# ---- block 1 ----
**Block 1: pin map**

Pins as bars across the die edge, other pins in grey.
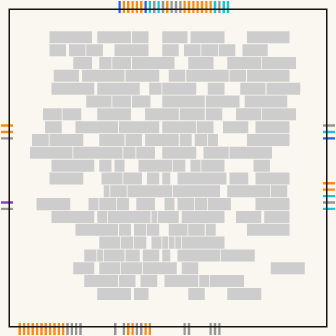

$ cat src/rtl/decode_pkg.sv
// Shared decode definitions for instr_decode_stage: opcode/ALU enums,
// instruction field positions and the opcode-to-control decode function.
package decode_pkg;

  localparam int REG_AW  = 3;

  // Instruction field positions (LSB, width)
  localparam int OP_LSB  = 28;
  localparam int OP_W    = 4;
  localparam int RD_LSB  = 25;
  localparam int RS1_LSB = 22;
  localparam int RS2_LSB = 19;
  localparam int IMM_LSB = 0;
  localparam int IMM_W   = 8;

  typedef enum logic [3:0] {
    OP_NOP  = 4'h0,
    OP_ADD  = 4'h1,
    OP_SUB  = 4'h2,
    OP_AND  = 4'h3,
    OP_OR   = 4'h4,
    OP_MOVI = 4'h5,
    OP_LDIM = 4'h6,
    OP_STR  = 4'h7,
    OP_HALT = 4'hF
  } op_t;

  typedef enum logic [1:0] {
    ALU_ADD = 2'b00,
    ALU_SUB = 2'b01,
    ALU_AND = 2'b10,
    ALU_OR  = 2'b11
  } alu_op_t;

  // Control bundle produced for one opcode
  typedef struct packed {
    logic    we3;
    logic    rwe2;
    logic    we_im;
    logic    dm_we;
    alu_op_t alu_op;
    logic    uses_src;  // reads rs1/rs2, so subject to the RAW interlock
    logic    writer;    // writes rd, so marks it pending
    logic    halt;
    logic    illegal;
  } dec_t;

  function automatic dec_t decode_op(input logic [OP_W-1:0] op);
    dec_t d;
    d = '0;
    case (op)
      OP_NOP: ;
      OP_ADD, OP_SUB, OP_AND, OP_OR: begin
        d.we3      = 1'b1;
        // ADD..OR are 1..4, so the ALU code is op-1 in two bits
        d.alu_op   = alu_op_t'(op[1:0] - 2'd1);
        d.uses_src = 1'b1;
        d.writer   = 1'b1;
      end
      OP_MOVI: begin
        d.rwe2   = 1'b1;
        d.writer = 1'b1;
      end
      OP_LDIM: begin
        d.we_im  = 1'b1;
        d.writer = 1'b1;
      end
      OP_STR: begin
        d.dm_we    = 1'b1;
        d.uses_src = 1'b1;
      end
      OP_HALT: d.halt = 1'b1;
      default: d.illegal = 1'b1;
    endcase
    return d;
  endfunction

endpackage

$ cat src/rtl/reg_scoreboard.sv
// Pending-write mask for the register file. Register 0 is the immediate
// selector and is never tracked, so its bit is hard-wired to 0.
module reg_scoreboard #(
  parameter int NREGS = 8,
  parameter int AW    = $clog2(NREGS)
) (
  input  logic          clk,
  input  logic          rst,
  input  logic          set_valid,
  input  logic [AW-1:0] set_addr,
  input  logic          clr_valid,
  input  logic [AW-1:0] clr_addr,
  input  logic [AW-1:0] q1,
  input  logic [AW-1:0] q2,
  output logic          busy1,
  output logic          busy2
);

  logic [NREGS-1:1] pend_q;
  logic [NREGS-1:0] pending;

  assign pending = {pend_q, 1'b0};

  for (genvar gi = 1; gi < NREGS; gi++) begin : g_pend
    // One pending flag per register; a same-cycle set beats a clear
    always_ff @(posedge clk or negedge rst) begin
      if (!rst) begin
        pend_q[gi] <= 1'b0;
      end else if (set_valid && (set_addr == AW'(gi))) begin
        pend_q[gi] <= 1'b1;
      end else if (clr_valid && (clr_addr == AW'(gi))) begin
        pend_q[gi] <= 1'b0;
      end
    end
  end

  assign busy1 = pending[q1];
  assign busy2 = pending[q2];

endmodule

$ cat src/rtl/instr_decode_stage.sv
// Registered decode stage in front of the 8x32 register file.
// Optional RAW interlock enabled by defining DECODE_SCOREBOARD_EN; without it
// hazards are left to software NOP scheduling and wb_valid/wb_addr are ignored.
module instr_decode_stage
  import decode_pkg::*;
#(
  parameter int NREGS = 8
) (
  input  logic              clk,
  input  logic              rst,
  input  logic              in_valid,
  input  logic [31:0]       in_instr,
  output logic              in_ready,
  output logic              out_valid,
  input  logic              out_ready,
  output logic [REG_AW-1:0] a1,
  output logic [REG_AW-1:0] a2,
  output logic [REG_AW-1:0] a3,
  output logic              we3,
  output logic              rwe2,
  output logic              we_im,
  output logic              dm_we,
  output logic [1:0]        alu_op,
  output logic [7:0]        i2,
  input  logic              wb_valid,
  input  logic [REG_AW-1:0] wb_addr,
  output logic              halted,
  output logic              illegal
);

  logic [OP_W-1:0]   op;
  logic [REG_AW-1:0] rd;
  logic [REG_AW-1:0] rs1;
  logic [REG_AW-1:0] rs2;
  logic [IMM_W-1:0]  imm;
  dec_t              dec;
  logic              hazard;
  logic              accept;

  assign op  = in_instr[OP_LSB  +: OP_W];
  assign rd  = in_instr[RD_LSB  +: REG_AW];
  assign rs1 = in_instr[RS1_LSB +: REG_AW];
  assign rs2 = in_instr[RS2_LSB +: REG_AW];
  assign imm = in_instr[IMM_LSB +: IMM_W];
  assign dec = decode_op(op);

  // Bits between rs2 and imm8 carry no meaning for this stage
  logic unused_instr_bits;
  assign unused_instr_bits = ^in_instr[RS2_LSB-1:IMM_LSB+IMM_W];

`ifdef DECODE_SCOREBOARD_EN
  logic busy1;
  logic busy2;

  reg_scoreboard #(
    .NREGS (NREGS),
    .AW    (REG_AW)
  ) u_scoreboard (
    .clk       (clk),
    .rst       (rst),
    .set_valid (accept && dec.writer),
    .set_addr  (rd),
    .clr_valid (wb_valid),
    .clr_addr  (wb_addr),
    .q1        (rs1),
    .q2        (rs2),
    .busy1     (busy1),
    .busy2     (busy2)
  );

  // Stall only when the incoming instruction actually reads a pending source
  assign hazard = in_valid && dec.uses_src && (busy1 || busy2);
`else
  localparam int unused_nregs = NREGS;
  logic unused_wb;
  assign unused_wb = ^{wb_valid, wb_addr};
  assign hazard    = 1'b0;
`endif

  assign in_ready = rst && !halted && !hazard && (!out_valid || out_ready);
  assign accept   = in_valid && in_ready;

  // Output register: load on accept, retire (drop strobes) when consumed
  always_ff @(posedge clk or negedge rst) begin
    if (!rst) begin
      out_valid <= 1'b0;
      a1        <= '0;
      a2        <= '0;
      a3        <= '0;
      we3       <= 1'b0;
      rwe2      <= 1'b0;
      we_im     <= 1'b0;
      dm_we     <= 1'b0;
      alu_op    <= '0;
      i2        <= '0;
      halted    <= 1'b0;
      illegal   <= 1'b0;
    end else if (accept) begin
      out_valid <= 1'b1;
      a1        <= rs1;
      a2        <= rs2;
      a3        <= rd;
      we3       <= dec.we3;
      rwe2      <= dec.rwe2;
      we_im     <= dec.we_im;
      dm_we     <= dec.dm_we;
      alu_op    <= dec.alu_op;
      i2        <= imm;
      if (dec.halt)    halted  <= 1'b1;
      if (dec.illegal) illegal <= 1'b1;
    end else if (out_ready) begin
      out_valid <= 1'b0;
      we3       <= 1'b0;
      rwe2      <= 1'b0;
      we_im     <= 1'b0;
      dm_we     <= 1'b0;
    end
  end

endmodule

$ cat config.mk
export PLATFORM = sky130hd
export DESIGN_NAME = instr_decode_stage
export DESIGN_NICKNAME = d
export VERILOG_FILES = /design/src/rtl/decode_pkg.sv /design/src/rtl/reg_scoreboard.sv /design/src/rtl/instr_decode_stage.sv
export SDC_FILE = /design/constraint.sdc
export NUM_CORES = 1
export LEC_CHECK = 0
export CAP_MARGIN = 5
export CORE_MARGIN = 4
export CORE_UTILIZATION = 34
export DETAILED_ROUTE_END_ITERATION = 10
export PLACE_DENSITY = 0.72
export SYNTH_ARGS = -nofsm -noshare
export SYNTH_HDL_FRONTEND = slang
export SYNTH_SLANG_ARGS = --single-unit
$ cat constraint.sdc
create_clock -name clk -period 1.15 [get_ports clk]
set_input_delay 0.115 -clock clk [delete_from_list [all_inputs] [get_ports clk]]
set_output_delay 0.115 -clock clk [all_outputs]
set_load 0.1 [all_outputs]
# ---- block 2 ----
### src/rtl/cfi_transition_monitor_if.sv
// Bus bundle between the fetch stage and the control-flow transition monitor.
// The master side drives addresses and table writes; the slave side is the monitor.
interface cfi_transition_monitor_if #(
  parameter int unsigned ADDR_W = 32,
  parameter int unsigned IDX_W  = 3,
  parameter int unsigned DBG_W  = 16
);
  logic [ADDR_W-1:0] i_instr_addr;
  logic              i_valid;
  logic              i_mode;
  logic              i_clr;
  logic              i_tbl_we;
  logic [IDX_W-1:0]  i_tbl_idx;
  logic [ADDR_W-1:0] i_tbl_src;
  logic [ADDR_W-1:0] i_tbl_dst;
  logic              i_tbl_en;
  logic              o_signal;
  logic              o_match;
  logic [IDX_W-1:0]  o_match_idx;
  logic              o_chk;
  logic              o_alarm;
  logic [15:0]       o_viol_cnt;
  logic [DBG_W-1:0]  debug;

  modport master (
    output i_instr_addr, i_valid, i_mode, i_clr, i_tbl_we, i_tbl_idx, i_tbl_src, i_tbl_dst,
           i_tbl_en,
    input  o_signal, o_match, o_match_idx, o_chk, o_alarm, o_viol_cnt, debug
  );

  modport slave (
    input  i_instr_addr, i_valid, i_mode, i_clr, i_tbl_we, i_tbl_idx, i_tbl_src, i_tbl_dst,
           i_tbl_en,
    output o_signal, o_match, o_match_idx, o_chk, o_alarm, o_viol_cnt, debug
  );
endinterface

### src/rtl/cfi_transition_monitor.sv
// Detects non-sequential fetch-address transitions and checks each (src, dst) pair against a
// programmable table; flags misses (allowlist mode) or hits (watch mode).
module cfi_transition_monitor #(
  parameter int unsigned ADDR_W = 32,
  parameter int unsigned DEPTH  = 8,
  parameter int unsigned STEP   = 4,
  parameter int unsigned DBG_W  = 16,
  parameter int unsigned IDX_W  = $clog2(DEPTH)
) (
  input logic                     i_clk,
  input logic                     i_rst,
  cfi_transition_monitor_if.slave bus
);
  logic [ADDR_W-1:0] prev_q, prev_d;
  logic              prev_valid_q, prev_valid_d;
  logic              cap_valid_q, cap_valid_d;
  logic [ADDR_W-1:0] cap_src_q, cap_src_d, cap_dst_q, cap_dst_d;
  logic [DBG_W-1:0]  dbg_q, dbg_d;
  logic [ADDR_W-1:0] tbl_src_q [DEPTH];
  logic [ADDR_W-1:0] tbl_dst_q [DEPTH];
  logic [DEPTH-1:0]  tbl_en_q;
  logic              chk_q, chk_d, sig_q, sig_d, match_q, match_d;
  logic [IDX_W-1:0]  idx_q, idx_d;
  logic              alarm_q, alarm_d;
  logic [15:0]       cnt_q, cnt_d;
  logic              cnt_pend_q, cnt_pend_d;
  logic              disc, hit;
  logic [IDX_W-1:0]  hit_idx;

  assign disc = bus.i_valid & prev_valid_q & (bus.i_instr_addr != prev_q) &
                (bus.i_instr_addr != prev_q + ADDR_W'(STEP));

  // Scan from the top so the lowest matching index is the one left standing.
  always_comb begin
    hit     = 1'b0;
    hit_idx = '0;
    for (int i = int'(DEPTH) - 1; i >= 0; i--) begin
      if (tbl_en_q[i] && (tbl_src_q[i] == cap_src_q) && (tbl_dst_q[i] == cap_dst_q)) begin
        hit     = 1'b1;
        hit_idx = IDX_W'(i);
      end
    end
  end

  always_comb begin
    prev_d       = bus.i_valid ? bus.i_instr_addr : prev_q;
    prev_valid_d = prev_valid_q | bus.i_valid;
    cap_valid_d  = disc;
    cap_src_d    = disc ? prev_q : cap_src_q;
    cap_dst_d    = disc ? bus.i_instr_addr : cap_dst_q;
    dbg_d        = disc ? prev_q[DBG_W-1:0] : dbg_q;
    chk_d        = cap_valid_q;
    match_d      = cap_valid_q & hit;
    idx_d        = (cap_valid_q & hit) ? hit_idx : '0;
    sig_d        = cap_valid_q & (bus.i_mode ? hit : ~hit);
    // A clear in the same cycle as a fresh pulse suppresses both its alarm and its count.
    alarm_d      = bus.i_clr ? 1'b0 : (alarm_q | sig_d);
    cnt_pend_d   = sig_d & ~bus.i_clr;
    if (bus.i_clr) begin
      cnt_d = '0;
    end else if (cnt_pend_q && (cnt_q != 16'hFFFF)) begin
      cnt_d = cnt_q + 16'd1;
    end else begin
      cnt_d = cnt_q;
    end
  end

  always_ff @(posedge i_clk) begin
    if (i_rst) begin
      prev_q       <= '0;
      prev_valid_q <= 1'b0;
      cap_valid_q  <= 1'b0;
      cap_src_q    <= '0;
      cap_dst_q    <= '0;
      dbg_q        <= '0;
      tbl_en_q     <= '0;
      for (int i = 0; i < int'(DEPTH); i++) begin
        tbl_src_q[i] <= '0;
        tbl_dst_q[i] <= '0;
      end
      chk_q      <= 1'b0;
      sig_q      <= 1'b0;
      match_q    <= 1'b0;
      idx_q      <= '0;
      alarm_q    <= 1'b0;
      cnt_q      <= '0;
      cnt_pend_q <= 1'b0;
    end else begin
      prev_q       <= prev_d;
      prev_valid_q <= prev_valid_d;
      cap_valid_q  <= cap_valid_d;
      cap_src_q    <= cap_src_d;
      cap_dst_q    <= cap_dst_d;
      dbg_q        <= dbg_d;
      for (int i = 0; i < int'(DEPTH); i++) begin
        if (bus.i_tbl_we && (bus.i_tbl_idx == IDX_W'(i))) begin
          tbl_src_q[i] <= bus.i_tbl_src;
          tbl_dst_q[i] <= bus.i_tbl_dst;
          tbl_en_q[i]  <= bus.i_tbl_en;
        end
      end
      chk_q      <= chk_d;
      sig_q      <= sig_d;
      match_q    <= match_d;
      idx_q      <= idx_d;
      alarm_q    <= alarm_d;
      cnt_q      <= cnt_d;
      cnt_pend_q <= cnt_pend_d;
    end
  end

  assign bus.o_chk       = chk_q;
  assign bus.o_signal    = sig_q;
  assign bus.o_match     = match_q;
  assign bus.o_match_idx = idx_q;
  assign bus.o_alarm     = alarm_q;
  assign bus.o_viol_cnt  = cnt_q;
  assign bus.debug       = dbg_q;
endmodule

### src/flat_wrapper.sv
// flat-port wrapper written by rule: the top's interface ports become plain ports
module cfi_transition_monitor_flat 
#(
  parameter int unsigned ADDR_W = 32,
  parameter int unsigned DEPTH  = 8,
  parameter int unsigned STEP   = 4,
  parameter int unsigned DBG_W  = 16,
  parameter int unsigned IDX_W  = $clog2(DEPTH)
)
  (i_clk, i_rst, bus_i_instr_addr, bus_i_valid, bus_i_mode, bus_i_clr, bus_i_tbl_we, bus_i_tbl_idx, bus_i_tbl_src, bus_i_tbl_dst, bus_i_tbl_en, bus_o_signal, bus_o_match, bus_o_match_idx, bus_o_chk, bus_o_alarm, bus_o_viol_cnt, bus_debug);
  cfi_transition_monitor_if #(.ADDR_W(ADDR_W), .IDX_W(IDX_W), .DBG_W(DBG_W)) bus_i ();
  input logic i_clk;
  input logic i_rst;
  input wire logic [$bits(bus_i.i_instr_addr)-1:0] bus_i_instr_addr;
  input wire logic [$bits(bus_i.i_valid)-1:0] bus_i_valid;
  input wire logic [$bits(bus_i.i_mode)-1:0] bus_i_mode;
  input wire logic [$bits(bus_i.i_clr)-1:0] bus_i_clr;
  input wire logic [$bits(bus_i.i_tbl_we)-1:0] bus_i_tbl_we;
  input wire logic [$bits(bus_i.i_tbl_idx)-1:0] bus_i_tbl_idx;
  input wire logic [$bits(bus_i.i_tbl_src)-1:0] bus_i_tbl_src;
  input wire logic [$bits(bus_i.i_tbl_dst)-1:0] bus_i_tbl_dst;
  input wire logic [$bits(bus_i.i_tbl_en)-1:0] bus_i_tbl_en;
  output wire logic [$bits(bus_i.o_signal)-1:0] bus_o_signal;
  output wire logic [$bits(bus_i.o_match)-1:0] bus_o_match;
  output wire logic [$bits(bus_i.o_match_idx)-1:0] bus_o_match_idx;
  output wire logic [$bits(bus_i.o_chk)-1:0] bus_o_chk;
  output wire logic [$bits(bus_i.o_alarm)-1:0] bus_o_alarm;
  output wire logic [$bits(bus_i.o_viol_cnt)-1:0] bus_o_viol_cnt;
  output wire logic [$bits(bus_i.debug)-1:0] bus_debug;
  assign bus_i.i_instr_addr = bus_i_instr_addr;
  assign bus_i.i_valid = bus_i_valid;
  assign bus_i.i_mode = bus_i_mode;
  assign bus_i.i_clr = bus_i_clr;
  assign bus_i.i_tbl_we = bus_i_tbl_we;
  assign bus_i.i_tbl_idx = bus_i_tbl_idx;
  assign bus_i.i_tbl_src = bus_i_tbl_src;
  assign bus_i.i_tbl_dst = bus_i_tbl_dst;
  assign bus_i.i_tbl_en = bus_i_tbl_en;
  assign bus_o_signal = bus_i.o_signal;
  assign bus_o_match = bus_i.o_match;
  assign bus_o_match_idx = bus_i.o_match_idx;
  assign bus_o_chk = bus_i.o_chk;
  assign bus_o_alarm = bus_i.o_alarm;
  assign bus_o_viol_cnt = bus_i.o_viol_cnt;
  assign bus_debug = bus_i.debug;
  cfi_transition_monitor #(.ADDR_W(ADDR_W), .DEPTH(DEPTH), .STEP(STEP), .DBG_W(DBG_W), .IDX_W(IDX_W)) u_core (.i_clk(i_clk), .i_rst(i_rst), .bus(bus_i));
endmodule
### config.mk
export PLATFORM = sky130hd
export DESIGN_NAME = cfi_transition_monitor_flat
export DESIGN_NICKNAME = d
export VERILOG_FILES = /design/src/rtl/cfi_transition_monitor_if.sv /design/src/rtl/cfi_transition_monitor.sv /design/src/flat_wrapper.sv
export SDC_FILE = /design/constraint.sdc
export NUM_CORES = 1
export LEC_CHECK = 0
export CAP_MARGIN = 15
export CELL_PAD_IN_SITES_DETAIL_PLACEMENT = 1
export CELL_PAD_IN_SITES_GLOBAL_PLACEMENT = 2
export CORE_MARGIN = 2
export CORE_UTILIZATION = 45
export DETAILED_ROUTE_END_ITERATION = 8
export PLACE_DENSITY_LB_ADDON = 0.3
export SKIP_CTS_REPAIR_TIMING = 1
export SYNTH_ARGS = -nofsm -noshare
export SYNTH_HDL_FRONTEND = slang
export SYNTH_SLANG_ARGS = --single-unit
### constraint.sdc
create_clock -name i_clk -period 6.91 [get_ports i_clk]
set_input_delay 1.382 -clock i_clk [delete_from_list [all_inputs] [get_ports i_clk]]
set_output_delay 1.382 -clock i_clk [all_outputs]
set_load 0.01 [all_outputs]
**Block 1: selected gate families**

Scale bar: 20 um.
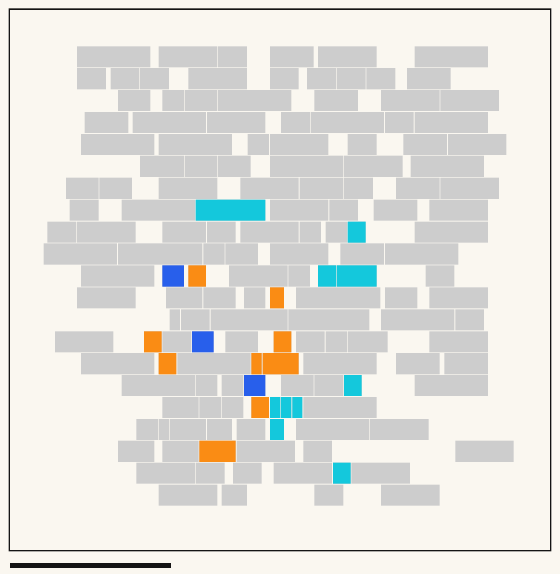
colour	family	cells
cyan	NAND gates	10
orange	NOR gates	9
blue	inverting AOI/OAI gates	3
number of standard cells in the layout, taps in and fillers out: 199
fraction of standard cell area in multi-input logic: 23.1%
dominant logic cell type in the layout: sky130_fd_sc_hd__buf_12

About 'pin map' of block 1:
colour	port	pins	direction	edge
purple	`in_ready`	1	output	left
blue	`a3`	3	output	2 top, 1 right
orange	`in_instr`	32	input	15 bottom, 13 top, 2 left, 2 right
cyan	`i2`	8	output	5 top, 3 right
all pins by edge	28 bottom, 26 top, 8 right, 5 left
IO buf count: 51
die height: 67 um
die x size: 67 um

==> results.txt, block 1 <==
Item: results of the latest flow run.

- The checks that failed: negative setup slack.
- The number of standard cells reported by yosys is 80.
- For flop-to-flop paths, the worst setup slack is -0.36 ns.
- The full die area is 4490 sq um.
- Synthesis inferred 26 register bits.
- The internal power of the cells is 2.47 mW.
- The flow ran to the end, but the final reports show violations.
- Summed over all routing layers, the global router reports a total usage of 14.1%.
- The post-detailed-route wirelength per cell is 15.2 um.
- The worst setup path is of the flip-flop to output port kind.
- The worst setup path is launched from a flip-flop.
- The first-pass GRT wire length is 4830 um.
- The post-synthesis instance total is 80.
- The last timing report of the flow puts the setup violation total at 29.
- The top cell type's share of synthesized area is 55.0%.
- According to the hold report, the worst path is of the input pin to async pin type.
- The most used routing layer in global routing is met2.
- The area figure in the yosys stat output is 1180 sq um.
- Per the synthesis report, the number of distinct cell types is 20.
- Once routing completed, OpenROAD measured the worst setup slack at -0.407 ns.
- The power report shows net switching accounting for 46.9% of the total.
- The instance area at placement is 2150 sq um.
- The smallest clock period supported by the final layout is computed as 1.56 ns.
- The cell type of the slowest stage on the worst timing path is sky130_fd_sc_hd__dfrtp_4.
[block 1: metal layers]
layer / vias up / part of all wire, %
met5: - / 0
met4: 0 / 1.1
met3: 4 / 3.1
met2: 18 / 57
met1: 455 / 39
li1: 427 / -
[block 1: stage by stage]
stage / power, mW / TNS, ns / setup slack, ns
global placement: 4.10 / -8.77 / -0.519
detailed placement: 4.14 / -10.22 / -0.748
floorplan: 2.96 / -7.12 / -0.366
finish: 4.65 / -7.88 / -0.407
global route: 4.82 / -9.23 / -0.473
CTS: 4.69 / -7.82 / -0.405
[block 1: state kept, by name, summed over array words and instances (netlist names)]
register	cells
i2	8
a1	3
a2	3
a3	3
alu_op	2
dm_we	1
halted	1
illegal	1
out_valid	1
rwe2	1
we3	1
we_im	1
[block 1: area by class of cell]
cell class	count	share of cell area [%]
repair buffers	71	43.9
well taps	46	2.50
multi-input cells	50	23.1
inverters	2	0.326
flip-flops and latches	26	28.7
clock buffers	4	1.58
[block 1: final timing paths]
check | endpoint
setup reg to reg | i2[2]
min in group clk | a2[0]
hold reg to reg | i2[7]
setup / recovery | in_ready
max in group asynchronous | a1[1]
hold / removal | out_valid
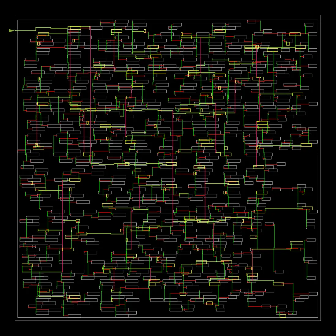
**Above:** block 2 (clock routing).
CTS sink count: 642
clk_buf instances: 98
Latency at later pin: 0.62 ns
Seq Cell Count: 642
number of buffers created by CTS: 73

==> results.txt, block 2 <==
Item: results of the latest flow run.

- The flow ran to the end, and the final reports show no timing, DRC or antenna violations.
- Summed over all failing endpoints, the final setup total negative slack is 0 ns.
- The category of the worst setup path launch point is a flip-flop.
- The worst-case setup slack after placement is 1.83 ns.
- The final hold violation count is 0.
- The first global-routing pass estimated 179000 um of wire.
- In the floorplan report the effective utilization is 45.6%.
- The worst-case IR drop observed on VDD is 0.190 mV.
- The worst setup path startpoint is u_core.bus.debug[9].
- Combinational logic burns 10.0% of the power.
- The number of failing setup endpoints in the final timing report is 0.
- The top cell class by occupied area is sequential cells.
- Per the CTS log, the buffer count on the longest clock path is 3.
- Total global-route track usage over all layers is 37.5%.
- The longest incremental delay of any stage on the critical path is reported as 0.98 ns.
- In the synthesized netlist, the cells that appear most often are sky130_fd_sc_hd__nor2_1 (526), sky130_fd_sc_hd__edfxtp_1 (512), sky130_fd_sc_hd__xor2_1 (213), sky130_fd_sc_hd__xnor2_1 (205), sky130_fd_sc_hd__inv_1 (136).
- The core outline area is 66000 sq um.
- The tree is rooted in a sky130_fd_sc_hd__clkbuf_16.
block 2: per-layer routing:
metal	vias to the layer above	global-route usage, %	routed length (um)
li1	9310	-	-
met1	11821	48.5	49700
met2	1338	59.5	59900
met3	310	7.11	12900
met4	2	20.7	8340
met5	-	0	11
block 2: cells by family (layout without fill, tap and decap cells):
family | count (synthesis) | count (layout) | synth area share (%)
and+or+nand+nor | 942 | 942 | 15.0
DFF | 642 | 642 | 59.7
adders and majority gates | 2 | 2 | 0.0831
AOI/OAI and AO/OA | 192 | 192 | 4.97
xor gates and xnor gates | 418 | 418 | 12.2
muxes | 107 | 107 | 3.56
buffers and inverters | 308 | 481 | 4.56
block 2: worst min-delay path, stage by stage, from the launching register on:
cell and delay, ns:
sky130_fd_sc_hd__dfxtp_1 0.33, sky130_fd_sc_hd__nor2_1 0.04, sky130_fd_sc_hd__nor2_1 0.07
block 2: power groups by stage:
stage	sequential (mW)	combinational, mW	clock (mW)
final	4.61	0.953	3.96
after floorplan	4.61	0.526	0
after global routing	4.63	0.988	4.09
after global placement	4.67	0.916	0
after CTS	4.61	0.940	3.97
after detailed placement	4.68	0.932	0

# ---- block 3 ----
## config.mk

```make
export PLATFORM = sky130hd
export DESIGN_NAME = unsigned_seq_div_rs
export DESIGN_NICKNAME = d
export VERILOG_FILES = /design/src/rtl/div_pkg.sv /design/src/rtl/div_restore_step.sv /design/src/rtl/unsigned_seq_div_rs.sv
export SDC_FILE = /design/constraint.sdc
export NUM_CORES = 1
export LEC_CHECK = 0
export ABC_AREA = 0
export CAP_MARGIN = 0
export CORE_MARGIN = 2
export CORE_UTILIZATION = 52
export DETAILED_ROUTE_END_ITERATION = 16
export GPL_ROUTABILITY_DRIVEN = 0
export PLACE_DENSITY = 0.83
export SYNTH_ARGS = -nofsm -noshare
export SYNTH_HDL_FRONTEND = slang
export SYNTH_SLANG_ARGS = --single-unit
export TNS_END_PERCENT = 1
```

## constraint.sdc

```tcl
create_clock -name clk -period 2.2 [get_ports clk]
set_input_delay 0.44 -clock clk [delete_from_list [all_inputs] [get_ports clk]]
set_output_delay 0.44 -clock clk [all_outputs]
set_load 0.05 [all_outputs]
```

## src/rtl/div_pkg.sv

```systemverilog
// Shared types and default widths for the sequential restoring divider.
package div_pkg;

  localparam int DEF_N = 6;
  localparam int DEF_DW = 2 * DEF_N;
  localparam int DEF_CW = $clog2(DEF_DW);

  typedef enum logic [1:0] {
    IDLE = 2'd0,
    RUN  = 2'd1,
    DONE = 2'd2
  } state_t;

endpackage

```

## src/rtl/div_restore_step.sv

```systemverilog
// One restoring-division iteration: shift in a dividend bit, trial-subtract, restore on borrow.
module div_restore_step #(
  parameter int N = 6
) (
  input  logic [N:0]   p,
  input  logic         bit_in,
  input  logic [N-1:0] divisor,
  output logic [N:0]   p_next,
  output logic         q_bit
);

  logic [N+1:0] shifted;
  logic [N+1:0] dvs_ext;
  logic         ge;

  // p is always below divisor between steps, so its top bit is zero and the
  // N+2-bit shift equals {p[N-1:0], bit_in}; the result always fits N+1 bits.
  assign shifted = {p, bit_in};
  assign dvs_ext = {2'b00, divisor};
  assign ge      = (shifted >= dvs_ext);
  assign q_bit   = ge;
  assign p_next  = (N+1)'(ge ? (shifted - dvs_ext) : shifted);

endmodule

```

## src/rtl/unsigned_seq_div_rs.sv

```systemverilog
// Unsigned 2N/N sequential restoring divider: one quotient bit per clock, MSB first.
module unsigned_seq_div_rs
  import div_pkg::*;
#(
  parameter int N = DEF_N
) (
  input  logic           clk,
  input  logic           rst,
  input  logic           load,
  input  logic [2*N-1:0] dividend,
  input  logic [N-1:0]   divisor,
  output logic [2*N-1:0] quotient,
  output logic [N-1:0]   remainder,
  output logic           busy,
  output logic           done,
  output logic           div_by_zero,
  output state_t         state
);

  localparam int CW = $clog2(2 * N);
  localparam logic [CW-1:0] LAST = CW'(2 * N - 1);

  logic [N-1:0]   dvs_q;
  logic [2*N-1:0] work_q;
  logic [N:0]     p_q;
  logic [CW-1:0]  cnt;
  logic [N:0]     step_p;
  logic           q_bit;

  div_restore_step #(.N(N)) u_step (
    .p       (p_q),
    .bit_in  (work_q[2*N-1]),
    .divisor (dvs_q),
    .p_next  (step_p),
    .q_bit   (q_bit)
  );

  // Handshake: load is a one-cycle command with no backpressure and is honoured
  // in every state (a load mid-run aborts and restarts); done marks valid
  // quotient/remainder and stays high until the next load or rst.
  // work_q doubles as dividend shifter and quotient collector: dividend bits
  // leave at the MSB while quotient bits enter at the LSB.
  always_ff @(posedge clk) begin
    if (rst) begin
      state       <= IDLE;
      quotient    <= '0;
      remainder   <= '0;
      busy        <= 1'b0;
      done        <= 1'b0;
      div_by_zero <= 1'b0;
      dvs_q       <= '0;
      work_q      <= '0;
      p_q         <= '0;
      cnt         <= '0;
    end else if (load) begin
      dvs_q  <= divisor;
      work_q <= dividend;
      p_q    <= '0;
      cnt    <= '0;
      if (divisor == '0) begin
        state       <= DONE;
        quotient    <= '1;
        remainder   <= '0;
        busy        <= 1'b0;
        done        <= 1'b1;
        div_by_zero <= 1'b1;
      end else begin
        state       <= RUN;
        busy        <= 1'b1;
        done        <= 1'b0;
        div_by_zero <= 1'b0;
      end
    end else begin
      case (state)
        RUN: begin
          p_q    <= step_p;
          work_q <= {work_q[2*N-2:0], q_bit};
          cnt    <= cnt + 1'b1;
          if (cnt == LAST) begin
            quotient  <= {work_q[2*N-2:0], q_bit};
            remainder <= step_p[N-1:0];
            busy      <= 1'b0;
            done      <= 1'b1;
            state     <= DONE;
          end
        end
        IDLE, DONE: ;
        default: state <= IDLE;
      endcase
    end
  end

endmodule

```

# ---- block 4 ----
$ cat src/rtl/game_screen_ctrl.sv
// game_screen_ctrl
//   Screen sequencer for Space Invaders: title -> play -> hit-freeze -> game-over -> title.
//   All timing is counted in VGA frames (rising edges of frame_clk), not in Clk cycles.
//
// Ports
//   Clk, Reset_n     system clock, asynchronous active-low reset
//   frame_clk        VGA vsync in the Clk domain; each rising edge is one frame tick
//   keycode[7:0]     current keyboard keycode (0 = none); START_KEY starts a game
//   player_hit       level, high while a bullet overlaps the player
//   enemies_cleared  level, high while no enemies remain
//   start            title screen active
//   blink            title message visible phase
//   game_active      enemy/player/bullet engines may move
//   player_en        player layer enable (flashes during the hit freeze)
//   game_over        game-over screen active
//   round_reset      one-Clk pulse that re-spawns the wave and clears bullets
//   lives[1:0]       remaining lives
//   level[2:0]       wave number, saturating at 7
module game_screen_ctrl #(
  parameter logic [7:0] START_KEY    = 8'h28,
  parameter int unsigned LIVES        = 3,
  parameter int unsigned BLINK_FRAMES = 30,
  parameter int unsigned HIT_FRAMES   = 60,
  parameter int unsigned OVER_FRAMES  = 180
) (
  input  logic       Clk,
  input  logic       Reset_n,
  input  logic       frame_clk,
  input  logic [7:0] keycode,
  input  logic       player_hit,
  input  logic       enemies_cleared,
  output logic       start,
  output logic       blink,
  output logic       game_active,
  output logic       player_en,
  output logic       game_over,
  output logic       round_reset,
  output logic [1:0] lives,
  output logic [2:0] level
);

  typedef enum logic [2:0] {
    S_TITLE = 3'd0,
    S_PLAY  = 3'd1,
    S_HIT   = 3'd2,
    S_OVER  = 3'd3
  } state_t;

  localparam logic [7:0] BLINK_LAST = 8'(BLINK_FRAMES - 1);
  localparam logic [7:0] HIT_LAST   = 8'(HIT_FRAMES - 1);
  localparam logic [7:0] OVER_LAST  = 8'(OVER_FRAMES - 1);
  localparam logic [1:0] LIVES_INIT = 2'(LIVES);

  state_t     state, state_d;
  logic [7:0] fcnt, fcnt_d;

  logic frame_q, key_q, hit_q, clr_q;
  logic key_match, frame_tick, key_press, hit_rise, clr_rise;

  logic       start_d, blink_d, game_active_d, player_en_d, game_over_d, round_reset_d;
  logic [1:0] lives_d;
  logic [2:0] level_d;

  assign key_match  = (keycode == START_KEY);
  assign frame_tick = frame_clk & ~frame_q;
  assign key_press  = key_match & ~key_q;
  assign hit_rise   = player_hit & ~hit_q;
  assign clr_rise   = enemies_cleared & ~clr_q;

  // Edge registers track their inputs in every state so that a level
  // still high when a state is re-entered does not count as a new event.
  always_ff @(posedge Clk or negedge Reset_n) begin
    if (!Reset_n) begin
      frame_q <= 1'b0;
      key_q   <= 1'b0;
      hit_q   <= 1'b0;
      clr_q   <= 1'b0;
    end else begin
      frame_q <= frame_clk;
      key_q   <= key_match;
      hit_q   <= player_hit;
      clr_q   <= enemies_cleared;
    end
  end

  always_ff @(posedge Clk or negedge Reset_n) begin
    if (!Reset_n) begin
      state       <= S_TITLE;
      fcnt        <= '0;
      start       <= 1'b1;
      blink       <= 1'b0;
      game_active <= 1'b0;
      player_en   <= 1'b0;
      game_over   <= 1'b0;
      round_reset <= 1'b0;
      lives       <= '0;
      level       <= '0;
    end else begin
      state       <= state_d;
      fcnt        <= fcnt_d;
      start       <= start_d;
      blink       <= blink_d;
      game_active <= game_active_d;
      player_en   <= player_en_d;
      game_over   <= game_over_d;
      round_reset <= round_reset_d;
      lives       <= lives_d;
      level       <= level_d;
    end
  end

  // Next-state and next-output logic; every output is registered from here.
  always_comb begin
    state_d       = state;
    fcnt_d        = fcnt;
    start_d       = start;
    blink_d       = blink;
    game_active_d = game_active;
    player_en_d   = player_en;
    game_over_d   = game_over;
    round_reset_d = 1'b0;
    lives_d       = lives;
    level_d       = level;

    case (state)
      S_TITLE: begin
        start_d       = 1'b1;
        game_active_d = 1'b0;
        player_en_d   = 1'b0;
        game_over_d   = 1'b0;
        if (key_press) begin
          state_d       = S_PLAY;
          fcnt_d        = '0;
          lives_d       = LIVES_INIT;
          level_d       = '0;
          round_reset_d = 1'b1;
          start_d       = 1'b0;
          blink_d       = 1'b0;
          game_active_d = 1'b1;
          player_en_d   = 1'b1;
        end else if (frame_tick) begin
          if (fcnt == BLINK_LAST) begin
            blink_d = ~blink;
            fcnt_d  = '0;
          end else begin
            fcnt_d = fcnt + 8'd1;
          end
        end
      end

      S_PLAY: begin
        start_d       = 1'b0;
        blink_d       = 1'b0;
        game_active_d = 1'b1;
        player_en_d   = 1'b1;
        game_over_d   = 1'b0;
        // A hit in the same cycle as the wave clearing takes priority.
        if (hit_rise) begin
          fcnt_d        = '0;
          game_active_d = 1'b0;
          player_en_d   = 1'b0;
          if (lives <= 2'd1) begin
            state_d     = S_OVER;
            lives_d     = '0;
            game_over_d = 1'b1;
          end else begin
            state_d = S_HIT;
            lives_d = lives - 2'd1;
          end
        end else begin
          if (clr_rise) begin
            round_reset_d = 1'b1;
            if (level != 3'd7) level_d = level + 3'd1;
          end
          if (frame_tick) fcnt_d = fcnt + 8'd1;
        end
      end

      S_HIT: begin
        start_d       = 1'b0;
        game_active_d = 1'b0;
        game_over_d   = 1'b0;
        if (frame_tick && fcnt == HIT_LAST) begin
          state_d       = S_PLAY;
          fcnt_d        = '0;
          game_active_d = 1'b1;
          player_en_d   = 1'b1;
        end else begin
          if (frame_tick) fcnt_d = fcnt + 8'd1;
          // Registered copy of the frame counter's bit 3: flashes every 8 frames.
          player_en_d = fcnt_d[3];
        end
      end

      S_OVER: begin
        start_d       = 1'b0;
        game_active_d = 1'b0;
        player_en_d   = 1'b0;
        game_over_d   = 1'b1;
        lives_d       = '0;
        if (frame_tick) begin
          if (fcnt == OVER_LAST) begin
            state_d     = S_TITLE;
            fcnt_d      = '0;
            game_over_d = 1'b0;
            start_d     = 1'b1;
            blink_d     = 1'b0;
          end else begin
            fcnt_d = fcnt + 8'd1;
          end
        end
      end

      default: begin
        state_d       = S_TITLE;
        fcnt_d        = '0;
        start_d       = 1'b1;
        blink_d       = 1'b0;
        game_active_d = 1'b0;
        player_en_d   = 1'b0;
        game_over_d   = 1'b0;
      end
    endcase
  end

endmodule

$ cat config.mk
export PLATFORM = sky130hd
export DESIGN_NAME = game_screen_ctrl
export DESIGN_NICKNAME = d
export VERILOG_FILES = /design/src/rtl/game_screen_ctrl.sv
export SDC_FILE = /design/constraint.sdc
export NUM_CORES = 1
export LEC_CHECK = 0
export CORE_MARGIN = 4
export CORE_UTILIZATION = 45
export DETAILED_ROUTE_END_ITERATION = 7
export PLACE_DENSITY = 0.7
export SLEW_MARGIN = 20
export SYNTH_ARGS = -nofsm -noshare
export SYNTH_HDL_FRONTEND = slang
export SYNTH_SLANG_ARGS = --single-unit
$ cat constraint.sdc
create_clock -name Clk -period 3.65 [get_ports Clk]
set_input_delay 0.5475 -clock Clk [delete_from_list [all_inputs] [get_ports Clk]]
set_output_delay 0.5475 -clock Clk [all_outputs]
set_load 0.01 [all_outputs]
# ---- block 5 ----
==> src/rtl/dm_cache_array_if.sv <==
// Request/response bundle between the cache controller and dm_cache_array.
//
// Handshake: a request transfers on a rising clk edge where req_valid and
// req_ready are both high. req_ready never depends on req_valid. A requester
// that sees req_ready low keeps its request (and its fields) stable until it
// transfers. Every transferred request produces rsp_valid high for exactly
// one cycle, on the cycle after the transfer; there is no response back-pressure.
// Response fields (hit/dirty/tag_out/data_out/valid) hold their last values
// while rsp_valid is low.
//
// Signals
//   req_valid/req_ready        request handshake
//   index/word                 line and word select
//   comp/write                 operation mode
//   tag_in/data_in/valid_in    request payload
//   flush                      start an invalidate-all walk
//   rsp_valid                  one-cycle response strobe
//   hit/dirty/tag_out/data_out/valid  line state seen before the access
//   busy                       invalidate walk in progress
//   state_dbg                  array FSM state, for observation only
interface dm_cache_array_if #(
  parameter int INDEX_W = 4,
  parameter int WORD_W  = 2,
  parameter int TAG_W   = 5,
  parameter int DATA_W  = 16
);
  logic               req_valid;
  logic               req_ready;
  logic [INDEX_W-1:0] index;
  logic [WORD_W-1:0]  word;
  logic               comp;
  logic               write;
  logic [TAG_W-1:0]   tag_in;
  logic [DATA_W-1:0]  data_in;
  logic               valid_in;
  logic               flush;
  logic               rsp_valid;
  logic               hit;
  logic               dirty;
  logic [TAG_W-1:0]   tag_out;
  logic [DATA_W-1:0]  data_out;
  logic               valid;
  logic               busy;
  logic [1:0]         state_dbg;

  modport master (
    output req_valid, index, word, comp, write, tag_in, data_in, valid_in, flush,
    input  req_ready, rsp_valid, hit, dirty, tag_out, data_out, valid, busy, state_dbg
  );

  modport slave (
    input  req_valid, index, word, comp, write, tag_in, data_in, valid_in, flush,
    output req_ready, rsp_valid, hit, dirty, tag_out, data_out, valid, busy, state_dbg
  );
endinterface

==> src/rtl/dm_cache_array.sv <==
// Direct-mapped cache storage array: tag, valid, dirty and data words for
// 2^INDEX_W lines of 2^WORD_W words each, with one registered access per cycle
// and a hardware invalidate walk after reset and on flush.
//
// Ports
//   clk   rising-edge clock
//   rst   synchronous active-high reset; restarts the invalidate walk
//   bus   dm_cache_array_if slave modport (request, response, busy, state_dbg)
//
// Operation modes (L = addressed line):
//   compare read   hit = L.valid && L.tag == tag_in, no state change
//   compare write  on hit: word written, L.dirty set; otherwise no change
//   access read    hit = 0, no state change
//   access write   word written, tag <= tag_in, valid <= valid_in, dirty <= 0
// The response always reports the line as it was before the access. Writes
// land in the arrays at the accept edge, so a request in the next cycle reads
// the updated contents directly and no bypass path is needed.
module dm_cache_array #(
  parameter int INDEX_W = 4,
  parameter int WORD_W  = 2,
  parameter int TAG_W   = 5,
  parameter int DATA_W  = 16
) (
  input  logic              clk,
  input  logic              rst,
  dm_cache_array_if.slave   bus
);

  localparam int LINES = 1 << INDEX_W;
  localparam int WORDS = 1 << WORD_W;

  typedef enum logic [1:0] {
    S_INIT  = 2'd0,
    S_READY = 2'd1,
    S_FLUSH = 2'd2
  } state_e;

  state_e             state_q, state_d;
  logic [INDEX_W-1:0] cnt_q, cnt_d;

  logic walk_active;
  logic req_ready_c;

  // Storage. Only valid/dirty are cleared by the walk; tag and data keep
  // whatever they held.
  logic [TAG_W-1:0]  line_tag_q   [LINES];
  logic [LINES-1:0]  line_valid_q;
  logic [LINES-1:0]  line_dirty_q;
  logic [DATA_W-1:0] line_data_q  [LINES*WORDS];

  // Response registers
  logic              rsp_valid_q;
  logic              rsp_hit_q;
  logic              rsp_dirty_q;
  logic [TAG_W-1:0]  rsp_tag_q;
  logic [DATA_W-1:0] rsp_data_q;
  logic              rsp_line_valid_q;

  // Addressed line, as currently stored
  logic [INDEX_W+WORD_W-1:0] word_addr;
  logic                      cur_valid;
  logic                      cur_dirty;
  logic [TAG_W-1:0]          cur_tag;
  logic [DATA_W-1:0]         cur_data;
  logic                      line_hit;

  logic accept;
  logic do_fill;
  logic do_cwrite;

  // ---------------------------------------------------------------------------
  // FSM: state register
  // ---------------------------------------------------------------------------
  always_ff @(posedge clk) begin
    if (rst) begin
      state_q <= S_INIT;
      cnt_q   <= '0;
    end else begin
      state_q <= state_d;
      cnt_q   <= cnt_d;
    end
  end

  // ---------------------------------------------------------------------------
  // FSM: next state
  // ---------------------------------------------------------------------------
  always_comb begin
    state_d = state_q;
    cnt_d   = cnt_q;
    unique case (state_q)
      S_INIT, S_FLUSH: begin
        // One line cleared per cycle; the counter wraps back to zero as the
        // last line is cleared, so it is ready for the next walk.
        cnt_d = cnt_q + 1'b1;
        if (cnt_q == {INDEX_W{1'b1}}) begin
          state_d = S_READY;
        end
      end
      S_READY: begin
        if (bus.flush) begin
          state_d = S_FLUSH;
          cnt_d   = '0;
        end
      end
      default: begin
        state_d = S_INIT;
        cnt_d   = '0;
      end
    endcase
  end

  // ---------------------------------------------------------------------------
  // FSM: outputs
  // ---------------------------------------------------------------------------
  always_comb begin
    walk_active = (state_q == S_INIT) || (state_q == S_FLUSH);
    // flush wins over a same-cycle request: the request is simply not accepted.
    req_ready_c = (state_q == S_READY) && !bus.flush;
  end

  assign bus.busy      = walk_active;
  assign bus.req_ready = req_ready_c;
  assign bus.state_dbg = state_q;

  // ---------------------------------------------------------------------------
  // Line lookup and write enables
  // ---------------------------------------------------------------------------
  assign word_addr = {bus.index, bus.word};
  assign cur_valid = line_valid_q[bus.index];
  assign cur_dirty = line_dirty_q[bus.index];
  assign cur_tag   = line_tag_q[bus.index];
  assign cur_data  = line_data_q[word_addr];
  assign line_hit  = cur_valid && (cur_tag == bus.tag_in);

  // rst gating keeps an access from landing on the same edge that restarts
  // the array.
  assign accept    = bus.req_valid && req_ready_c && !rst;
  assign do_fill   = accept && bus.write && !bus.comp;
  assign do_cwrite = accept && bus.write && bus.comp && line_hit;

  // ---------------------------------------------------------------------------
  // Valid / dirty storage
  // ---------------------------------------------------------------------------
  always_ff @(posedge clk) begin
    if (walk_active) begin
      line_valid_q[cnt_q] <= 1'b0;
      line_dirty_q[cnt_q] <= 1'b0;
    end else if (do_fill) begin
      line_valid_q[bus.index] <= bus.valid_in;
      line_dirty_q[bus.index] <= 1'b0;
    end else if (do_cwrite) begin
      line_dirty_q[bus.index] <= 1'b1;
    end
  end

  // ---------------------------------------------------------------------------
  // Tag / data storage
  // ---------------------------------------------------------------------------
  always_ff @(posedge clk) begin
    if (do_fill) begin
      line_tag_q[bus.index] <= bus.tag_in;
    end
    if (do_fill || do_cwrite) begin
      line_data_q[word_addr] <= bus.data_in;
    end
  end

  // ---------------------------------------------------------------------------
  // Response registers: capture pre-access line state on accept, hold otherwise
  // ---------------------------------------------------------------------------
  always_ff @(posedge clk) begin
    if (rst) begin
      rsp_valid_q      <= 1'b0;
      rsp_hit_q        <= 1'b0;
      rsp_dirty_q      <= 1'b0;
      rsp_tag_q        <= '0;
      rsp_data_q       <= '0;
      rsp_line_valid_q <= 1'b0;
    end else begin
      rsp_valid_q <= accept;
      if (accept) begin
        rsp_hit_q        <= bus.comp && line_hit;
        rsp_dirty_q      <= cur_dirty;
        rsp_tag_q        <= cur_tag;
        rsp_data_q       <= cur_data;
        rsp_line_valid_q <= cur_valid;
      end
    end
  end

  assign bus.rsp_valid = rsp_valid_q;
  assign bus.hit       = rsp_hit_q;
  assign bus.dirty     = rsp_dirty_q;
  assign bus.tag_out   = rsp_tag_q;
  assign bus.data_out  = rsp_data_q;
  assign bus.valid     = rsp_line_valid_q;

endmodule

==> src/flat_wrapper.sv <==
// flat-port wrapper written by rule: the top's interface ports become plain ports
module dm_cache_array_flat 
#(
  parameter int INDEX_W = 4,
  parameter int WORD_W  = 2,
  parameter int TAG_W   = 5,
  parameter int DATA_W  = 16
)
  (clk, rst, bus_req_valid, bus_index, bus_word, bus_comp, bus_write, bus_tag_in, bus_data_in, bus_valid_in, bus_flush, bus_req_ready, bus_rsp_valid, bus_hit, bus_dirty, bus_tag_out, bus_data_out, bus_valid, bus_busy, bus_state_dbg);
  dm_cache_array_if #(.INDEX_W(INDEX_W), .WORD_W(WORD_W), .TAG_W(TAG_W), .DATA_W(DATA_W)) bus_i ();
  input  logic clk;
  input  logic rst;
  input wire logic [$bits(bus_i.req_valid)-1:0] bus_req_valid;
  input wire logic [$bits(bus_i.index)-1:0] bus_index;
  input wire logic [$bits(bus_i.word)-1:0] bus_word;
  input wire logic [$bits(bus_i.comp)-1:0] bus_comp;
  input wire logic [$bits(bus_i.write)-1:0] bus_write;
  input wire logic [$bits(bus_i.tag_in)-1:0] bus_tag_in;
  input wire logic [$bits(bus_i.data_in)-1:0] bus_data_in;
  input wire logic [$bits(bus_i.valid_in)-1:0] bus_valid_in;
  input wire logic [$bits(bus_i.flush)-1:0] bus_flush;
  output wire logic [$bits(bus_i.req_ready)-1:0] bus_req_ready;
  output wire logic [$bits(bus_i.rsp_valid)-1:0] bus_rsp_valid;
  output wire logic [$bits(bus_i.hit)-1:0] bus_hit;
  output wire logic [$bits(bus_i.dirty)-1:0] bus_dirty;
  output wire logic [$bits(bus_i.tag_out)-1:0] bus_tag_out;
  output wire logic [$bits(bus_i.data_out)-1:0] bus_data_out;
  output wire logic [$bits(bus_i.valid)-1:0] bus_valid;
  output wire logic [$bits(bus_i.busy)-1:0] bus_busy;
  output wire logic [$bits(bus_i.state_dbg)-1:0] bus_state_dbg;
  assign bus_i.req_valid = bus_req_valid;
  assign bus_i.index = bus_index;
  assign bus_i.word = bus_word;
  assign bus_i.comp = bus_comp;
  assign bus_i.write = bus_write;
  assign bus_i.tag_in = bus_tag_in;
  assign bus_i.data_in = bus_data_in;
  assign bus_i.valid_in = bus_valid_in;
  assign bus_i.flush = bus_flush;
  assign bus_req_ready = bus_i.req_ready;
  assign bus_rsp_valid = bus_i.rsp_valid;
  assign bus_hit = bus_i.hit;
  assign bus_dirty = bus_i.dirty;
  assign bus_tag_out = bus_i.tag_out;
  assign bus_data_out = bus_i.data_out;
  assign bus_valid = bus_i.valid;
  assign bus_busy = bus_i.busy;
  assign bus_state_dbg = bus_i.state_dbg;
  dm_cache_array #(.INDEX_W(INDEX_W), .WORD_W(WORD_W), .TAG_W(TAG_W), .DATA_W(DATA_W)) u_core (.clk(clk), .rst(rst), .bus(bus_i));
endmodule
==> config.mk <==
export PLATFORM = sky130hd
export DESIGN_NAME = dm_cache_array_flat
export DESIGN_NICKNAME = d
export VERILOG_FILES = /design/src/rtl/dm_cache_array_if.sv /design/src/rtl/dm_cache_array.sv /design/src/flat_wrapper.sv
export SDC_FILE = /design/constraint.sdc
export NUM_CORES = 1
export LEC_CHECK = 0
export CAP_MARGIN = 20
export CORE_MARGIN = 10
export CORE_UTILIZATION = 35
export CTS_CLUSTER_SIZE = 8
export DETAILED_ROUTE_END_ITERATION = 16
export PLACE_DENSITY_LB_ADDON = 0.2
export SYNTH_ARGS = -nofsm -noshare
export SYNTH_HDL_FRONTEND = slang
export SYNTH_SLANG_ARGS = --single-unit
==> constraint.sdc <==
create_clock -name clk -period 10.3 [get_ports clk]
set_input_delay 2.06 -clock clk [delete_from_list [all_inputs] [get_ports clk]]
set_output_delay 2.06 -clock clk [all_outputs]
set_load 0.01 [all_outputs]
# ---- block 6 ----
--- src/rtl/cordic_prerotate.sv ---
// cordic_prerotate: quadrant pre-rotation ahead of the CORDIC micro-rotations.
// Each beat is rotated by 0 or +/-90 degrees (exact swap/negate) so the
// following iterations see a vector/angle inside their convergence range.
// quad_o records the rotation applied: 00 none, 01 +90, 11 -90.
//
// Optional feature macro: CORDIC_PREROT_SAT_EN
//   defined   : negating the most negative value saturates to the max positive
//   undefined : negation wraps (plain two's complement)
// z arithmetic always wraps, since the angle is periodic.
//
// Flow control (valid/ready): a beat transfers on any clock edge where its
// valid and the matching ready are both high. Valid never depends on ready.
// in_ready_o comes straight from a register (no path from out_ready_i). The
// output beat holds stable while valid is high and ready is low.
module cordic_prerotate #(
  parameter int N_FRAC = 7,
  localparam int W = N_FRAC + 1
) (
  input  logic         clk_i,
  input  logic         rst_i,
  input  logic [W-1:0] x_i,
  input  logic [W-1:0] y_i,
  input  logic [W-1:0] z_i,
  input  logic         mode_i,
  input  logic         data_in_valid_strobe_i,
  output logic         in_ready_o,
  output logic [W-1:0] x_o,
  output logic [W-1:0] y_o,
  output logic [W-1:0] z_o,
  output logic [1:0]   quad_o,
  output logic         mode_o,
  output logic         data_out_valid_strobe_o,
  input  logic         out_ready_i
);

  // Packed beat layout: {mode, quad, z, y, x}
  localparam int BW = 3 * W + 3;

  localparam logic signed [W-1:0] HALF       = W'(2 ** (N_FRAC - 1));
  localparam logic signed [W-1:0] MINUS_HALF = -HALF;
  localparam logic [W-1:0]        MOST_NEG   = {1'b1, {N_FRAC{1'b0}}};
  localparam logic [W-1:0]        MOST_POS   = {1'b0, {N_FRAC{1'b1}}};

  // Negation with the configured treatment of the most negative value
  function automatic logic [W-1:0] neg_f(input logic [W-1:0] v);
`ifdef CORDIC_PREROT_SAT_EN
    if (v == MOST_NEG) neg_f = MOST_POS;
    else               neg_f = -v;
`else
    neg_f = -v;
`endif
  endfunction

  logic signed [W-1:0] xs, ys, zs;
  logic [W-1:0]        xr, yr, zr;
  logic [1:0]          qr;
  logic [BW-1:0]       rot_beat;

  assign xs = $signed(x_i);
  assign ys = $signed(y_i);
  assign zs = $signed(z_i);

  // Pre-rotation of the incoming beat, selected by mode
  always_comb begin
    xr = x_i;
    yr = y_i;
    zr = z_i;
    qr = 2'b00;
    if (!mode_i) begin
      if (zs > HALF) begin
        xr = neg_f(y_i);
        yr = x_i;
        zr = z_i - HALF;
        qr = 2'b01;
      end else if (zs < MINUS_HALF) begin
        xr = y_i;
        yr = neg_f(x_i);
        zr = z_i + HALF;
        qr = 2'b11;
      end
    end else if (xs[W-1]) begin
      if (!ys[W-1]) begin
        xr = y_i;
        yr = neg_f(x_i);
        zr = z_i + HALF;
        qr = 2'b11;
      end else begin
        xr = neg_f(y_i);
        yr = x_i;
        zr = z_i - HALF;
        qr = 2'b01;
      end
    end
  end

  assign rot_beat = {mode_i, qr, zr, yr, xr};

  logic          main_valid_q, main_valid_d;
  logic [BW-1:0] main_q, main_d;
  logic          skid_valid_q, skid_valid_d;
  logic [BW-1:0] skid_q, skid_d;
  logic          in_ready_q;
  logic          accept, drain;

  assign accept = data_in_valid_strobe_i && in_ready_q;
  assign drain  = main_valid_q && out_ready_i;

  // Next state of the main/skid pair; skid only fills behind a stalled main
  always_comb begin
    main_valid_d = main_valid_q;
    main_d       = main_q;
    skid_valid_d = skid_valid_q;
    skid_d       = skid_q;
    if (!main_valid_q || drain) begin
      if (skid_valid_q) begin
        main_valid_d = 1'b1;
        main_d       = skid_q;
        skid_valid_d = 1'b0;
      end else if (accept) begin
        main_valid_d = 1'b1;
        main_d       = rot_beat;
      end else begin
        main_valid_d = 1'b0;
      end
    end else if (accept) begin
      skid_valid_d = 1'b1;
      skid_d       = rot_beat;
    end
  end

  // Buffer registers; ready is held low during reset and rises one cycle after
  always_ff @(posedge clk_i) begin
    if (!rst_i) begin
      main_valid_q <= 1'b0;
      main_q       <= '0;
      skid_valid_q <= 1'b0;
      skid_q       <= '0;
      in_ready_q   <= 1'b0;
    end else begin
      main_valid_q <= main_valid_d;
      main_q       <= main_d;
      skid_valid_q <= skid_valid_d;
      skid_q       <= skid_d;
      in_ready_q   <= !skid_valid_d;
    end
  end

  assign in_ready_o              = in_ready_q;
  assign data_out_valid_strobe_o = main_valid_q;
  assign x_o                     = main_q[W-1:0];
  assign y_o                     = main_q[2*W-1:W];
  assign z_o                     = main_q[3*W-1:2*W];
  assign quad_o                  = main_q[3*W+1:3*W];
  assign mode_o                  = main_q[3*W+2];

endmodule

--- config.mk ---
export PLATFORM = sky130hd
export DESIGN_NAME = cordic_prerotate
export DESIGN_NICKNAME = d
export VERILOG_FILES = /design/src/rtl/cordic_prerotate.sv
export SDC_FILE = /design/constraint.sdc
export NUM_CORES = 1
export LEC_CHECK = 0
export CORE_UTILIZATION = 50
export CTS_BUF_LIST = sky130_fd_sc_hd__clkbuf_8
export DETAILED_ROUTE_END_ITERATION = 16
export HOLD_SLACK_MARGIN = 0.08
export PLACE_DENSITY = 0.78
export SLEW_MARGIN = 10
export SYNTH_ARGS = -nofsm -noshare
export SYNTH_HDL_FRONTEND = slang
export SYNTH_SLANG_ARGS = --single-unit
--- constraint.sdc ---
create_clock -name clk_i -period 2.2 [get_ports clk_i]
set_input_delay 0.44 -clock clk_i [delete_from_list [all_inputs] [get_ports clk_i]]
set_output_delay 0.44 -clock clk_i [all_outputs]
set_load 0.1 [all_outputs]

==> gallery <==
Pin map.
Pins as bars across the die edge, other pins in grey.
Plate I
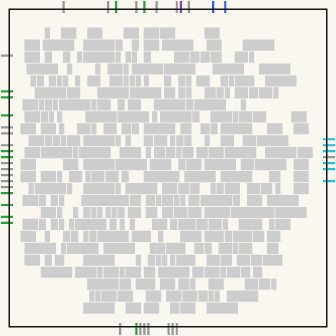
Plate II
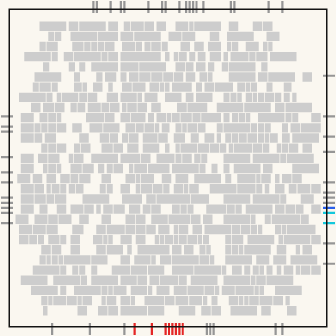
Plate III
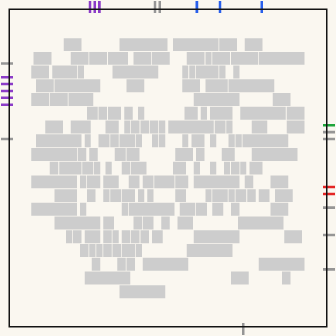
Plate IV
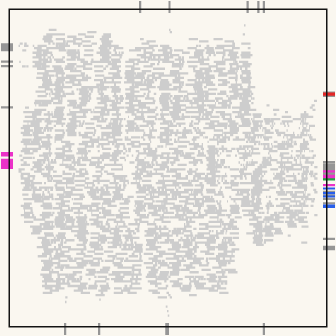
For block 4, see Plate III.
For block 6, see Plate II.
For block 3, see Plate I.
For block 5, see Plate IV.
Of these, fewest pins: Plate III

Key to Plate I:
colour	port	pins	direction	edge
cyan	`remainder`	6	output	right
green	`dividend`	12	input	9 left, 2 top, 1 bottom
blue	`state`	2	output	top
purple	`load`	1	input	top
all pins by edge	18 left, 11 top, 8 bottom, 7 right

**Block 4: selected gate families**

Scale bar: 20 um.
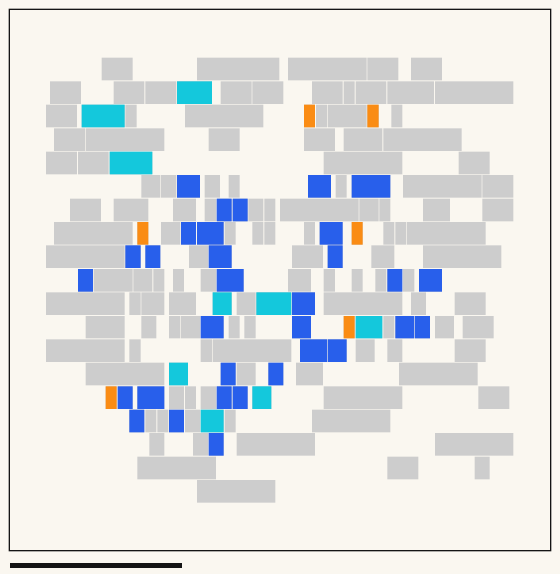
colour	family	cells
orange	inverters	6
cyan	AND and OR gates	9
blue	inverting AOI/OAI gates	32
dominant logic cell type in the layout: sky130_fd_sc_hd__dfrtp_1
fraction of standard cell area in multi-input logic: 41.9%
number of standard cells in the layout, taps in and fillers out: 197

==> results.txt, block 4 <==
Item: results of the latest flow run.

- Per the post-synthesis stats, the area per cell is 9.52 sq um.
- Dividing total power by cell area gives a power density of 467 nW/um^2.
- Per the synth stats, the flop cell with the highest instance count is sky130_fd_sc_hd__dfrtp_1.
- The overall power consumption is 0.755 mW.
- The most area-hungry cell type in the Yosys netlist is sky130_fd_sc_hd__dfrtp_1.
- The fill cell instance count of the final layout is 260.
- In the final layout, the share of cells above drive strength 1 is 9.04%.
- The layer flagged by global routing as most heavily used is met2.
- The minimum setup slack among reg-to-reg paths is 1.46 ns.
- The slew of the pin with the lowest slew margin is 0.909 ns.
- The TritonCTS clock tree is done.
- The number of global-route vias before repair is 1144.
- The run finished with clean final reports.
- The final timing report lists a max-slew violation count of 0.
- The worst path meets setup with 1.30 ns of slack.
- The routed length on met1 is 1310 um.
- The script logs the mean routed wire length per placed instance as 14.9 um.
- The post-cts resize count is 0.
block 4: how the worst max path moves through the flow:
stage | endpoint | slack, ns
2_1_floorplan | level[0] | 1.53
3_3_place_gp | fcnt[5] | 1.03
3_5_place_dp | fcnt[5] | 0.99
4_1_cts | fcnt[6] | 1.33
5_1_grt | fcnt[6] | 1.22
6_report | fcnt[6] | 1.30
block 4: area by class of cell:
type | instances | share of cell area [%]
Multi-Input combinational cell | 108 | 41.9
Sequential cell | 25 | 38.7
Timing Repair Buffer | 23 | 13.9
Tap cell | 31 | 2.40
Clock buffer | 4 | 1.62
Inverter | 6 | 1.39
block 4: sequential cells by signal, indices dropped and copies added (netlist names):
name and count:
round_reset 1, clr_q 1, lives 2, fcnt 8, player_en 1, game_active 1, key_q 1, level 3
frame_q 1, state 2, hit_q 1, blink 1, game_over 1, start 1
block 4: cells by family (layout without fill, tap and decap cells):
group           count (synthesis)  in the layout  synth area share (%)
fa+ha+maj                       4              4                  3.73
simple gates                   66             66                  26.8
flops                          25             25                  46.7
mux                             4              4                  3.35
compound gates                 34             34                  16.6
buf+inv                         8             33                  2.80
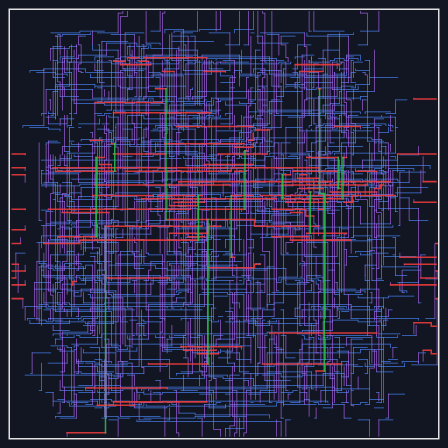
**Above:** block 6 (routed metal, one colour a layer).
colour	layer	wire length
red	metal 3	905 um
green	metal 4	233 um
purple	metal 2	5480 um
blue	metal 1	4790 um
total vias in the final route: 3935
routed wire length per instance: 18.2 um
total routed wirelength: 11400 um
global-route total usage across every layer: 32.0%

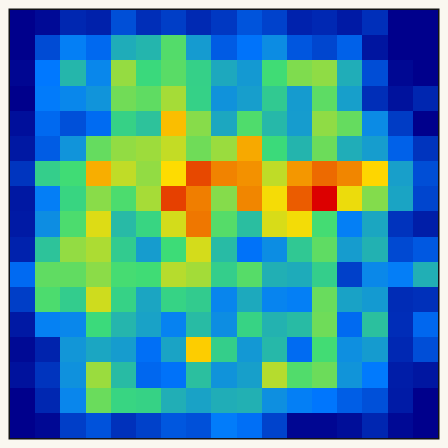
**Above:** block 6 (wiring heat map).
17 x 17 tiles, from dark blue (low) to red (high), scaled to the fullest tile. Values are wire area over tile area, all layers added.
densest ninth of the die	middle
tiles over half the peak	28%
nearly empty tiles	6.6%
mean over tiles	0.26
fullest tile	0.74

==> results.txt, block 6 <==
Item: results of the latest flow run.

- Subtracting the final worst setup slack from the clock period gives 2.10 ns.
- The number of antenna-violating nets in the routed design is 0.
- The checks that failed: design-rule violations.
- met3 track demand over resource after global routing is 6.49%.
- According to the floorplan report, the total die area is 7150 sq um.
- Walking the worst path, the cells encountered are clkdlybuf4s50_1, or4_4, or4b_1, o41ai_1, a311oi_2, a311oi_2.
- The post-layout period usage of the worst path is 95.3%.
- The netlist area before placement is 3410 sq um.
- The most area-hungry cell type in the Yosys netlist is sky130_fd_sc_hd__dfxtp_1.
- Signal routing reaches up to met4.
- The post-placement cell area is 4450 sq um.
- The TritonCTS clock tree is done.
- By instance count after routing, the leading logic cell type is sky130_fd_sc_hd__buf_4.
- The minimum setup slack among reg-to-reg paths is 0.24 ns.
- The area of all placed cells without fillers is 4840 sq um.
- The worst setup path is captured at a flip-flop.
- The cell family with the largest share of critical-path delay is simple AND/OR/NAND/NOR gates.
- The met1 track utilization from global routing is 40.3%.
- The end-of-flow core utilization is 74.9%.
- The synthesized design contains 0 enable-type register cells.
- The flow ran to the end, but the final reports show violations.
- For this run, the post-layout net count is 583.
- In the routed design, unresolved DRC markers number 4.
- The cell seen most often among critical-path stages is sky130_fd_sc_hd__a311oi_2.
- The post-route netlist has 28.3% of its cells at a drive strength greater than 1.
- The most common cell in the netlist is sky130_fd_sc_hd__dfxtp_1.
- The min-delay analysis places its worst path in the category flip-flop to flip-flop.
- Relative to the synthesized area, the layout overhead comes to 41.8%.
==> block 6: flip-flops by register name (all words and copies together) (netlist names) <==
register and count:
main_q 27, skid_q 27, skid_valid_q 1, in_ready_o 1
data_out_valid_strobe_o 1
==> block 6: timing repair <==
action | in CTS | in global routing
gates resized | 3 | 29
hold buffers | 0 | 0
gates cloned | 0 | 1
pin swaps | 2 | 6
setup buffers | 1 | 0
endpoints found under the setup margin | 8 | 35
==> block 6: where the power goes <==
part	total, mW	switching (mW)	internal, mW
combinational	0.860	0.559	0.302
clock	1.08	0.465	0.613
sequential	1.10	0.0251	1.07
==> block 6: path summary, 6_finish.rpt <==
kind / start / end / depth (start not counted)
worst max register to register: skid_valid_q / main_q[9] / 4
worst max-delay path: x_i[3] / main_q[13] / 6
worst min-delay path: skid_q[18] / skid_q[18] / 2
worst min register to register: skid_q[18] / skid_q[18] / 2
==> block 6: area by class of cell <==
class / instances / area [sq um] / share of cell area, %
timing repair buffer: 138 / 1160 / 24.1
multi-input combinational: 329 / 2180 / 45.0
inverter: 11 / 41.3 / 0.854
clock buffer: 12 / 165 / 3.42
tap: 77 / 96.3 / 1.99
sequential: 57 / 1140 / 23.6
clock inverter: 4 / 50.0 / 1.03
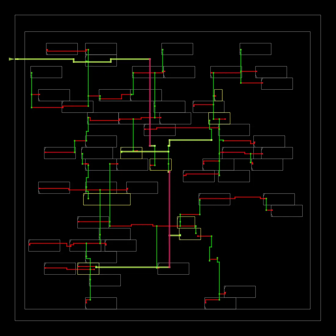
**Above:** block 3 (clock routing).
Seq Cell Count: 52
clock network power: 0.685 mW
CTS sink count: 52

==> results.txt, block 3 <==
Item: results of the latest flow run.

- Per report_power, the Combinational row totals 0.482 mW.
- The flow reports power dissipated in sequential cells as 1.02 mW.
- Per the final timing report, the hold violations number 0.
- The number of enable-type register cells in the synthesized netlist is 0.
- Overall routing resource usage recorded by global route was 22.3%.
- The flow ran to the end, and the final reports show no timing, DRC or antenna violations.
- The end-of-flow core utilization is 69.2%.
- The met1 track utilization from global routing is 28.8%.
- The minimum clock period is 2.09 ns.
- The cell-mix breakdown from Yosys lists the XOR/XNOR area share as 2.19%.
- The max-cap violation count is 0.
- The peak ir drop on the vdd network is 0.532 mV.
- The setup TNS is 0 ns.
- The number of global-route vias before repair is 2009.
- The overall die size recorded for this design is 5170 sq um.
- The prevailing logic family in the synthesized netlist is AND-OR/OR-AND gates.
- The pin closest to its max-slew limit shows a slew of 0.727 ns.
==> block 3: worst register-to-register path, delay by kind of cell, from the launching register on <==
family	cells	cell delay, ns
AND-OR/OR-AND	4	0.80
buffers and inverters	3	0.29
flip-flops	1	0.33
adder cells (fa/ha/maj)	2	0.52
AND/OR/NAND/NOR	1	0.10
==> block 3: layout make-up <==
type | instances | area, sq um | share of cell area, %
multi-input combinational | 199 | 1270 | 41.7
tap | 52 | 65.1 | 2.15
clock inverter | 3 | 46.3 | 1.53
timing repair buffer | 55 | 515 | 17.0
inverter | 8 | 30.0 | 0.990
sequential | 52 | 1040 | 34.3
clock buffer | 5 | 68.8 | 2.27
==> block 3: worst paths after layout <==
path              startpoint     end  slack (ns)
setup / recovery  work_q[11]  p_q[6]        0.11
hold reg to reg         busy    busy        0.48
setup reg to reg  work_q[11]  p_q[6]        0.11
hold / removal          busy    busy        0.48
==> block 3: registers in the layout (all words and copies together), names as in the netlist, 2 cells and up <==
register and flops:
remainder 6, quotient 12, state 2, p_q 7, cnt 4, dvs_q 6, work_q 12
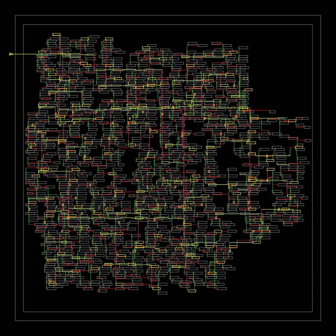
**Above:** block 5 (clock routing).
clock network power: 4.94 mW
CTS sink count: 1167
clock skew: 0.0462 ns
clk_buf instances: 235
Latency at later pin: 0.78 ns

==> results.txt, block 5 <==
Item: results of the latest flow run.

- The number of violations reported at the end of detailed-routing iteration 0 is 2807.
- Across all setup checks in the final design, the least slack found is 3.95 ns.
- In this run, post-CTS hold repair placed 0 buffers.
- The commonest cells after synthesis are sky130_fd_sc_hd__edfxtp_1 (1136), sky130_fd_sc_hd__a22oi_1 (286), sky130_fd_sc_hd__a221oi_1 (96), sky130_fd_sc_hd__a22o_1 (94), sky130_fd_sc_hd__clkbuf_1 (80).
- For reference, the top cells by area after synthesis are sky130_fd_sc_hd__edfxtp_1 (77%), sky130_fd_sc_hd__a22oi_1 (4.8%), sky130_fd_sc_hd__a221oi_1 (1.9%).
- The share of total power in the clock network is 46.5%.
- The chip area line in the Yosys stat output reads 44300 sq um.
- The dominant synthesized flop cell is sky130_fd_sc_hd__edfxtp_1.
- For reference, simple AND, OR, NAND and NOR cells occupy 4.99% of the area reported after synthesis.
- Per the timing report, the achievable frequency comes out to 0.158 GHz.
- The top contributor to total power is sequential cells.
- STA classifies the critical path startpoint as an input pin.
- The overall power consumption is 10.6 mW.
- Of the total power, the share spent switching nets is 22.0%.
- The number of placed instances, taps included is 4179.
- The flow ran to the end, and the final reports show no timing, DRC or antenna violations.
- The routed wire length is 135000 um.
- Counting every net in the synthesized netlist gives 2570.
- Hold is met by 0.462 ns.
- The power attributed to sequential cells is 5.25 mW.
- The I/O pin count is 63.
- Per report_power, the sequential group accounts for 49.4% of the total.
- Sequential cells were found to cover 78.3% of the synthesized design area.
- The number of global-route vias before repair is 26164.
- The async set-reset flop share out of synthesis is 0%.
## block 5: critical path, cell delays in order
cell and delay, ns:
sky130_fd_sc_hd__buf_4 0.63, sky130_fd_sc_hd__buf_4 0.70, sky130_fd_sc_hd__mux2_1 0.39, sky130_fd_sc_hd__o22a_1 0.23
sky130_fd_sc_hd__a21o_1 0.18, sky130_fd_sc_hd__a221o_1 0.37, sky130_fd_sc_hd__a21o_1 0.20, sky130_fd_sc_hd__o31a_2 0.32
sky130_fd_sc_hd__buf_4 0.36, sky130_fd_sc_hd__buf_4 0.45, sky130_fd_sc_hd__nor3_2 0.45, sky130_fd_sc_hd__buf_4 0.31
## block 5: metal layers
| metal | GRT usage, % | share of wire [%] | vias up |
|---|---|---|---|
| met2 | 29.8 | 47 | 1112 |
| met5 | 0 | 0 | - |
| met1 | 25.8 | 43 | 13531 |
| met3 | 3.61 | 7.2 | 191 |
| li1 | - | - | 10932 |
| met4 | 5.49 | 2.2 | 0 |
## block 5: area by class of cell
type                       instances  area (sq um)
fill                           11141         73800
sequential                      1167         34700
multi-input combinational       1168          8880
clock buffer                     235          4380
tap                             1650          2060
timing repair buffer             190          1550
clock inverter                    15           303
inverter                           6          22.5
antenna                            1          2.50

# ---- block 7 ----
**Block 7: pin map**

Pins as bars across the die edge, other pins in grey.
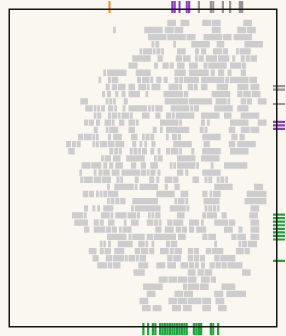

### src/rtl/key_dir_pkg.sv
// -----------------------------------------------------------------------------
// key_dir_pkg
// Shared definitions for the direction-key arbiter: HID keycodes for the
// W/A/S/D direction keys, the 2-bit key identifier, the recency-stack entry
// layout and a helper that maps a key identifier back to its HID keycode.
// Key identifiers double as bit positions in the 4-bit pressed/new/release
// masks (W = bit 0, A = bit 1, S = bit 2, D = bit 3).
// -----------------------------------------------------------------------------
package key_dir_pkg;

    localparam logic [7:0] KEY_W_CODE = 8'h1A;
    localparam logic [7:0] KEY_A_CODE = 8'h04;
    localparam logic [7:0] KEY_S_CODE = 8'h16;
    localparam logic [7:0] KEY_D_CODE = 8'h07;
    localparam logic [7:0] KEY_NONE   = 8'h00;
    localparam logic [7:0] HID_ERR    = 8'h01;

    typedef enum logic [1:0] {
        KID_W = 2'd0,
        KID_A = 2'd1,
        KID_S = 2'd2,
        KID_D = 2'd3
    } key_id_t;

    typedef struct packed {
        logic    valid;
        key_id_t id;
    } stack_entry_t;

    function automatic logic [7:0] id_to_code(input key_id_t id);
        logic [7:0] code;
        case (id)
            KID_W:   code = KEY_W_CODE;
            KID_A:   code = KEY_A_CODE;
            KID_S:   code = KEY_S_CODE;
            default: code = KEY_D_CODE;
        endcase
        return code;
    endfunction

endpackage

### src/rtl/key_recency_stack.sv
// -----------------------------------------------------------------------------
// key_recency_stack
// Four-entry most-recently-pressed stack of direction keys (entry 0 = top).
// Each frame: released keys are removed and the survivors compacted upward
// keeping their order, then newly pressed keys are pushed on top in the order
// D, S, A, W so that W ends up highest when several arrive together.
//
// Ports:
//   frame_clk  in   frame-rate clock
//   Reset      in   synchronous, active-high; empties the stack
//   enable     in   1 = apply this frame's masks, 0 = hold the stack
//   new_mask   in   [3:0] keys newly pressed this frame (bit = key id)
//   rel_mask   in   [3:0] keys released this frame (bit = key id)
//   top_valid  out  top entry of the stack as it will be after this edge
//   top_id     out  key id of that top entry (meaningful when top_valid)
// -----------------------------------------------------------------------------
module key_recency_stack
    import key_dir_pkg::*;
(
    input  logic       frame_clk,
    input  logic       Reset,
    input  logic       enable,
    input  logic [3:0] new_mask,
    input  logic [3:0] rel_mask,
    output logic       top_valid,
    output key_id_t    top_id
);

    stack_entry_t stack_q   [4];
    stack_entry_t after_rel [4];
    stack_entry_t pushed    [4];
    stack_entry_t stack_n   [4];

    // Remove released keys; surviving entries slide up in their original order.
    always_comb begin
        logic [2:0] fill;
        fill = '0;
        for (int unsigned i = 0; i < 4; i++) begin
            after_rel[i] = '0;
        end
        for (int unsigned i = 0; i < 4; i++) begin
            if (stack_q[i].valid && !rel_mask[stack_q[i].id]) begin
                after_rel[fill[1:0]] = stack_q[i];
                fill = fill + 3'd1;
            end
        end
    end

    // Push new keys D first, W last, so the fixed priority W > A > S > D
    // decides the top when presses coincide.
    always_comb begin
        logic [1:0] kid;
        for (int unsigned i = 0; i < 4; i++) begin
            pushed[i] = after_rel[i];
        end
        for (int unsigned n = 0; n < 4; n++) begin
            kid = 2'(3 - n);
            if (new_mask[kid]) begin
                pushed[3] = pushed[2];
                pushed[2] = pushed[1];
                pushed[1] = pushed[0];
                pushed[0].valid = 1'b1;
                pushed[0].id    = key_id_t'(kid);
            end
        end
    end

    always_comb begin
        for (int unsigned i = 0; i < 4; i++) begin
            stack_n[i] = enable ? pushed[i] : stack_q[i];
        end
    end

    always_ff @(posedge frame_clk) begin
        for (int unsigned i = 0; i < 4; i++) begin
            if (Reset) begin
                stack_q[i] <= '0;
            end else begin
                stack_q[i] <= stack_n[i];
            end
        end
    end

    assign top_valid = stack_n[0].valid;
    assign top_id    = stack_n[0].id;

endmodule

### src/rtl/key_direction_arbiter.sv
// -----------------------------------------------------------------------------
// key_direction_arbiter
// Turns the raw 4-slot HID keycode field into a single direction keycode: the
// most recently pressed W/A/S/D key that is still held. Also produces a
// one-frame press-event pulse and a saturating hold-duration count.
// A report carrying HID error code 0x01 in any slot is ignored for that frame
// (state holds, no event, hold count keeps running).
//
// Optional build macro:
//   KEY_DIRECTION_REPEAT_EN  adds auto-repeat pulses on key_event: first at
//                            REPEAT_DELAY frames of hold, then every
//                            REPEAT_PERIOD frames.
//
// Ports:
//   frame_clk    in   frame-rate clock (vsync derived)
//   Reset        in   synchronous, active-high
//   keycode_in   in   [31:0] four HID keycode slots, slot i = [8i+7:8i]
//   keycode      out  [7:0] arbitrated direction keycode (0x00 = none)
//   key_event    out  one-frame pulse on a new nonzero keycode (and repeats)
//   hold_frames  out  [HOLD_W-1:0] frames current keycode has been output
// -----------------------------------------------------------------------------
module key_direction_arbiter
    import key_dir_pkg::*;
#(
    parameter int unsigned HOLD_W        = 8,
    parameter int unsigned REPEAT_DELAY  = 30,
    parameter int unsigned REPEAT_PERIOD = 6
) (
    input  logic              frame_clk,
    input  logic              Reset,
    input  logic [31:0]       keycode_in,
    output logic [7:0]        keycode,
    output logic              key_event,
    output logic [HOLD_W-1:0] hold_frames
);

    logic [3:0]        pressed;
    logic [3:0]        prev_q;
    logic [3:0]        new_mask;
    logic [3:0]        rel_mask;
    logic              report_err;
    logic              top_valid;
    key_id_t           top_id;
    logic [7:0]        keycode_n;
    logic              changed;
    logic              repeat_pulse;
    logic              event_n;
    logic [HOLD_W-1:0] hold_n;

    // Slot decode: duplicates collapse into one mask bit, foreign codes drop out.
    always_comb begin
        logic [7:0] slot;
        pressed    = '0;
        report_err = 1'b0;
        for (int unsigned s = 0; s < 4; s++) begin
            slot = keycode_in[8*s +: 8];
            if (slot == HID_ERR)    report_err = 1'b1;
            if (slot == KEY_W_CODE) pressed[KID_W] = 1'b1;
            if (slot == KEY_A_CODE) pressed[KID_A] = 1'b1;
            if (slot == KEY_S_CODE) pressed[KID_S] = 1'b1;
            if (slot == KEY_D_CODE) pressed[KID_D] = 1'b1;
        end
    end

    assign new_mask = pressed & ~prev_q;
    assign rel_mask = ~pressed & prev_q;

    always_ff @(posedge frame_clk) begin
        if (Reset) begin
            prev_q <= '0;
        end else if (!report_err) begin
            prev_q <= pressed;
        end
    end

    key_recency_stack u_stack (
        .frame_clk (frame_clk),
        .Reset     (Reset),
        .enable    (!report_err),
        .new_mask  (new_mask),
        .rel_mask  (rel_mask),
        .top_valid (top_valid),
        .top_id    (top_id)
    );

    always_comb begin
        keycode_n = keycode;
        if (!report_err) begin
            keycode_n = top_valid ? id_to_code(top_id) : KEY_NONE;
        end
    end

    assign changed = (keycode_n != keycode) && (keycode_n != KEY_NONE);

    always_comb begin
        hold_n = hold_frames;
        if (keycode_n == KEY_NONE) begin
            hold_n = '0;
        end else if (changed) begin
            hold_n = HOLD_W'(1);
        end else if (hold_frames != '1) begin
            hold_n = hold_frames + HOLD_W'(1);
        end
    end

`ifdef KEY_DIRECTION_REPEAT_EN
    localparam int unsigned RPT_MAX = (REPEAT_DELAY > REPEAT_PERIOD) ? REPEAT_DELAY : REPEAT_PERIOD;
    localparam int unsigned RPT_W   = $clog2(RPT_MAX + 1);

    logic [RPT_W-1:0] rpt_cnt;
    logic [RPT_W-1:0] rpt_cnt_n;
    logic             rpt_armed;
    logic             rpt_armed_n;

    // The counter mirrors hold_frames until the first repeat, then restarts
    // per period; it runs on its own so saturation of hold_frames is irrelevant.
    // Ignored (error) frames still advance it but cannot emit a pulse.
    always_comb begin
        logic [RPT_W-1:0] inc;
        inc          = rpt_cnt + RPT_W'(1);
        rpt_cnt_n    = inc;
        rpt_armed_n  = rpt_armed;
        repeat_pulse = 1'b0;
        if (keycode_n == KEY_NONE) begin
            rpt_cnt_n   = '0;
            rpt_armed_n = 1'b0;
        end else if (changed) begin
            rpt_cnt_n   = RPT_W'(1);
            rpt_armed_n = 1'b0;
        end else if (!rpt_armed && inc == RPT_W'(REPEAT_DELAY)) begin
            repeat_pulse = !report_err;
            rpt_cnt_n    = '0;
            rpt_armed_n  = 1'b1;
        end else if (rpt_armed && inc == RPT_W'(REPEAT_PERIOD)) begin
            repeat_pulse = !report_err;
            rpt_cnt_n    = '0;
        end
    end

    always_ff @(posedge frame_clk) begin
        if (Reset) begin
            rpt_cnt   <= '0;
            rpt_armed <= 1'b0;
        end else begin
            rpt_cnt   <= rpt_cnt_n;
            rpt_armed <= rpt_armed_n;
        end
    end
`else
    logic [63:0] unused_repeat_cfg;
    assign unused_repeat_cfg = {REPEAT_DELAY, REPEAT_PERIOD};
    assign repeat_pulse      = 1'b0;
`endif

    assign event_n = changed || repeat_pulse;

    always_ff @(posedge frame_clk) begin
        if (Reset) begin
            keycode     <= KEY_NONE;
            key_event   <= 1'b0;
            hold_frames <= '0;
        end else begin
            keycode     <= keycode_n;
            key_event   <= event_n;
            hold_frames <= hold_n;
        end
    end

endmodule

### config.mk
export PLATFORM = sky130hd
export DESIGN_NAME = key_direction_arbiter
export DESIGN_NICKNAME = d
export VERILOG_FILES = /design/src/rtl/key_dir_pkg.sv /design/src/rtl/key_recency_stack.sv /design/src/rtl/key_direction_arbiter.sv
export SDC_FILE = /design/constraint.sdc
export NUM_CORES = 1
export LEC_CHECK = 0
export CAP_MARGIN = 10
export CORE_ASPECT_RATIO = 1.2
export CORE_MARGIN = 3
export CORE_UTILIZATION = 29
export DETAILED_ROUTE_END_ITERATION = 12
export GPL_TIMING_DRIVEN = 0
export SLEW_MARGIN = 10
export SYNTH_ARGS = -nofsm -noshare
export SYNTH_HDL_FRONTEND = slang
export SYNTH_SLANG_ARGS = --single-unit
### constraint.sdc
create_clock -name frame_clk -period 5.05 [get_ports frame_clk]
set_input_delay 0.505 -clock frame_clk [delete_from_list [all_inputs] [get_ports frame_clk]]
set_output_delay 0.505 -clock frame_clk [all_outputs]
set_load 0.05 [all_outputs]
# ---- block 8 ----
[src/rtl/freq_meter.sv]
// Gated edge counter: counts synchronized rising edges of sig_in over a fixed
// window of clk_in cycles and reports the distance from first to last edge.
module freq_meter #(
    parameter int GATE_CYCLES = 100,
    parameter int CNT_W       = 16
) (
    input  logic             clk_in,
    input  logic             rst,
    input  logic             sig_in,
    input  logic             start,
    input  logic             clr,
    output logic             busy,
    output logic             done,
    output logic [CNT_W-1:0] edge_cnt,
    output logic [CNT_W-1:0] span
);

    localparam int               GATE_EFF = (GATE_CYCLES < 2) ? 2 : GATE_CYCLES;
    localparam logic [CNT_W-1:0] G_LAST   = CNT_W'(GATE_EFF - 1);

    typedef enum logic [1:0] {IDLE, GATE, DONE} state_t;

    state_t           state, state_nx;
    logic             s1, s2, s3;
    logic             rise;
    logic             gate_end;
    logic [CNT_W-1:0] g, cnt, first, last;
    logic [CNT_W-1:0] cnt_nx, first_nx, last_nx;

    function automatic logic [CNT_W-1:0] calc_span(input logic [CNT_W-1:0] n,
                                                   input logic [CNT_W-1:0] lo,
                                                   input logic [CNT_W-1:0] hi);
        return (n >= CNT_W'(2)) ? (hi - lo) : '0;
    endfunction

    always_ff @(posedge clk_in or negedge rst) begin
        if (!rst) begin
            s1 <= 1'b0;
            s2 <= 1'b0;
            s3 <= 1'b0;
        end else begin
            s1 <= sig_in;
            s2 <= s1;
            s3 <= s2;
        end
    end

    assign rise     = s2 & ~s3;
    assign gate_end = (state == GATE) && (g == G_LAST);
    assign busy     = (state == GATE);
    assign done     = (state == DONE);

    always_comb begin
        state_nx = state;
        case (state)
            IDLE:    if (start) state_nx = GATE;
            GATE:    if (gate_end) state_nx = DONE;
            DONE:    state_nx = start ? GATE : IDLE;
            default: state_nx = IDLE;
        endcase
        if (clr) state_nx = IDLE;
    end

    // Counter values including the current cycle's edge, so an edge in the
    // final gate cycle still lands in the captured result.
    always_comb begin
        cnt_nx   = cnt;
        first_nx = first;
        last_nx  = last;
        if (state == GATE && rise) begin
            cnt_nx  = cnt + CNT_W'(1);
            last_nx = g;
            if (cnt == '0) first_nx = g;
        end
    end

    always_ff @(posedge clk_in or negedge rst) begin
        if (!rst) begin
            state    <= IDLE;
            g        <= '0;
            cnt      <= '0;
            first    <= '0;
            last     <= '0;
            edge_cnt <= '0;
            span     <= '0;
        end else begin
            state <= state_nx;
            if (state_nx == GATE && state != GATE) begin
                g     <= '0;
                cnt   <= '0;
                first <= '0;
                last  <= '0;
            end else if (state == GATE) begin
                g     <= g + CNT_W'(1);
                cnt   <= cnt_nx;
                first <= first_nx;
                last  <= last_nx;
            end
            if (state_nx == DONE) begin
                edge_cnt <= cnt_nx;
                span     <= calc_span(cnt_nx, first_nx, last_nx);
            end
        end
    end

endmodule

[config.mk]
export PLATFORM = sky130hd
export DESIGN_NAME = freq_meter
export DESIGN_NICKNAME = d
export VERILOG_FILES = /design/src/rtl/freq_meter.sv
export SDC_FILE = /design/constraint.sdc
export NUM_CORES = 1
export LEC_CHECK = 0
export CORE_UTILIZATION = 40
export DETAILED_ROUTE_END_ITERATION = 12
export HOLD_SLACK_MARGIN = 0.12
export PLACE_DENSITY = 0.56
export SLEW_MARGIN = 40
export SYNTH_ARGS = -nofsm -noshare
export SYNTH_HDL_FRONTEND = slang
export SYNTH_SLANG_ARGS = --single-unit
[constraint.sdc]
create_clock -name clk_in -period 5.82 [get_ports clk_in]
set_clock_uncertainty 0.2 [all_clocks]
set_input_delay 1.746 -clock clk_in [delete_from_list [all_inputs] [get_ports clk_in]]
set_output_delay 1.746 -clock clk_in [all_outputs]
set_load 0.02 [all_outputs]
# ---- block 9 ----
**config.mk**
```make
export PLATFORM = sky130hd
export DESIGN_NAME = core_sequencer
export DESIGN_NICKNAME = d
export VERILOG_FILES = /design/src/rtl/core_sequencer.sv
export SDC_FILE = /design/constraint.sdc
export NUM_CORES = 1
export LEC_CHECK = 0
export ABC_AREA = 1
export CORE_MARGIN = 5
export CORE_UTILIZATION = 47
export CTS_CLUSTER_DIAMETER = 30
export DETAILED_ROUTE_END_ITERATION = 10
export DONT_BUFFER_PORTS = 1
export PLACE_DENSITY = 0.6
export SYNTH_ARGS = -nofsm -noshare
export SYNTH_HDL_FRONTEND = slang
export SYNTH_SLANG_ARGS = --single-unit
```
**constraint.sdc**
```tcl
create_clock -name clk -period 2.68 [get_ports clk]
set_clock_uncertainty 0.15 [all_clocks]
set_input_delay 0.804 -clock clk [delete_from_list [all_inputs] [get_ports clk]]
set_output_delay 0.804 -clock clk [all_outputs]
set_load 0.03 [all_outputs]
```
**src/rtl/core_sequencer.sv**
```systemverilog
`timescale 1ns/1ps
// Multi-cycle instruction sequencer: walks one instruction through the stage units,
// skips stages the decoded class does not need, retires with a PC update and counts retirements.
module core_sequencer #(
    parameter int TIMEOUT_CYCLES = 16,
    parameter int CNT_WIDTH      = 32
) (
    input  logic                 clk,
    input  logic                 reset,
    input  logic                 start,
    input  logic                 halt_req,
    input  logic                 stat_instruction_fetched,
    input  logic                 stat_instruction_decoded,
    input  logic                 is_load,
    input  logic                 is_store,
    input  logic                 is_branch,
    input  logic                 is_jump,
    input  logic                 stat_execute_done,
    input  logic                 branch_taken,
    input  logic                 stat_mem_done,
    input  logic                 stat_writeback_done,
    output logic                 ctrl_fetch_enable,
    output logic                 ctrl_decode_enable,
    output logic                 ctrl_execute_enable,
    output logic                 ctrl_mem_enable,
    output logic                 ctrl_writeback_enable,
    output logic                 ctrl_pc_update,
    output logic                 ctrl_pc_sel,
    output logic                 busy,
    output logic                 halted,
    output logic                 error,
    output logic [CNT_WIDTH-1:0] retired_count,
    output logic [3:0]           state
);

    localparam int WAIT_W = $clog2(TIMEOUT_CYCLES + 1);

    localparam logic [3:0] S_IDLE      = 4'd0;
    localparam logic [3:0] S_FETCH     = 4'd1;
    localparam logic [3:0] S_DECODE    = 4'd2;
    localparam logic [3:0] S_EXECUTE   = 4'd3;
    localparam logic [3:0] S_MEMORY    = 4'd4;
    localparam logic [3:0] S_WRITEBACK = 4'd5;
    localparam logic [3:0] S_RETIRE    = 4'd6;
    localparam logic [3:0] S_HALTED    = 4'd7;
    localparam logic [3:0] S_ERROR     = 4'd8;

    logic [3:0]           r_state;
    logic [WAIT_W-1:0]    r_wait;
    logic                 r_load;
    logic                 r_store;
    logic                 r_branch;
    logic                 r_jump;
    logic                 r_taken;
    logic                 r_halt_pending;
    logic [4:0]           r_stage_en;
    logic                 r_pc_update;
    logic                 r_pc_sel;
    logic                 r_busy;
    logic                 r_halted;
    logic                 r_error;
    logic [CNT_WIDTH-1:0] r_count;

    logic                 w_stat;
    logic                 w_in_stage;
    logic                 w_issue;
    logic                 w_timeout;
    logic                 w_accept;
    logic [3:0]           w_after_stage;
    logic [3:0]           w_next;
    logic                 w_enter;
    logic                 w_taken;
    logic [4:0]           w_stage_hit;

    assign w_in_stage = (r_state >= S_FETCH) && (r_state <= S_WRITEBACK);
    // r_wait is zero only in the issue cycle of a stage, so it doubles as the issue marker.
    assign w_issue    = (r_wait == '0);
    assign w_timeout  = (r_wait == WAIT_W'(TIMEOUT_CYCLES));
    assign w_accept   = w_in_stage && !w_issue && w_stat;
    assign w_enter    = (w_next != r_state);
    assign w_taken    = (r_state == S_EXECUTE) ? branch_taken : r_taken;

    always_comb begin
        w_stat        = 1'b0;
        w_after_stage = S_ERROR;
        case (r_state)
            S_FETCH: begin
                w_stat        = stat_instruction_fetched;
                w_after_stage = S_DECODE;
            end
            S_DECODE: begin
                w_stat        = stat_instruction_decoded;
                w_after_stage = S_EXECUTE;
            end
            S_EXECUTE: begin
                w_stat = stat_execute_done;
                if (r_load || r_store) begin
                    w_after_stage = S_MEMORY;
                end else if (r_branch) begin
                    w_after_stage = S_RETIRE;
                end else begin
                    w_after_stage = S_WRITEBACK;
                end
            end
            S_MEMORY: begin
                w_stat        = stat_mem_done;
                w_after_stage = r_load ? S_WRITEBACK : S_RETIRE;
            end
            S_WRITEBACK: begin
                w_stat        = stat_writeback_done;
                w_after_stage = S_RETIRE;
            end
            default: begin
                w_stat        = 1'b0;
                w_after_stage = S_ERROR;
            end
        endcase
    end

    always_comb begin
        w_next = r_state;
        case (r_state)
            S_IDLE, S_HALTED: begin
                if (start) begin
                    w_next = S_FETCH;
                end
            end
            S_FETCH, S_DECODE, S_EXECUTE, S_MEMORY, S_WRITEBACK: begin
                // A stat in the timeout cycle still counts, so it is tested first.
                if (!w_issue) begin
                    if (w_stat) begin
                        w_next = w_after_stage;
                    end else if (w_timeout) begin
                        w_next = S_ERROR;
                    end
                end
            end
            S_RETIRE: begin
                w_next = r_halt_pending ? S_HALTED : S_FETCH;
            end
            S_ERROR: begin
                w_next = S_ERROR;
            end
            default: begin
                w_next = S_ERROR;
            end
        endcase
    end

    generate
        for (genvar gi = 0; gi < 5; gi++) begin : g_stage_hit
            assign w_stage_hit[gi] = w_enter && (w_next == 4'(gi + 1));
        end
    endgenerate

    always_ff @(posedge clk or posedge reset) begin
        if (reset) begin
            r_state        <= S_IDLE;
            r_wait         <= '0;
            r_load         <= 1'b0;
            r_store        <= 1'b0;
            r_branch       <= 1'b0;
            r_jump         <= 1'b0;
            r_taken        <= 1'b0;
            r_halt_pending <= 1'b0;
            r_stage_en     <= '0;
            r_pc_update    <= 1'b0;
            r_pc_sel       <= 1'b0;
            r_busy         <= 1'b0;
            r_halted       <= 1'b0;
            r_error        <= 1'b0;
            r_count        <= '0;
        end else begin
            r_state <= w_next;
            r_wait  <= (w_enter || !w_in_stage) ? '0 : r_wait + 1'b1;

            // Class flags are reduced to one-hot with load > store > branch > jump.
            if (w_accept && (r_state == S_DECODE)) begin
                r_load   <= is_load;
                r_store  <= is_store & ~is_load;
                r_branch <= is_branch & ~is_load & ~is_store;
                r_jump   <= is_jump & ~(is_load | is_store | is_branch);
            end
            if (w_accept && (r_state == S_EXECUTE)) begin
                r_taken <= branch_taken;
            end

            r_stage_en  <= w_stage_hit;
            r_pc_update <= (w_next == S_RETIRE);
            r_pc_sel    <= (w_next == S_RETIRE) && (r_jump || (r_branch && w_taken));
            if (w_next == S_RETIRE) begin
                r_count <= r_count + 1'b1;
            end

            r_busy   <= (w_next >= S_FETCH) && (w_next <= S_RETIRE);
            r_halted <= (w_next == S_HALTED);
            r_error  <= (w_next == S_ERROR);

            if (w_next == S_HALTED) begin
                r_halt_pending <= 1'b0;
            end else if (halt_req && r_busy) begin
                r_halt_pending <= 1'b1;
            end
        end
    end

    assign ctrl_fetch_enable     = r_stage_en[0];
    assign ctrl_decode_enable    = r_stage_en[1];
    assign ctrl_execute_enable   = r_stage_en[2];
    assign ctrl_mem_enable       = r_stage_en[3];
    assign ctrl_writeback_enable = r_stage_en[4];
    assign ctrl_pc_update        = r_pc_update;
    assign ctrl_pc_sel           = r_pc_sel;
    assign busy                  = r_busy;
    assign halted                = r_halted;
    assign error                 = r_error;
    assign retired_count         = r_count;
    assign state                 = r_state;

endmodule

```
# ---- block 10 ----
**config.mk**
```make
export PLATFORM = sky130hd
export DESIGN_NAME = llc_l1d_line_bridge
export DESIGN_NICKNAME = d
export VERILOG_FILES = /design/src/rtl/llc_l1d_line_bridge.sv
export SDC_FILE = /design/constraint.sdc
export NUM_CORES = 2
export LEC_CHECK = 0
export ABC_AREA = 1
export CORE_AREA = 2 2 484 486
export CTS_CLUSTER_DIAMETER = 80
export DETAILED_ROUTE_END_ITERATION = 7
export DIE_AREA = 0 0 486 488
export SYNTH_ARGS = -nofsm -noshare
export SYNTH_HDL_FRONTEND = slang
export SYNTH_SLANG_ARGS = --single-unit
```
**constraint.sdc**
```tcl
create_clock -name clk_in -period 3.5 [get_ports clk_in]
set_input_delay 0.7 -clock clk_in [delete_from_list [all_inputs] [get_ports clk_in]]
set_output_delay 0.7 -clock clk_in [all_outputs]
set_load 0.01 [all_outputs]
```
**src/rtl/llc_l1d_line_bridge.sv**
```systemverilog
// llc_l1d_line_bridge: turns LLC fill beats into whole L1D lines, and turns
// L1D writeback lines back into LLC beats. The two directions share only the
// clock and reset, so a fill and a writeback can be in flight together.
module llc_l1d_line_bridge #(
  parameter int PADDR_BITS = 19,
  parameter int B          = 64,
  parameter int W          = 64
) (
  input  logic                  clk_in,
  input  logic                  rst_N_in,
  input  logic                  flush_in,
  // fill beats from the LLC
  input  logic                  llc_valid_in,
  output logic                  llc_ready_out,
  input  logic [PADDR_BITS-1:0] llc_addr_in,
  input  logic [W-1:0]          llc_value_in,
  // assembled line to the L1D
  output logic                  l1d_valid_out,
  input  logic                  l1d_ready_in,
  output logic [PADDR_BITS-1:0] l1d_addr_out,
  output logic [8*B-1:0]        l1d_line_out,
  // writeback line from the L1D
  input  logic                  l1d_wb_valid_in,
  output logic                  l1d_wb_ready_out,
  input  logic [PADDR_BITS-1:0] l1d_wb_addr_in,
  input  logic [8*B-1:0]        l1d_wb_line_in,
  // writeback beats to the LLC
  output logic                  llc_wb_valid_out,
  input  logic                  llc_wb_ready_in,
  output logic [PADDR_BITS-1:0] llc_wb_addr_out,
  output logic [W-1:0]          llc_wb_value_out,
  output logic                  protocol_err_out
);

  localparam int BEATS = (8 * B) / W;
  localparam int CW    = (BEATS > 1) ? $clog2(BEATS) : 1;
  localparam logic [CW-1:0]         LAST_BEAT = CW'(BEATS - 1);
  localparam logic [PADDR_BITS-1:0] LINE_MASK = ~PADDR_BITS'(B - 1);
  localparam logic [PADDR_BITS-1:0] BEAT_STEP = PADDR_BITS'(W / 8);

  typedef enum logic {F_COLLECT, F_PRESENT} fstate_t;
  typedef enum logic {W_IDLE, W_SEND}       wstate_t;

  // ---------------------------------------------------------------- fill path
  fstate_t                     r_fstate, w_fstate_nxt;
  logic [CW-1:0]               r_fcnt;
  logic [BEATS-1:0][W-1:0]     r_fline;
  logic [PADDR_BITS-1:0]       r_faddr;
  logic                        r_perr;
  logic                        w_fbeat, w_flast, w_fmis;

  // a flush in collect wins over a beat offered in the same cycle
  assign w_fbeat = llc_valid_in && (r_fstate == F_COLLECT) && !flush_in;
  assign w_flast = w_fbeat && (r_fcnt == LAST_BEAT);
  // beats after the first must stay inside the line captured on beat 0
  assign w_fmis  = w_fbeat && (r_fcnt != '0) &&
                   ((llc_addr_in & LINE_MASK) != r_faddr);

  // fill state register
  always_ff @(posedge clk_in or negedge rst_N_in) begin
    if (!rst_N_in) r_fstate <= F_COLLECT;
    else           r_fstate <= w_fstate_nxt;
  end

  // fill next state: present after the last beat, collect again once taken
  always_comb begin
    w_fstate_nxt = r_fstate;
    unique case (r_fstate)
      F_COLLECT: if (w_flast)      w_fstate_nxt = F_PRESENT;
      F_PRESENT: if (l1d_ready_in) w_fstate_nxt = F_COLLECT;
      default:                     w_fstate_nxt = F_COLLECT;
    endcase
  end

  // fill datapath: beat counter, line buffer, line address, sticky error
  always_ff @(posedge clk_in or negedge rst_N_in) begin
    if (!rst_N_in) begin
      r_fcnt  <= '0;
      r_fline <= '0;
      r_faddr <= '0;
      r_perr  <= 1'b0;
    end else begin
      if ((r_fstate == F_COLLECT) && flush_in) begin
        r_fcnt <= '0;
      end else if (w_fbeat) begin
        r_fline[r_fcnt] <= llc_value_in;
        if (r_fcnt == '0) r_faddr <= llc_addr_in & LINE_MASK;
        r_fcnt <= w_flast ? '0 : r_fcnt + 1'b1;
      end
      if (w_fmis) r_perr <= 1'b1;
    end
  end

  assign llc_ready_out    = (r_fstate == F_COLLECT);
  assign l1d_valid_out    = (r_fstate == F_PRESENT);
  assign l1d_addr_out     = r_faddr;
  assign l1d_line_out     = r_fline;
  assign protocol_err_out = r_perr;

  // ----------------------------------------------------------- writeback path
  wstate_t                     r_wstate, w_wstate_nxt;
  logic [CW-1:0]               r_widx;
  logic [BEATS-1:0][W-1:0]     r_wline;
  logic [PADDR_BITS-1:0]       r_waddr;
  logic                        w_wacc, w_wadv, w_wlast;

  assign w_wacc  = l1d_wb_valid_in && (r_wstate == W_IDLE);
  assign w_wadv  = (r_wstate == W_SEND) && llc_wb_ready_in;
  assign w_wlast = w_wadv && (r_widx == LAST_BEAT);

  // writeback state register
  always_ff @(posedge clk_in or negedge rst_N_in) begin
    if (!rst_N_in) r_wstate <= W_IDLE;
    else           r_wstate <= w_wstate_nxt;
  end

  // writeback next state: send once a line is taken, idle after the last beat
  always_comb begin
    w_wstate_nxt = r_wstate;
    unique case (r_wstate)
      W_IDLE:  if (w_wacc)  w_wstate_nxt = W_SEND;
      W_SEND:  if (w_wlast) w_wstate_nxt = W_IDLE;
      default:              w_wstate_nxt = W_IDLE;
    endcase
  end

  // writeback datapath: captured line, aligned address, beat index
  always_ff @(posedge clk_in or negedge rst_N_in) begin
    if (!rst_N_in) begin
      r_widx  <= '0;
      r_wline <= '0;
      r_waddr <= '0;
    end else if (w_wacc) begin
      r_wline <= l1d_wb_line_in;
      r_waddr <= l1d_wb_addr_in & LINE_MASK;
      r_widx  <= '0;
    end else if (w_wadv) begin
      r_widx  <= w_wlast ? '0 : r_widx + 1'b1;
    end
  end

  assign l1d_wb_ready_out = (r_wstate == W_IDLE);
  assign llc_wb_valid_out = (r_wstate == W_SEND);
  assign llc_wb_value_out = r_wline[r_widx];
  assign llc_wb_addr_out  = r_waddr + PADDR_BITS'(r_widx) * BEAT_STEP;

endmodule

```
**Block 8: pin map**

Pins as bars across the die edge, other pins in grey.
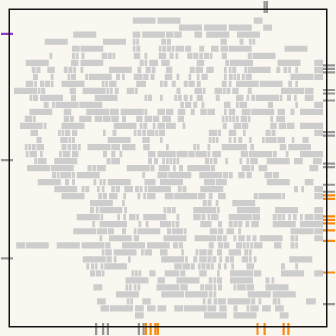
colour	port	pins	direction	edge
orange	`edge_cnt`	16	output	8 right, 8 bottom
purple	`clk_in`	1	input	left
die height: 122 um
die x size: 122 um

==> results.txt, block 8 <==
Item: results of the latest flow run.

- The number of port buffers is 38.
- The total routing usage reported by global routing is 20.8%.
- The final layout report lists a clock buffer count of 13.
- The iteration count of the initial detailed-routing pass is 5.
- The run finished with clean final reports.
- The dominant synthesized flop cell is sky130_fd_sc_hd__dfrtp_1.
- Multi-input logic gates represent a cell area share of 45.2%.
- The netlist area before placement is 5800 sq um.
- Leaving out the clock tree, the finished layout contains an inverter count of 19.
- The slew of the pin with the lowest slew margin is 0.823 ns.
- The number of cells on the worst reg-to-reg path is 20.
- The mux contribution to synthesized area is 3.19%.
- In the final layout, the multi-input gates occupy 2930 sq um.
- The highest clock frequency the design can meet is 0.198 GHz.
- The first-pass GRT wire length is 23600 um.
- For the final routed database, the setup TNS stands at 0 ns.
- The area figure in the yosys stat output is 5800 sq um.
- The instance area at placement is 6190 sq um.
- Overall power consumption after layout is estimated at 1.73 mW.
- The flip-flop and latch count after synthesis is 101.
- The stage delay of the slowest cell on the critical path is 0.48 ns.
- The count of yosys warnings during synthesis is 0.
-- block 8: report_power, final --
part / total (mW) / internal [mW] / switching, mW
Combinational: 0.352 / 0.138 / 0.214
Clock: 0.616 / 0.357 / 0.258
Sequential: 0.766 / 0.731 / 0.0354
-- block 8: layer usage --
layer / vias to the layer above / routed length, um / track usage (%) / part of all wire, %
li1: 2301 / - / - / -
met1: 2310 / 7280 / 30.6 / 51
met2: 93 / 6380 / 31.2 / 44
met3: 11 / 516 / 2.51 / 3.6
met4: 0 / 198 / 7.55 / 1.4
met5: - / 0 / 0 / 0
-- block 8: worst max-delay path by stage --
stage          startpoint  endpoint  depth (start not counted)
2_1_floorplan    state[1]  span[12]                         18
3_3_place_gp       cnt[0]  span[12]                         20
3_5_place_dp       cnt[0]  span[12]                         20
4_1_cts            cnt[1]  span[12]                         20
5_1_grt            cnt[1]  span[12]                         20
6_report           cnt[0]  span[12]                         20
-- block 8: cell families (layout without fill, tap and decap cells) --
kind of cell,Yosys count,after routing
and+or+nand+nor,270,270
AOI/OAI and AO/OA,146,146
DFF,101,101
buffers and inverters,60,80
xor gates and xnor gates,45,45
muxes,18,18
adders and majority gates,12,12
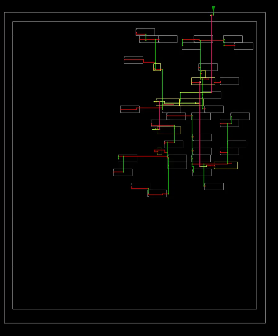
**Above:** block 7 (clock routing).
clock network power: 0.293 mW
CTS sink count: 33
number of buffers created by CTS: 5
Seq Cell Count: 33
clock skew: 0.00875 ns

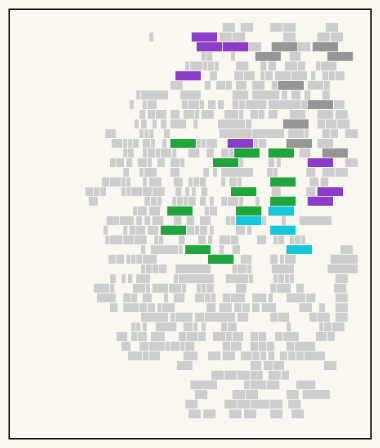
**Above:** block 7 (register map, names as in the netlist).
Other sequential cells in the stronger grey, the rest of the logic in the fainter grey.
colour	name in the netlist	flops
green	`u_stack.stack_q`	12
cyan	`prev_q`	4
purple	`keycode`	8
Post-Route Utilization: 39.3%
flip-flop and latch power: 0.281 mW
sequential share of cell area: 15.9%

About 'pin map' of block 7:
colour	port	pins	direction	edge
purple	`keycode`	8	output	5 top, 3 right
green	`keycode_in`	32	input	23 bottom, 9 right
orange	`Reset`	1	input	top
die x size: 101 um
IO buf count: 49

==> results.txt, block 7 <==
Item: results of the latest flow run.

- The run finished with clean final reports.
- The script extracted a total leakage power of 1.39 nW.
- Per the timing report, the most critical flop-to-flop path originates at prev_q[3].
- The synthesis run shows multiplexers occupying 4.23% of the cell area.
- The net switching power in the latest report is 0.269 mW.
- For the worst min-delay path, the startpoint reported by OpenROAD is keycode[7].
- No sink is reached through more buffers than the 2 on the longest clock path.
- The post-layout period usage of the worst path is 97.4%.
- Dividing the detail-routed via count by the number of cells gives 5.84.
- Entering global routing, the biggest net connects 12 pins.
- Leaving out fill and tap cells, the most frequent cell in the layout is sky130_fd_sc_hd__clkdlybuf4s50_1.
- By startpoint and endpoint, the worst setup path is classified as input pin to flip-flop.
- In the per-layer summary, the met1 wirelength comes to 4240 um.
- The number of H-tree levels is 2.
- The netlist uses 79 different library cells.
- The I/O pin count is 51.
- For reference, the top cells by count after synthesis are sky130_fd_sc_hd__nor2_1 (46), sky130_fd_sc_hd__nand2_1 (37), sky130_fd_sc_hd__dfxtp_1 (33), sky130_fd_sc_hd__nor3_1 (19), sky130_fd_sc_hd__a21oi_1 (18).
- The critical path ends at u_stack.stack_q[1][4].
- The critical path in the final layout is reported with a setup slack of 0.132 ns.
- After floorplanning, the core was sized to cover 10600 sq um.
- The final design was reported to hold multi-input combinational gates totalling 341.
- Overall power consumption after layout is estimated at 0.823 mW.
- The slew of the pin with the lowest slew margin is 0.826 ns.
- The most area-hungry cell type in the Yosys netlist is sky130_fd_sc_hd__dfxtp_1.
- Per the synthesis report, the adder-cell share of the synthesized area is 2.29%.
-- block 7: sequential cells by signal (all words and copies together), names as in the netlist --
name             count
hold_frames          8
key_event            1
keycode              8
prev_q               4
u_stack.stack_q     12
-- block 7: worst max-delay path, cell delays in order --
cell and delay [ns]:
sky130_fd_sc_hd__clkdlybuf4s50_1 0.49, sky130_fd_sc_hd__nor4b_4 0.36, sky130_fd_sc_hd__a32oi_2 0.19, sky130_fd_sc_hd__and3_1 0.21
sky130_fd_sc_hd__buf_6 0.14, sky130_fd_sc_hd__a22o_1 0.28, sky130_fd_sc_hd__a211o_4 0.39, sky130_fd_sc_hd__inv_1 0.11
sky130_fd_sc_hd__ha_2 0.23, sky130_fd_sc_hd__inv_1 0.11, sky130_fd_sc_hd__or4_1 0.55, sky130_fd_sc_hd__a21boi_2 0.24
sky130_fd_sc_hd__mux2_2 0.40, sky130_fd_sc_hd__o211ai_1 0.22, sky130_fd_sc_hd__nand3_1 0.12, sky130_fd_sc_hd__or2_2 0.31
sky130_fd_sc_hd__a311oi_1 0.25
-- block 7: layer usage --
metal  GRT usage, %  vias to the layer above
met3           1.33                       21
li1               -                     1703
met4           4.07                        0
met2           28.5                      111
met1           20.2                     1652
met5              0                        -
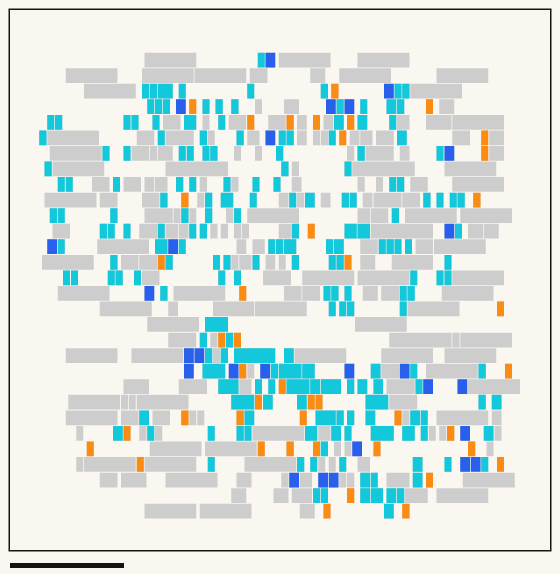
**Above:** block 9 (selected gate families).
Scale bar: 20 um.
colour	family	cells
cyan	NAND gates	197
blue	inverting AOI/OAI gates	27
orange	inverters	43
number of standard cells in the layout, taps in and fillers out: 561
dominant logic cell type in the layout: sky130_fd_sc_hd__nand2_1

==> results.txt, block 9 <==
Item: results of the latest flow run.

- In the post-synthesis netlist, the biggest area contributors are sky130_fd_sc_hd__dfrtp_1 (43%), sky130_fd_sc_hd__nand2_1 (17%), sky130_fd_sc_hd__nor2_1 (5.5%).
- Gates resized during post-CTS repair numbered 0.
- The number of diodes added for antenna fixing is 0.
- The run finished with clean final reports.
- The flow reports power dissipated in combinational cells as 0.0225 mW.
- The category of the worst setup path launch point is a flip-flop.
- TritonCTS built the clock tree.
- The full die area is 8920 sq um.
- The wire length on met2 is 3350 um.
- The net switching share of the total power is 19.3%.
- The share of total power in the clock network is 54.9%.
- The cell-mix breakdown from Yosys lists the adder-cell area share as 1.12%.
- Yosys reports the multiplexer fraction of the synthesized area as 0%.
- The DRC violations left is 0.
- After layout, the worst path uses 88.7% of the clock period.
- Detailed routing inserted a total of 2850 vias.
- The net count of the finished layout is 477.
- At the end of routability-driven placement, the weighted congestion stood at 0.968.
- Entering global routing, the biggest net connects 50 pins.
- The number of CTS-inserted buffers is 9.
## block 9: worst max-delay path, cell delays in order, from the launching register on
cell                      delay [ns]
sky130_fd_sc_hd__dfrtp_1        0.53
sky130_fd_sc_hd__nand2_1        0.15
sky130_fd_sc_hd__nor2_1         0.27
sky130_fd_sc_hd__inv_1          0.12
sky130_fd_sc_hd__nand2_1        0.07
sky130_fd_sc_hd__nand3_1        0.10
sky130_fd_sc_hd__nand2_2        0.10
sky130_fd_sc_hd__nand2_4        0.07
sky130_fd_sc_hd__nand2_8        0.09
sky130_fd_sc_hd__inv_2          0.06
sky130_fd_sc_hd__nor2_8         0.21
sky130_fd_sc_hd__buf_4          0.23
sky130_fd_sc_hd__nand2_1        0.06
sky130_fd_sc_hd__o21ai_0        0.08
## block 9: flip-flops by register name (all words and copies together) (netlist names), 4 cells and up
signal         count
retired_count     32
r_wait             5
state              4
r_stage_en         5
## block 9: path summary, 6_finish.rpt
path                                          end  slack (ns)  cells after the start
worst max-delay path            retired_count[29]        0.30                     13
worst min-delay path                  ctrl_pc_sel        0.12                      1
worst max register to register  retired_count[29]        0.30                     13
worst min register to register            r_taken        0.35                      2
max in group asynchronous        retired_count[9]        1.75                      2
min in group clk                          r_taken        0.35                      2
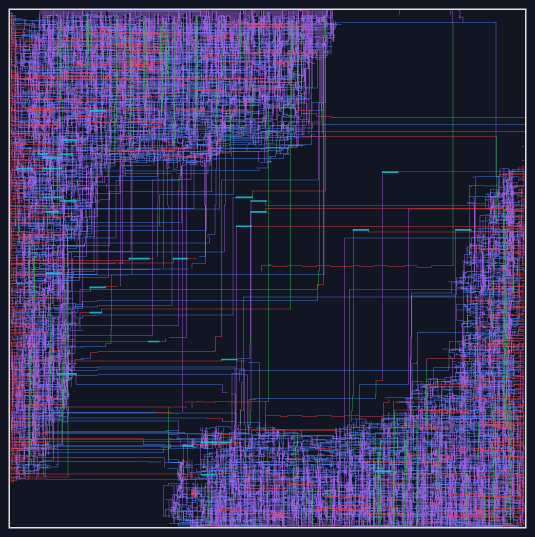
**Above:** block 10 (routed metal, one colour a layer).
colour	layer	wire length
purple	metal 2	96.0 mm
red	metal 3	19900 um
green	metal 4	9100 um
blue	metal 1	81.7 mm
cyan	metal 5	401 um
total routed wirelength: 207000 um
total vias in the final route: 36855
global-route total usage across every layer: 16.7%

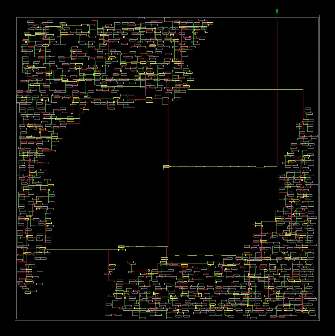
**Above:** block 10 (clock routing).
clk_buf instances: 168
clock skew: 0.104 ns
clock network power: 13.5 mW
Seq Cell Count: 1059

==> results.txt, block 10 <==
Item: results of the latest flow run.

- The flow ran to the end, and the final reports show no timing, DRC or antenna violations.
- The post-detailed-placement half-perimeter wirelength is 157000 um.
- Timing analysis after detailed placement gives a worst setup slack of -0.157 ns.
- Along the worst path, the maximum fanout reaches 11.
- The worst-case setup margin in the final layout is 0.0487 ns.
- The cell type of the slowest stage on the worst timing path is sky130_fd_sc_hd__dfrtp_4.
- Based on the critical path, the design can be clocked at up to 0.290 GHz.
- The setup TNS is 0 ns.
- The number of diodes added for antenna fixing is 44.
- Per the CTS log, the root buffer master is sky130_fd_sc_hd__clkbuf_16.
- The fill cell instance count of the final layout is 24074.
- The region available for standard cell placement spans 232000 sq um.
- The floorplan die height is 488 um.
- Synthesis produced 4183 cells.
- The area taken by flip-flops and latches is 26500 sq um.
- In the final layout, the share of cells above drive strength 1 is 18.6%.
- The endpoint with the worst hold slack is protocol_err_out.
- Per STA, the worst path is made up of buf_4, buf_12, bufbuf_16, o21ai_0, o21ai_1, nand2_1, nand2_1, clkdlybuf4s15_2.
- The slew of the pin with the lowest slew margin is 0.863 ns.
==> block 10: kinds of logic after synthesis <==
family                     Yosys count
buffers and inverters              504
and+or+nand+nor                   1171
AOI/OAI and AO/OA                  914
muxes                              527
xor gates and xnor gates             2
other                                1
DFF                               1059
adders and majority gates            5
==> block 10: Yosys cell counts (all sizes together) <==
cell	n	area, sq um
buf	226	1370
nand4	6	50.0
or2	2	12.5
nand3	4	20.0
dfrtp	1059	26500
conb	1	3.75
clkbuf	54	204
nand2	761	2860
inv	224	841
o21ai	907	4540
xnor2	2	17.5
o22ai	5	31.3
ha	5	62.6
mux2	527	5930
nor2	394	1480
nor4	1	6.26
nor3	3	36.3
a21oi	1	5.00
a22oi	1	7.51
==> block 10: metal layers <==
metal / vias up / share of wire [%] / track usage, %
met2: 1695 / 46 / 26.6
met3: 401 / 9.6 / 5.54
met5: - / 0.19 / 0
li1: 16297 / - / -
met1: 18402 / 39 / 20.5
met4: 60 / 4.4 / 7.18
==> block 10: state kept, by name, indices dropped and copies added (netlist names) <==
signal,flops
l1d_valid_out,1
r_fcnt,3
r_waddr,13
r_widx,3
llc_wb_valid_out,1
r_wline,512
l1d_addr_out,13
l1d_line_out,512
protocol_err_out,1


==> notes/layouts.md <==
Pictures saved along the way, in no particular order.

Pin map.
Pins as bars across the die edge, other pins in grey.
(a)
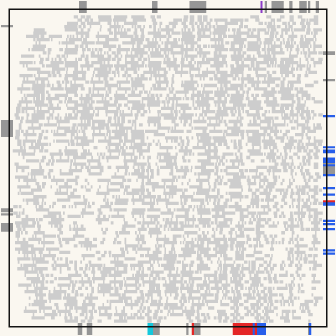
(b)
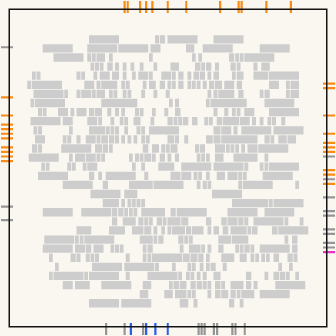
(c)
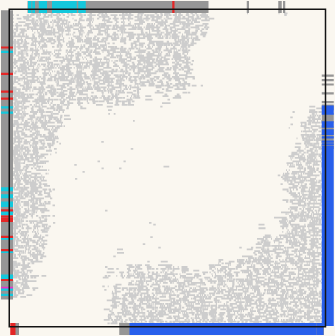
The one with the fewest pins is (b).
The one with the most pins is (c).
Block 10 is (c).
Block 9 is (b).
Block 2 is (a).


==> layout pictures side by side <==
Register map, names as in the netlist.
Other sequential cells in the stronger grey, the rest of the logic in the fainter grey.
panel A
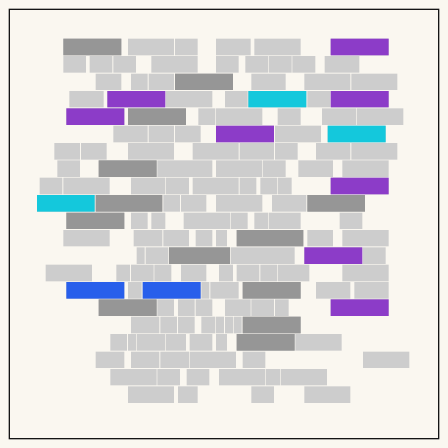
panel B
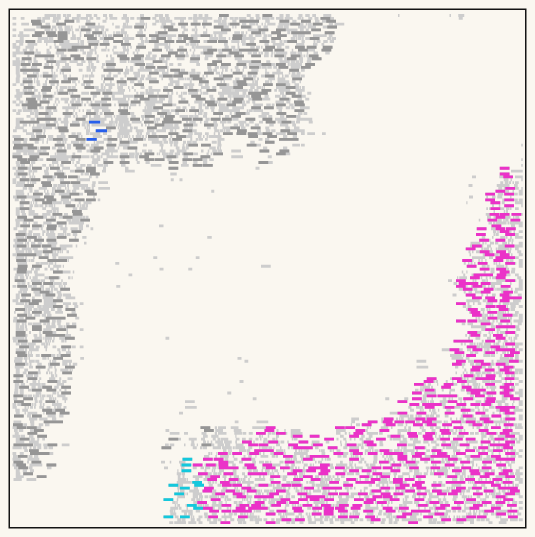
panel C
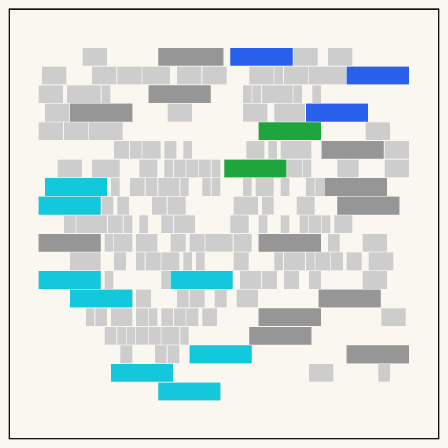
panel D
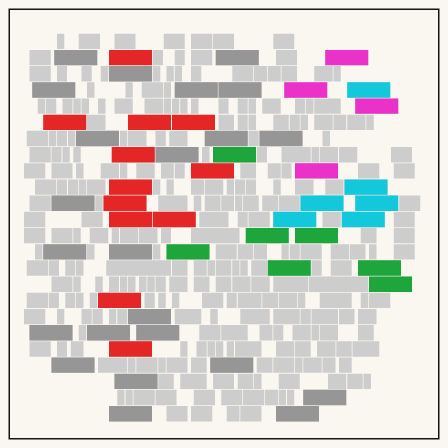
panel E
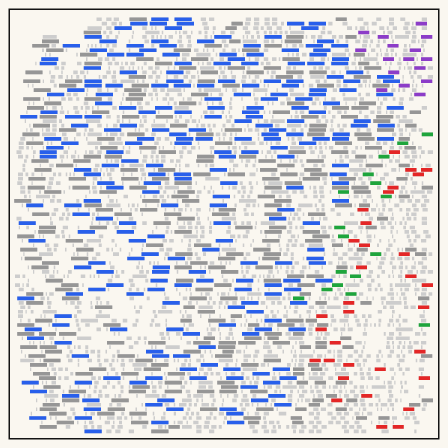
panel F
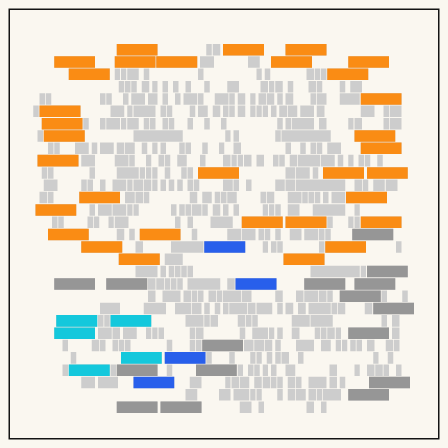
Panel C is block 4.
Panel F is block 9.
Panel B is block 10.
Panel E is block 2.
Panel A is block 1.
Panel D is block 3.
Of these, most sequential cells: panel B
Of these, most cells: panel B

Power figures rest on the tool's default switching activity, not on a simulated workload.
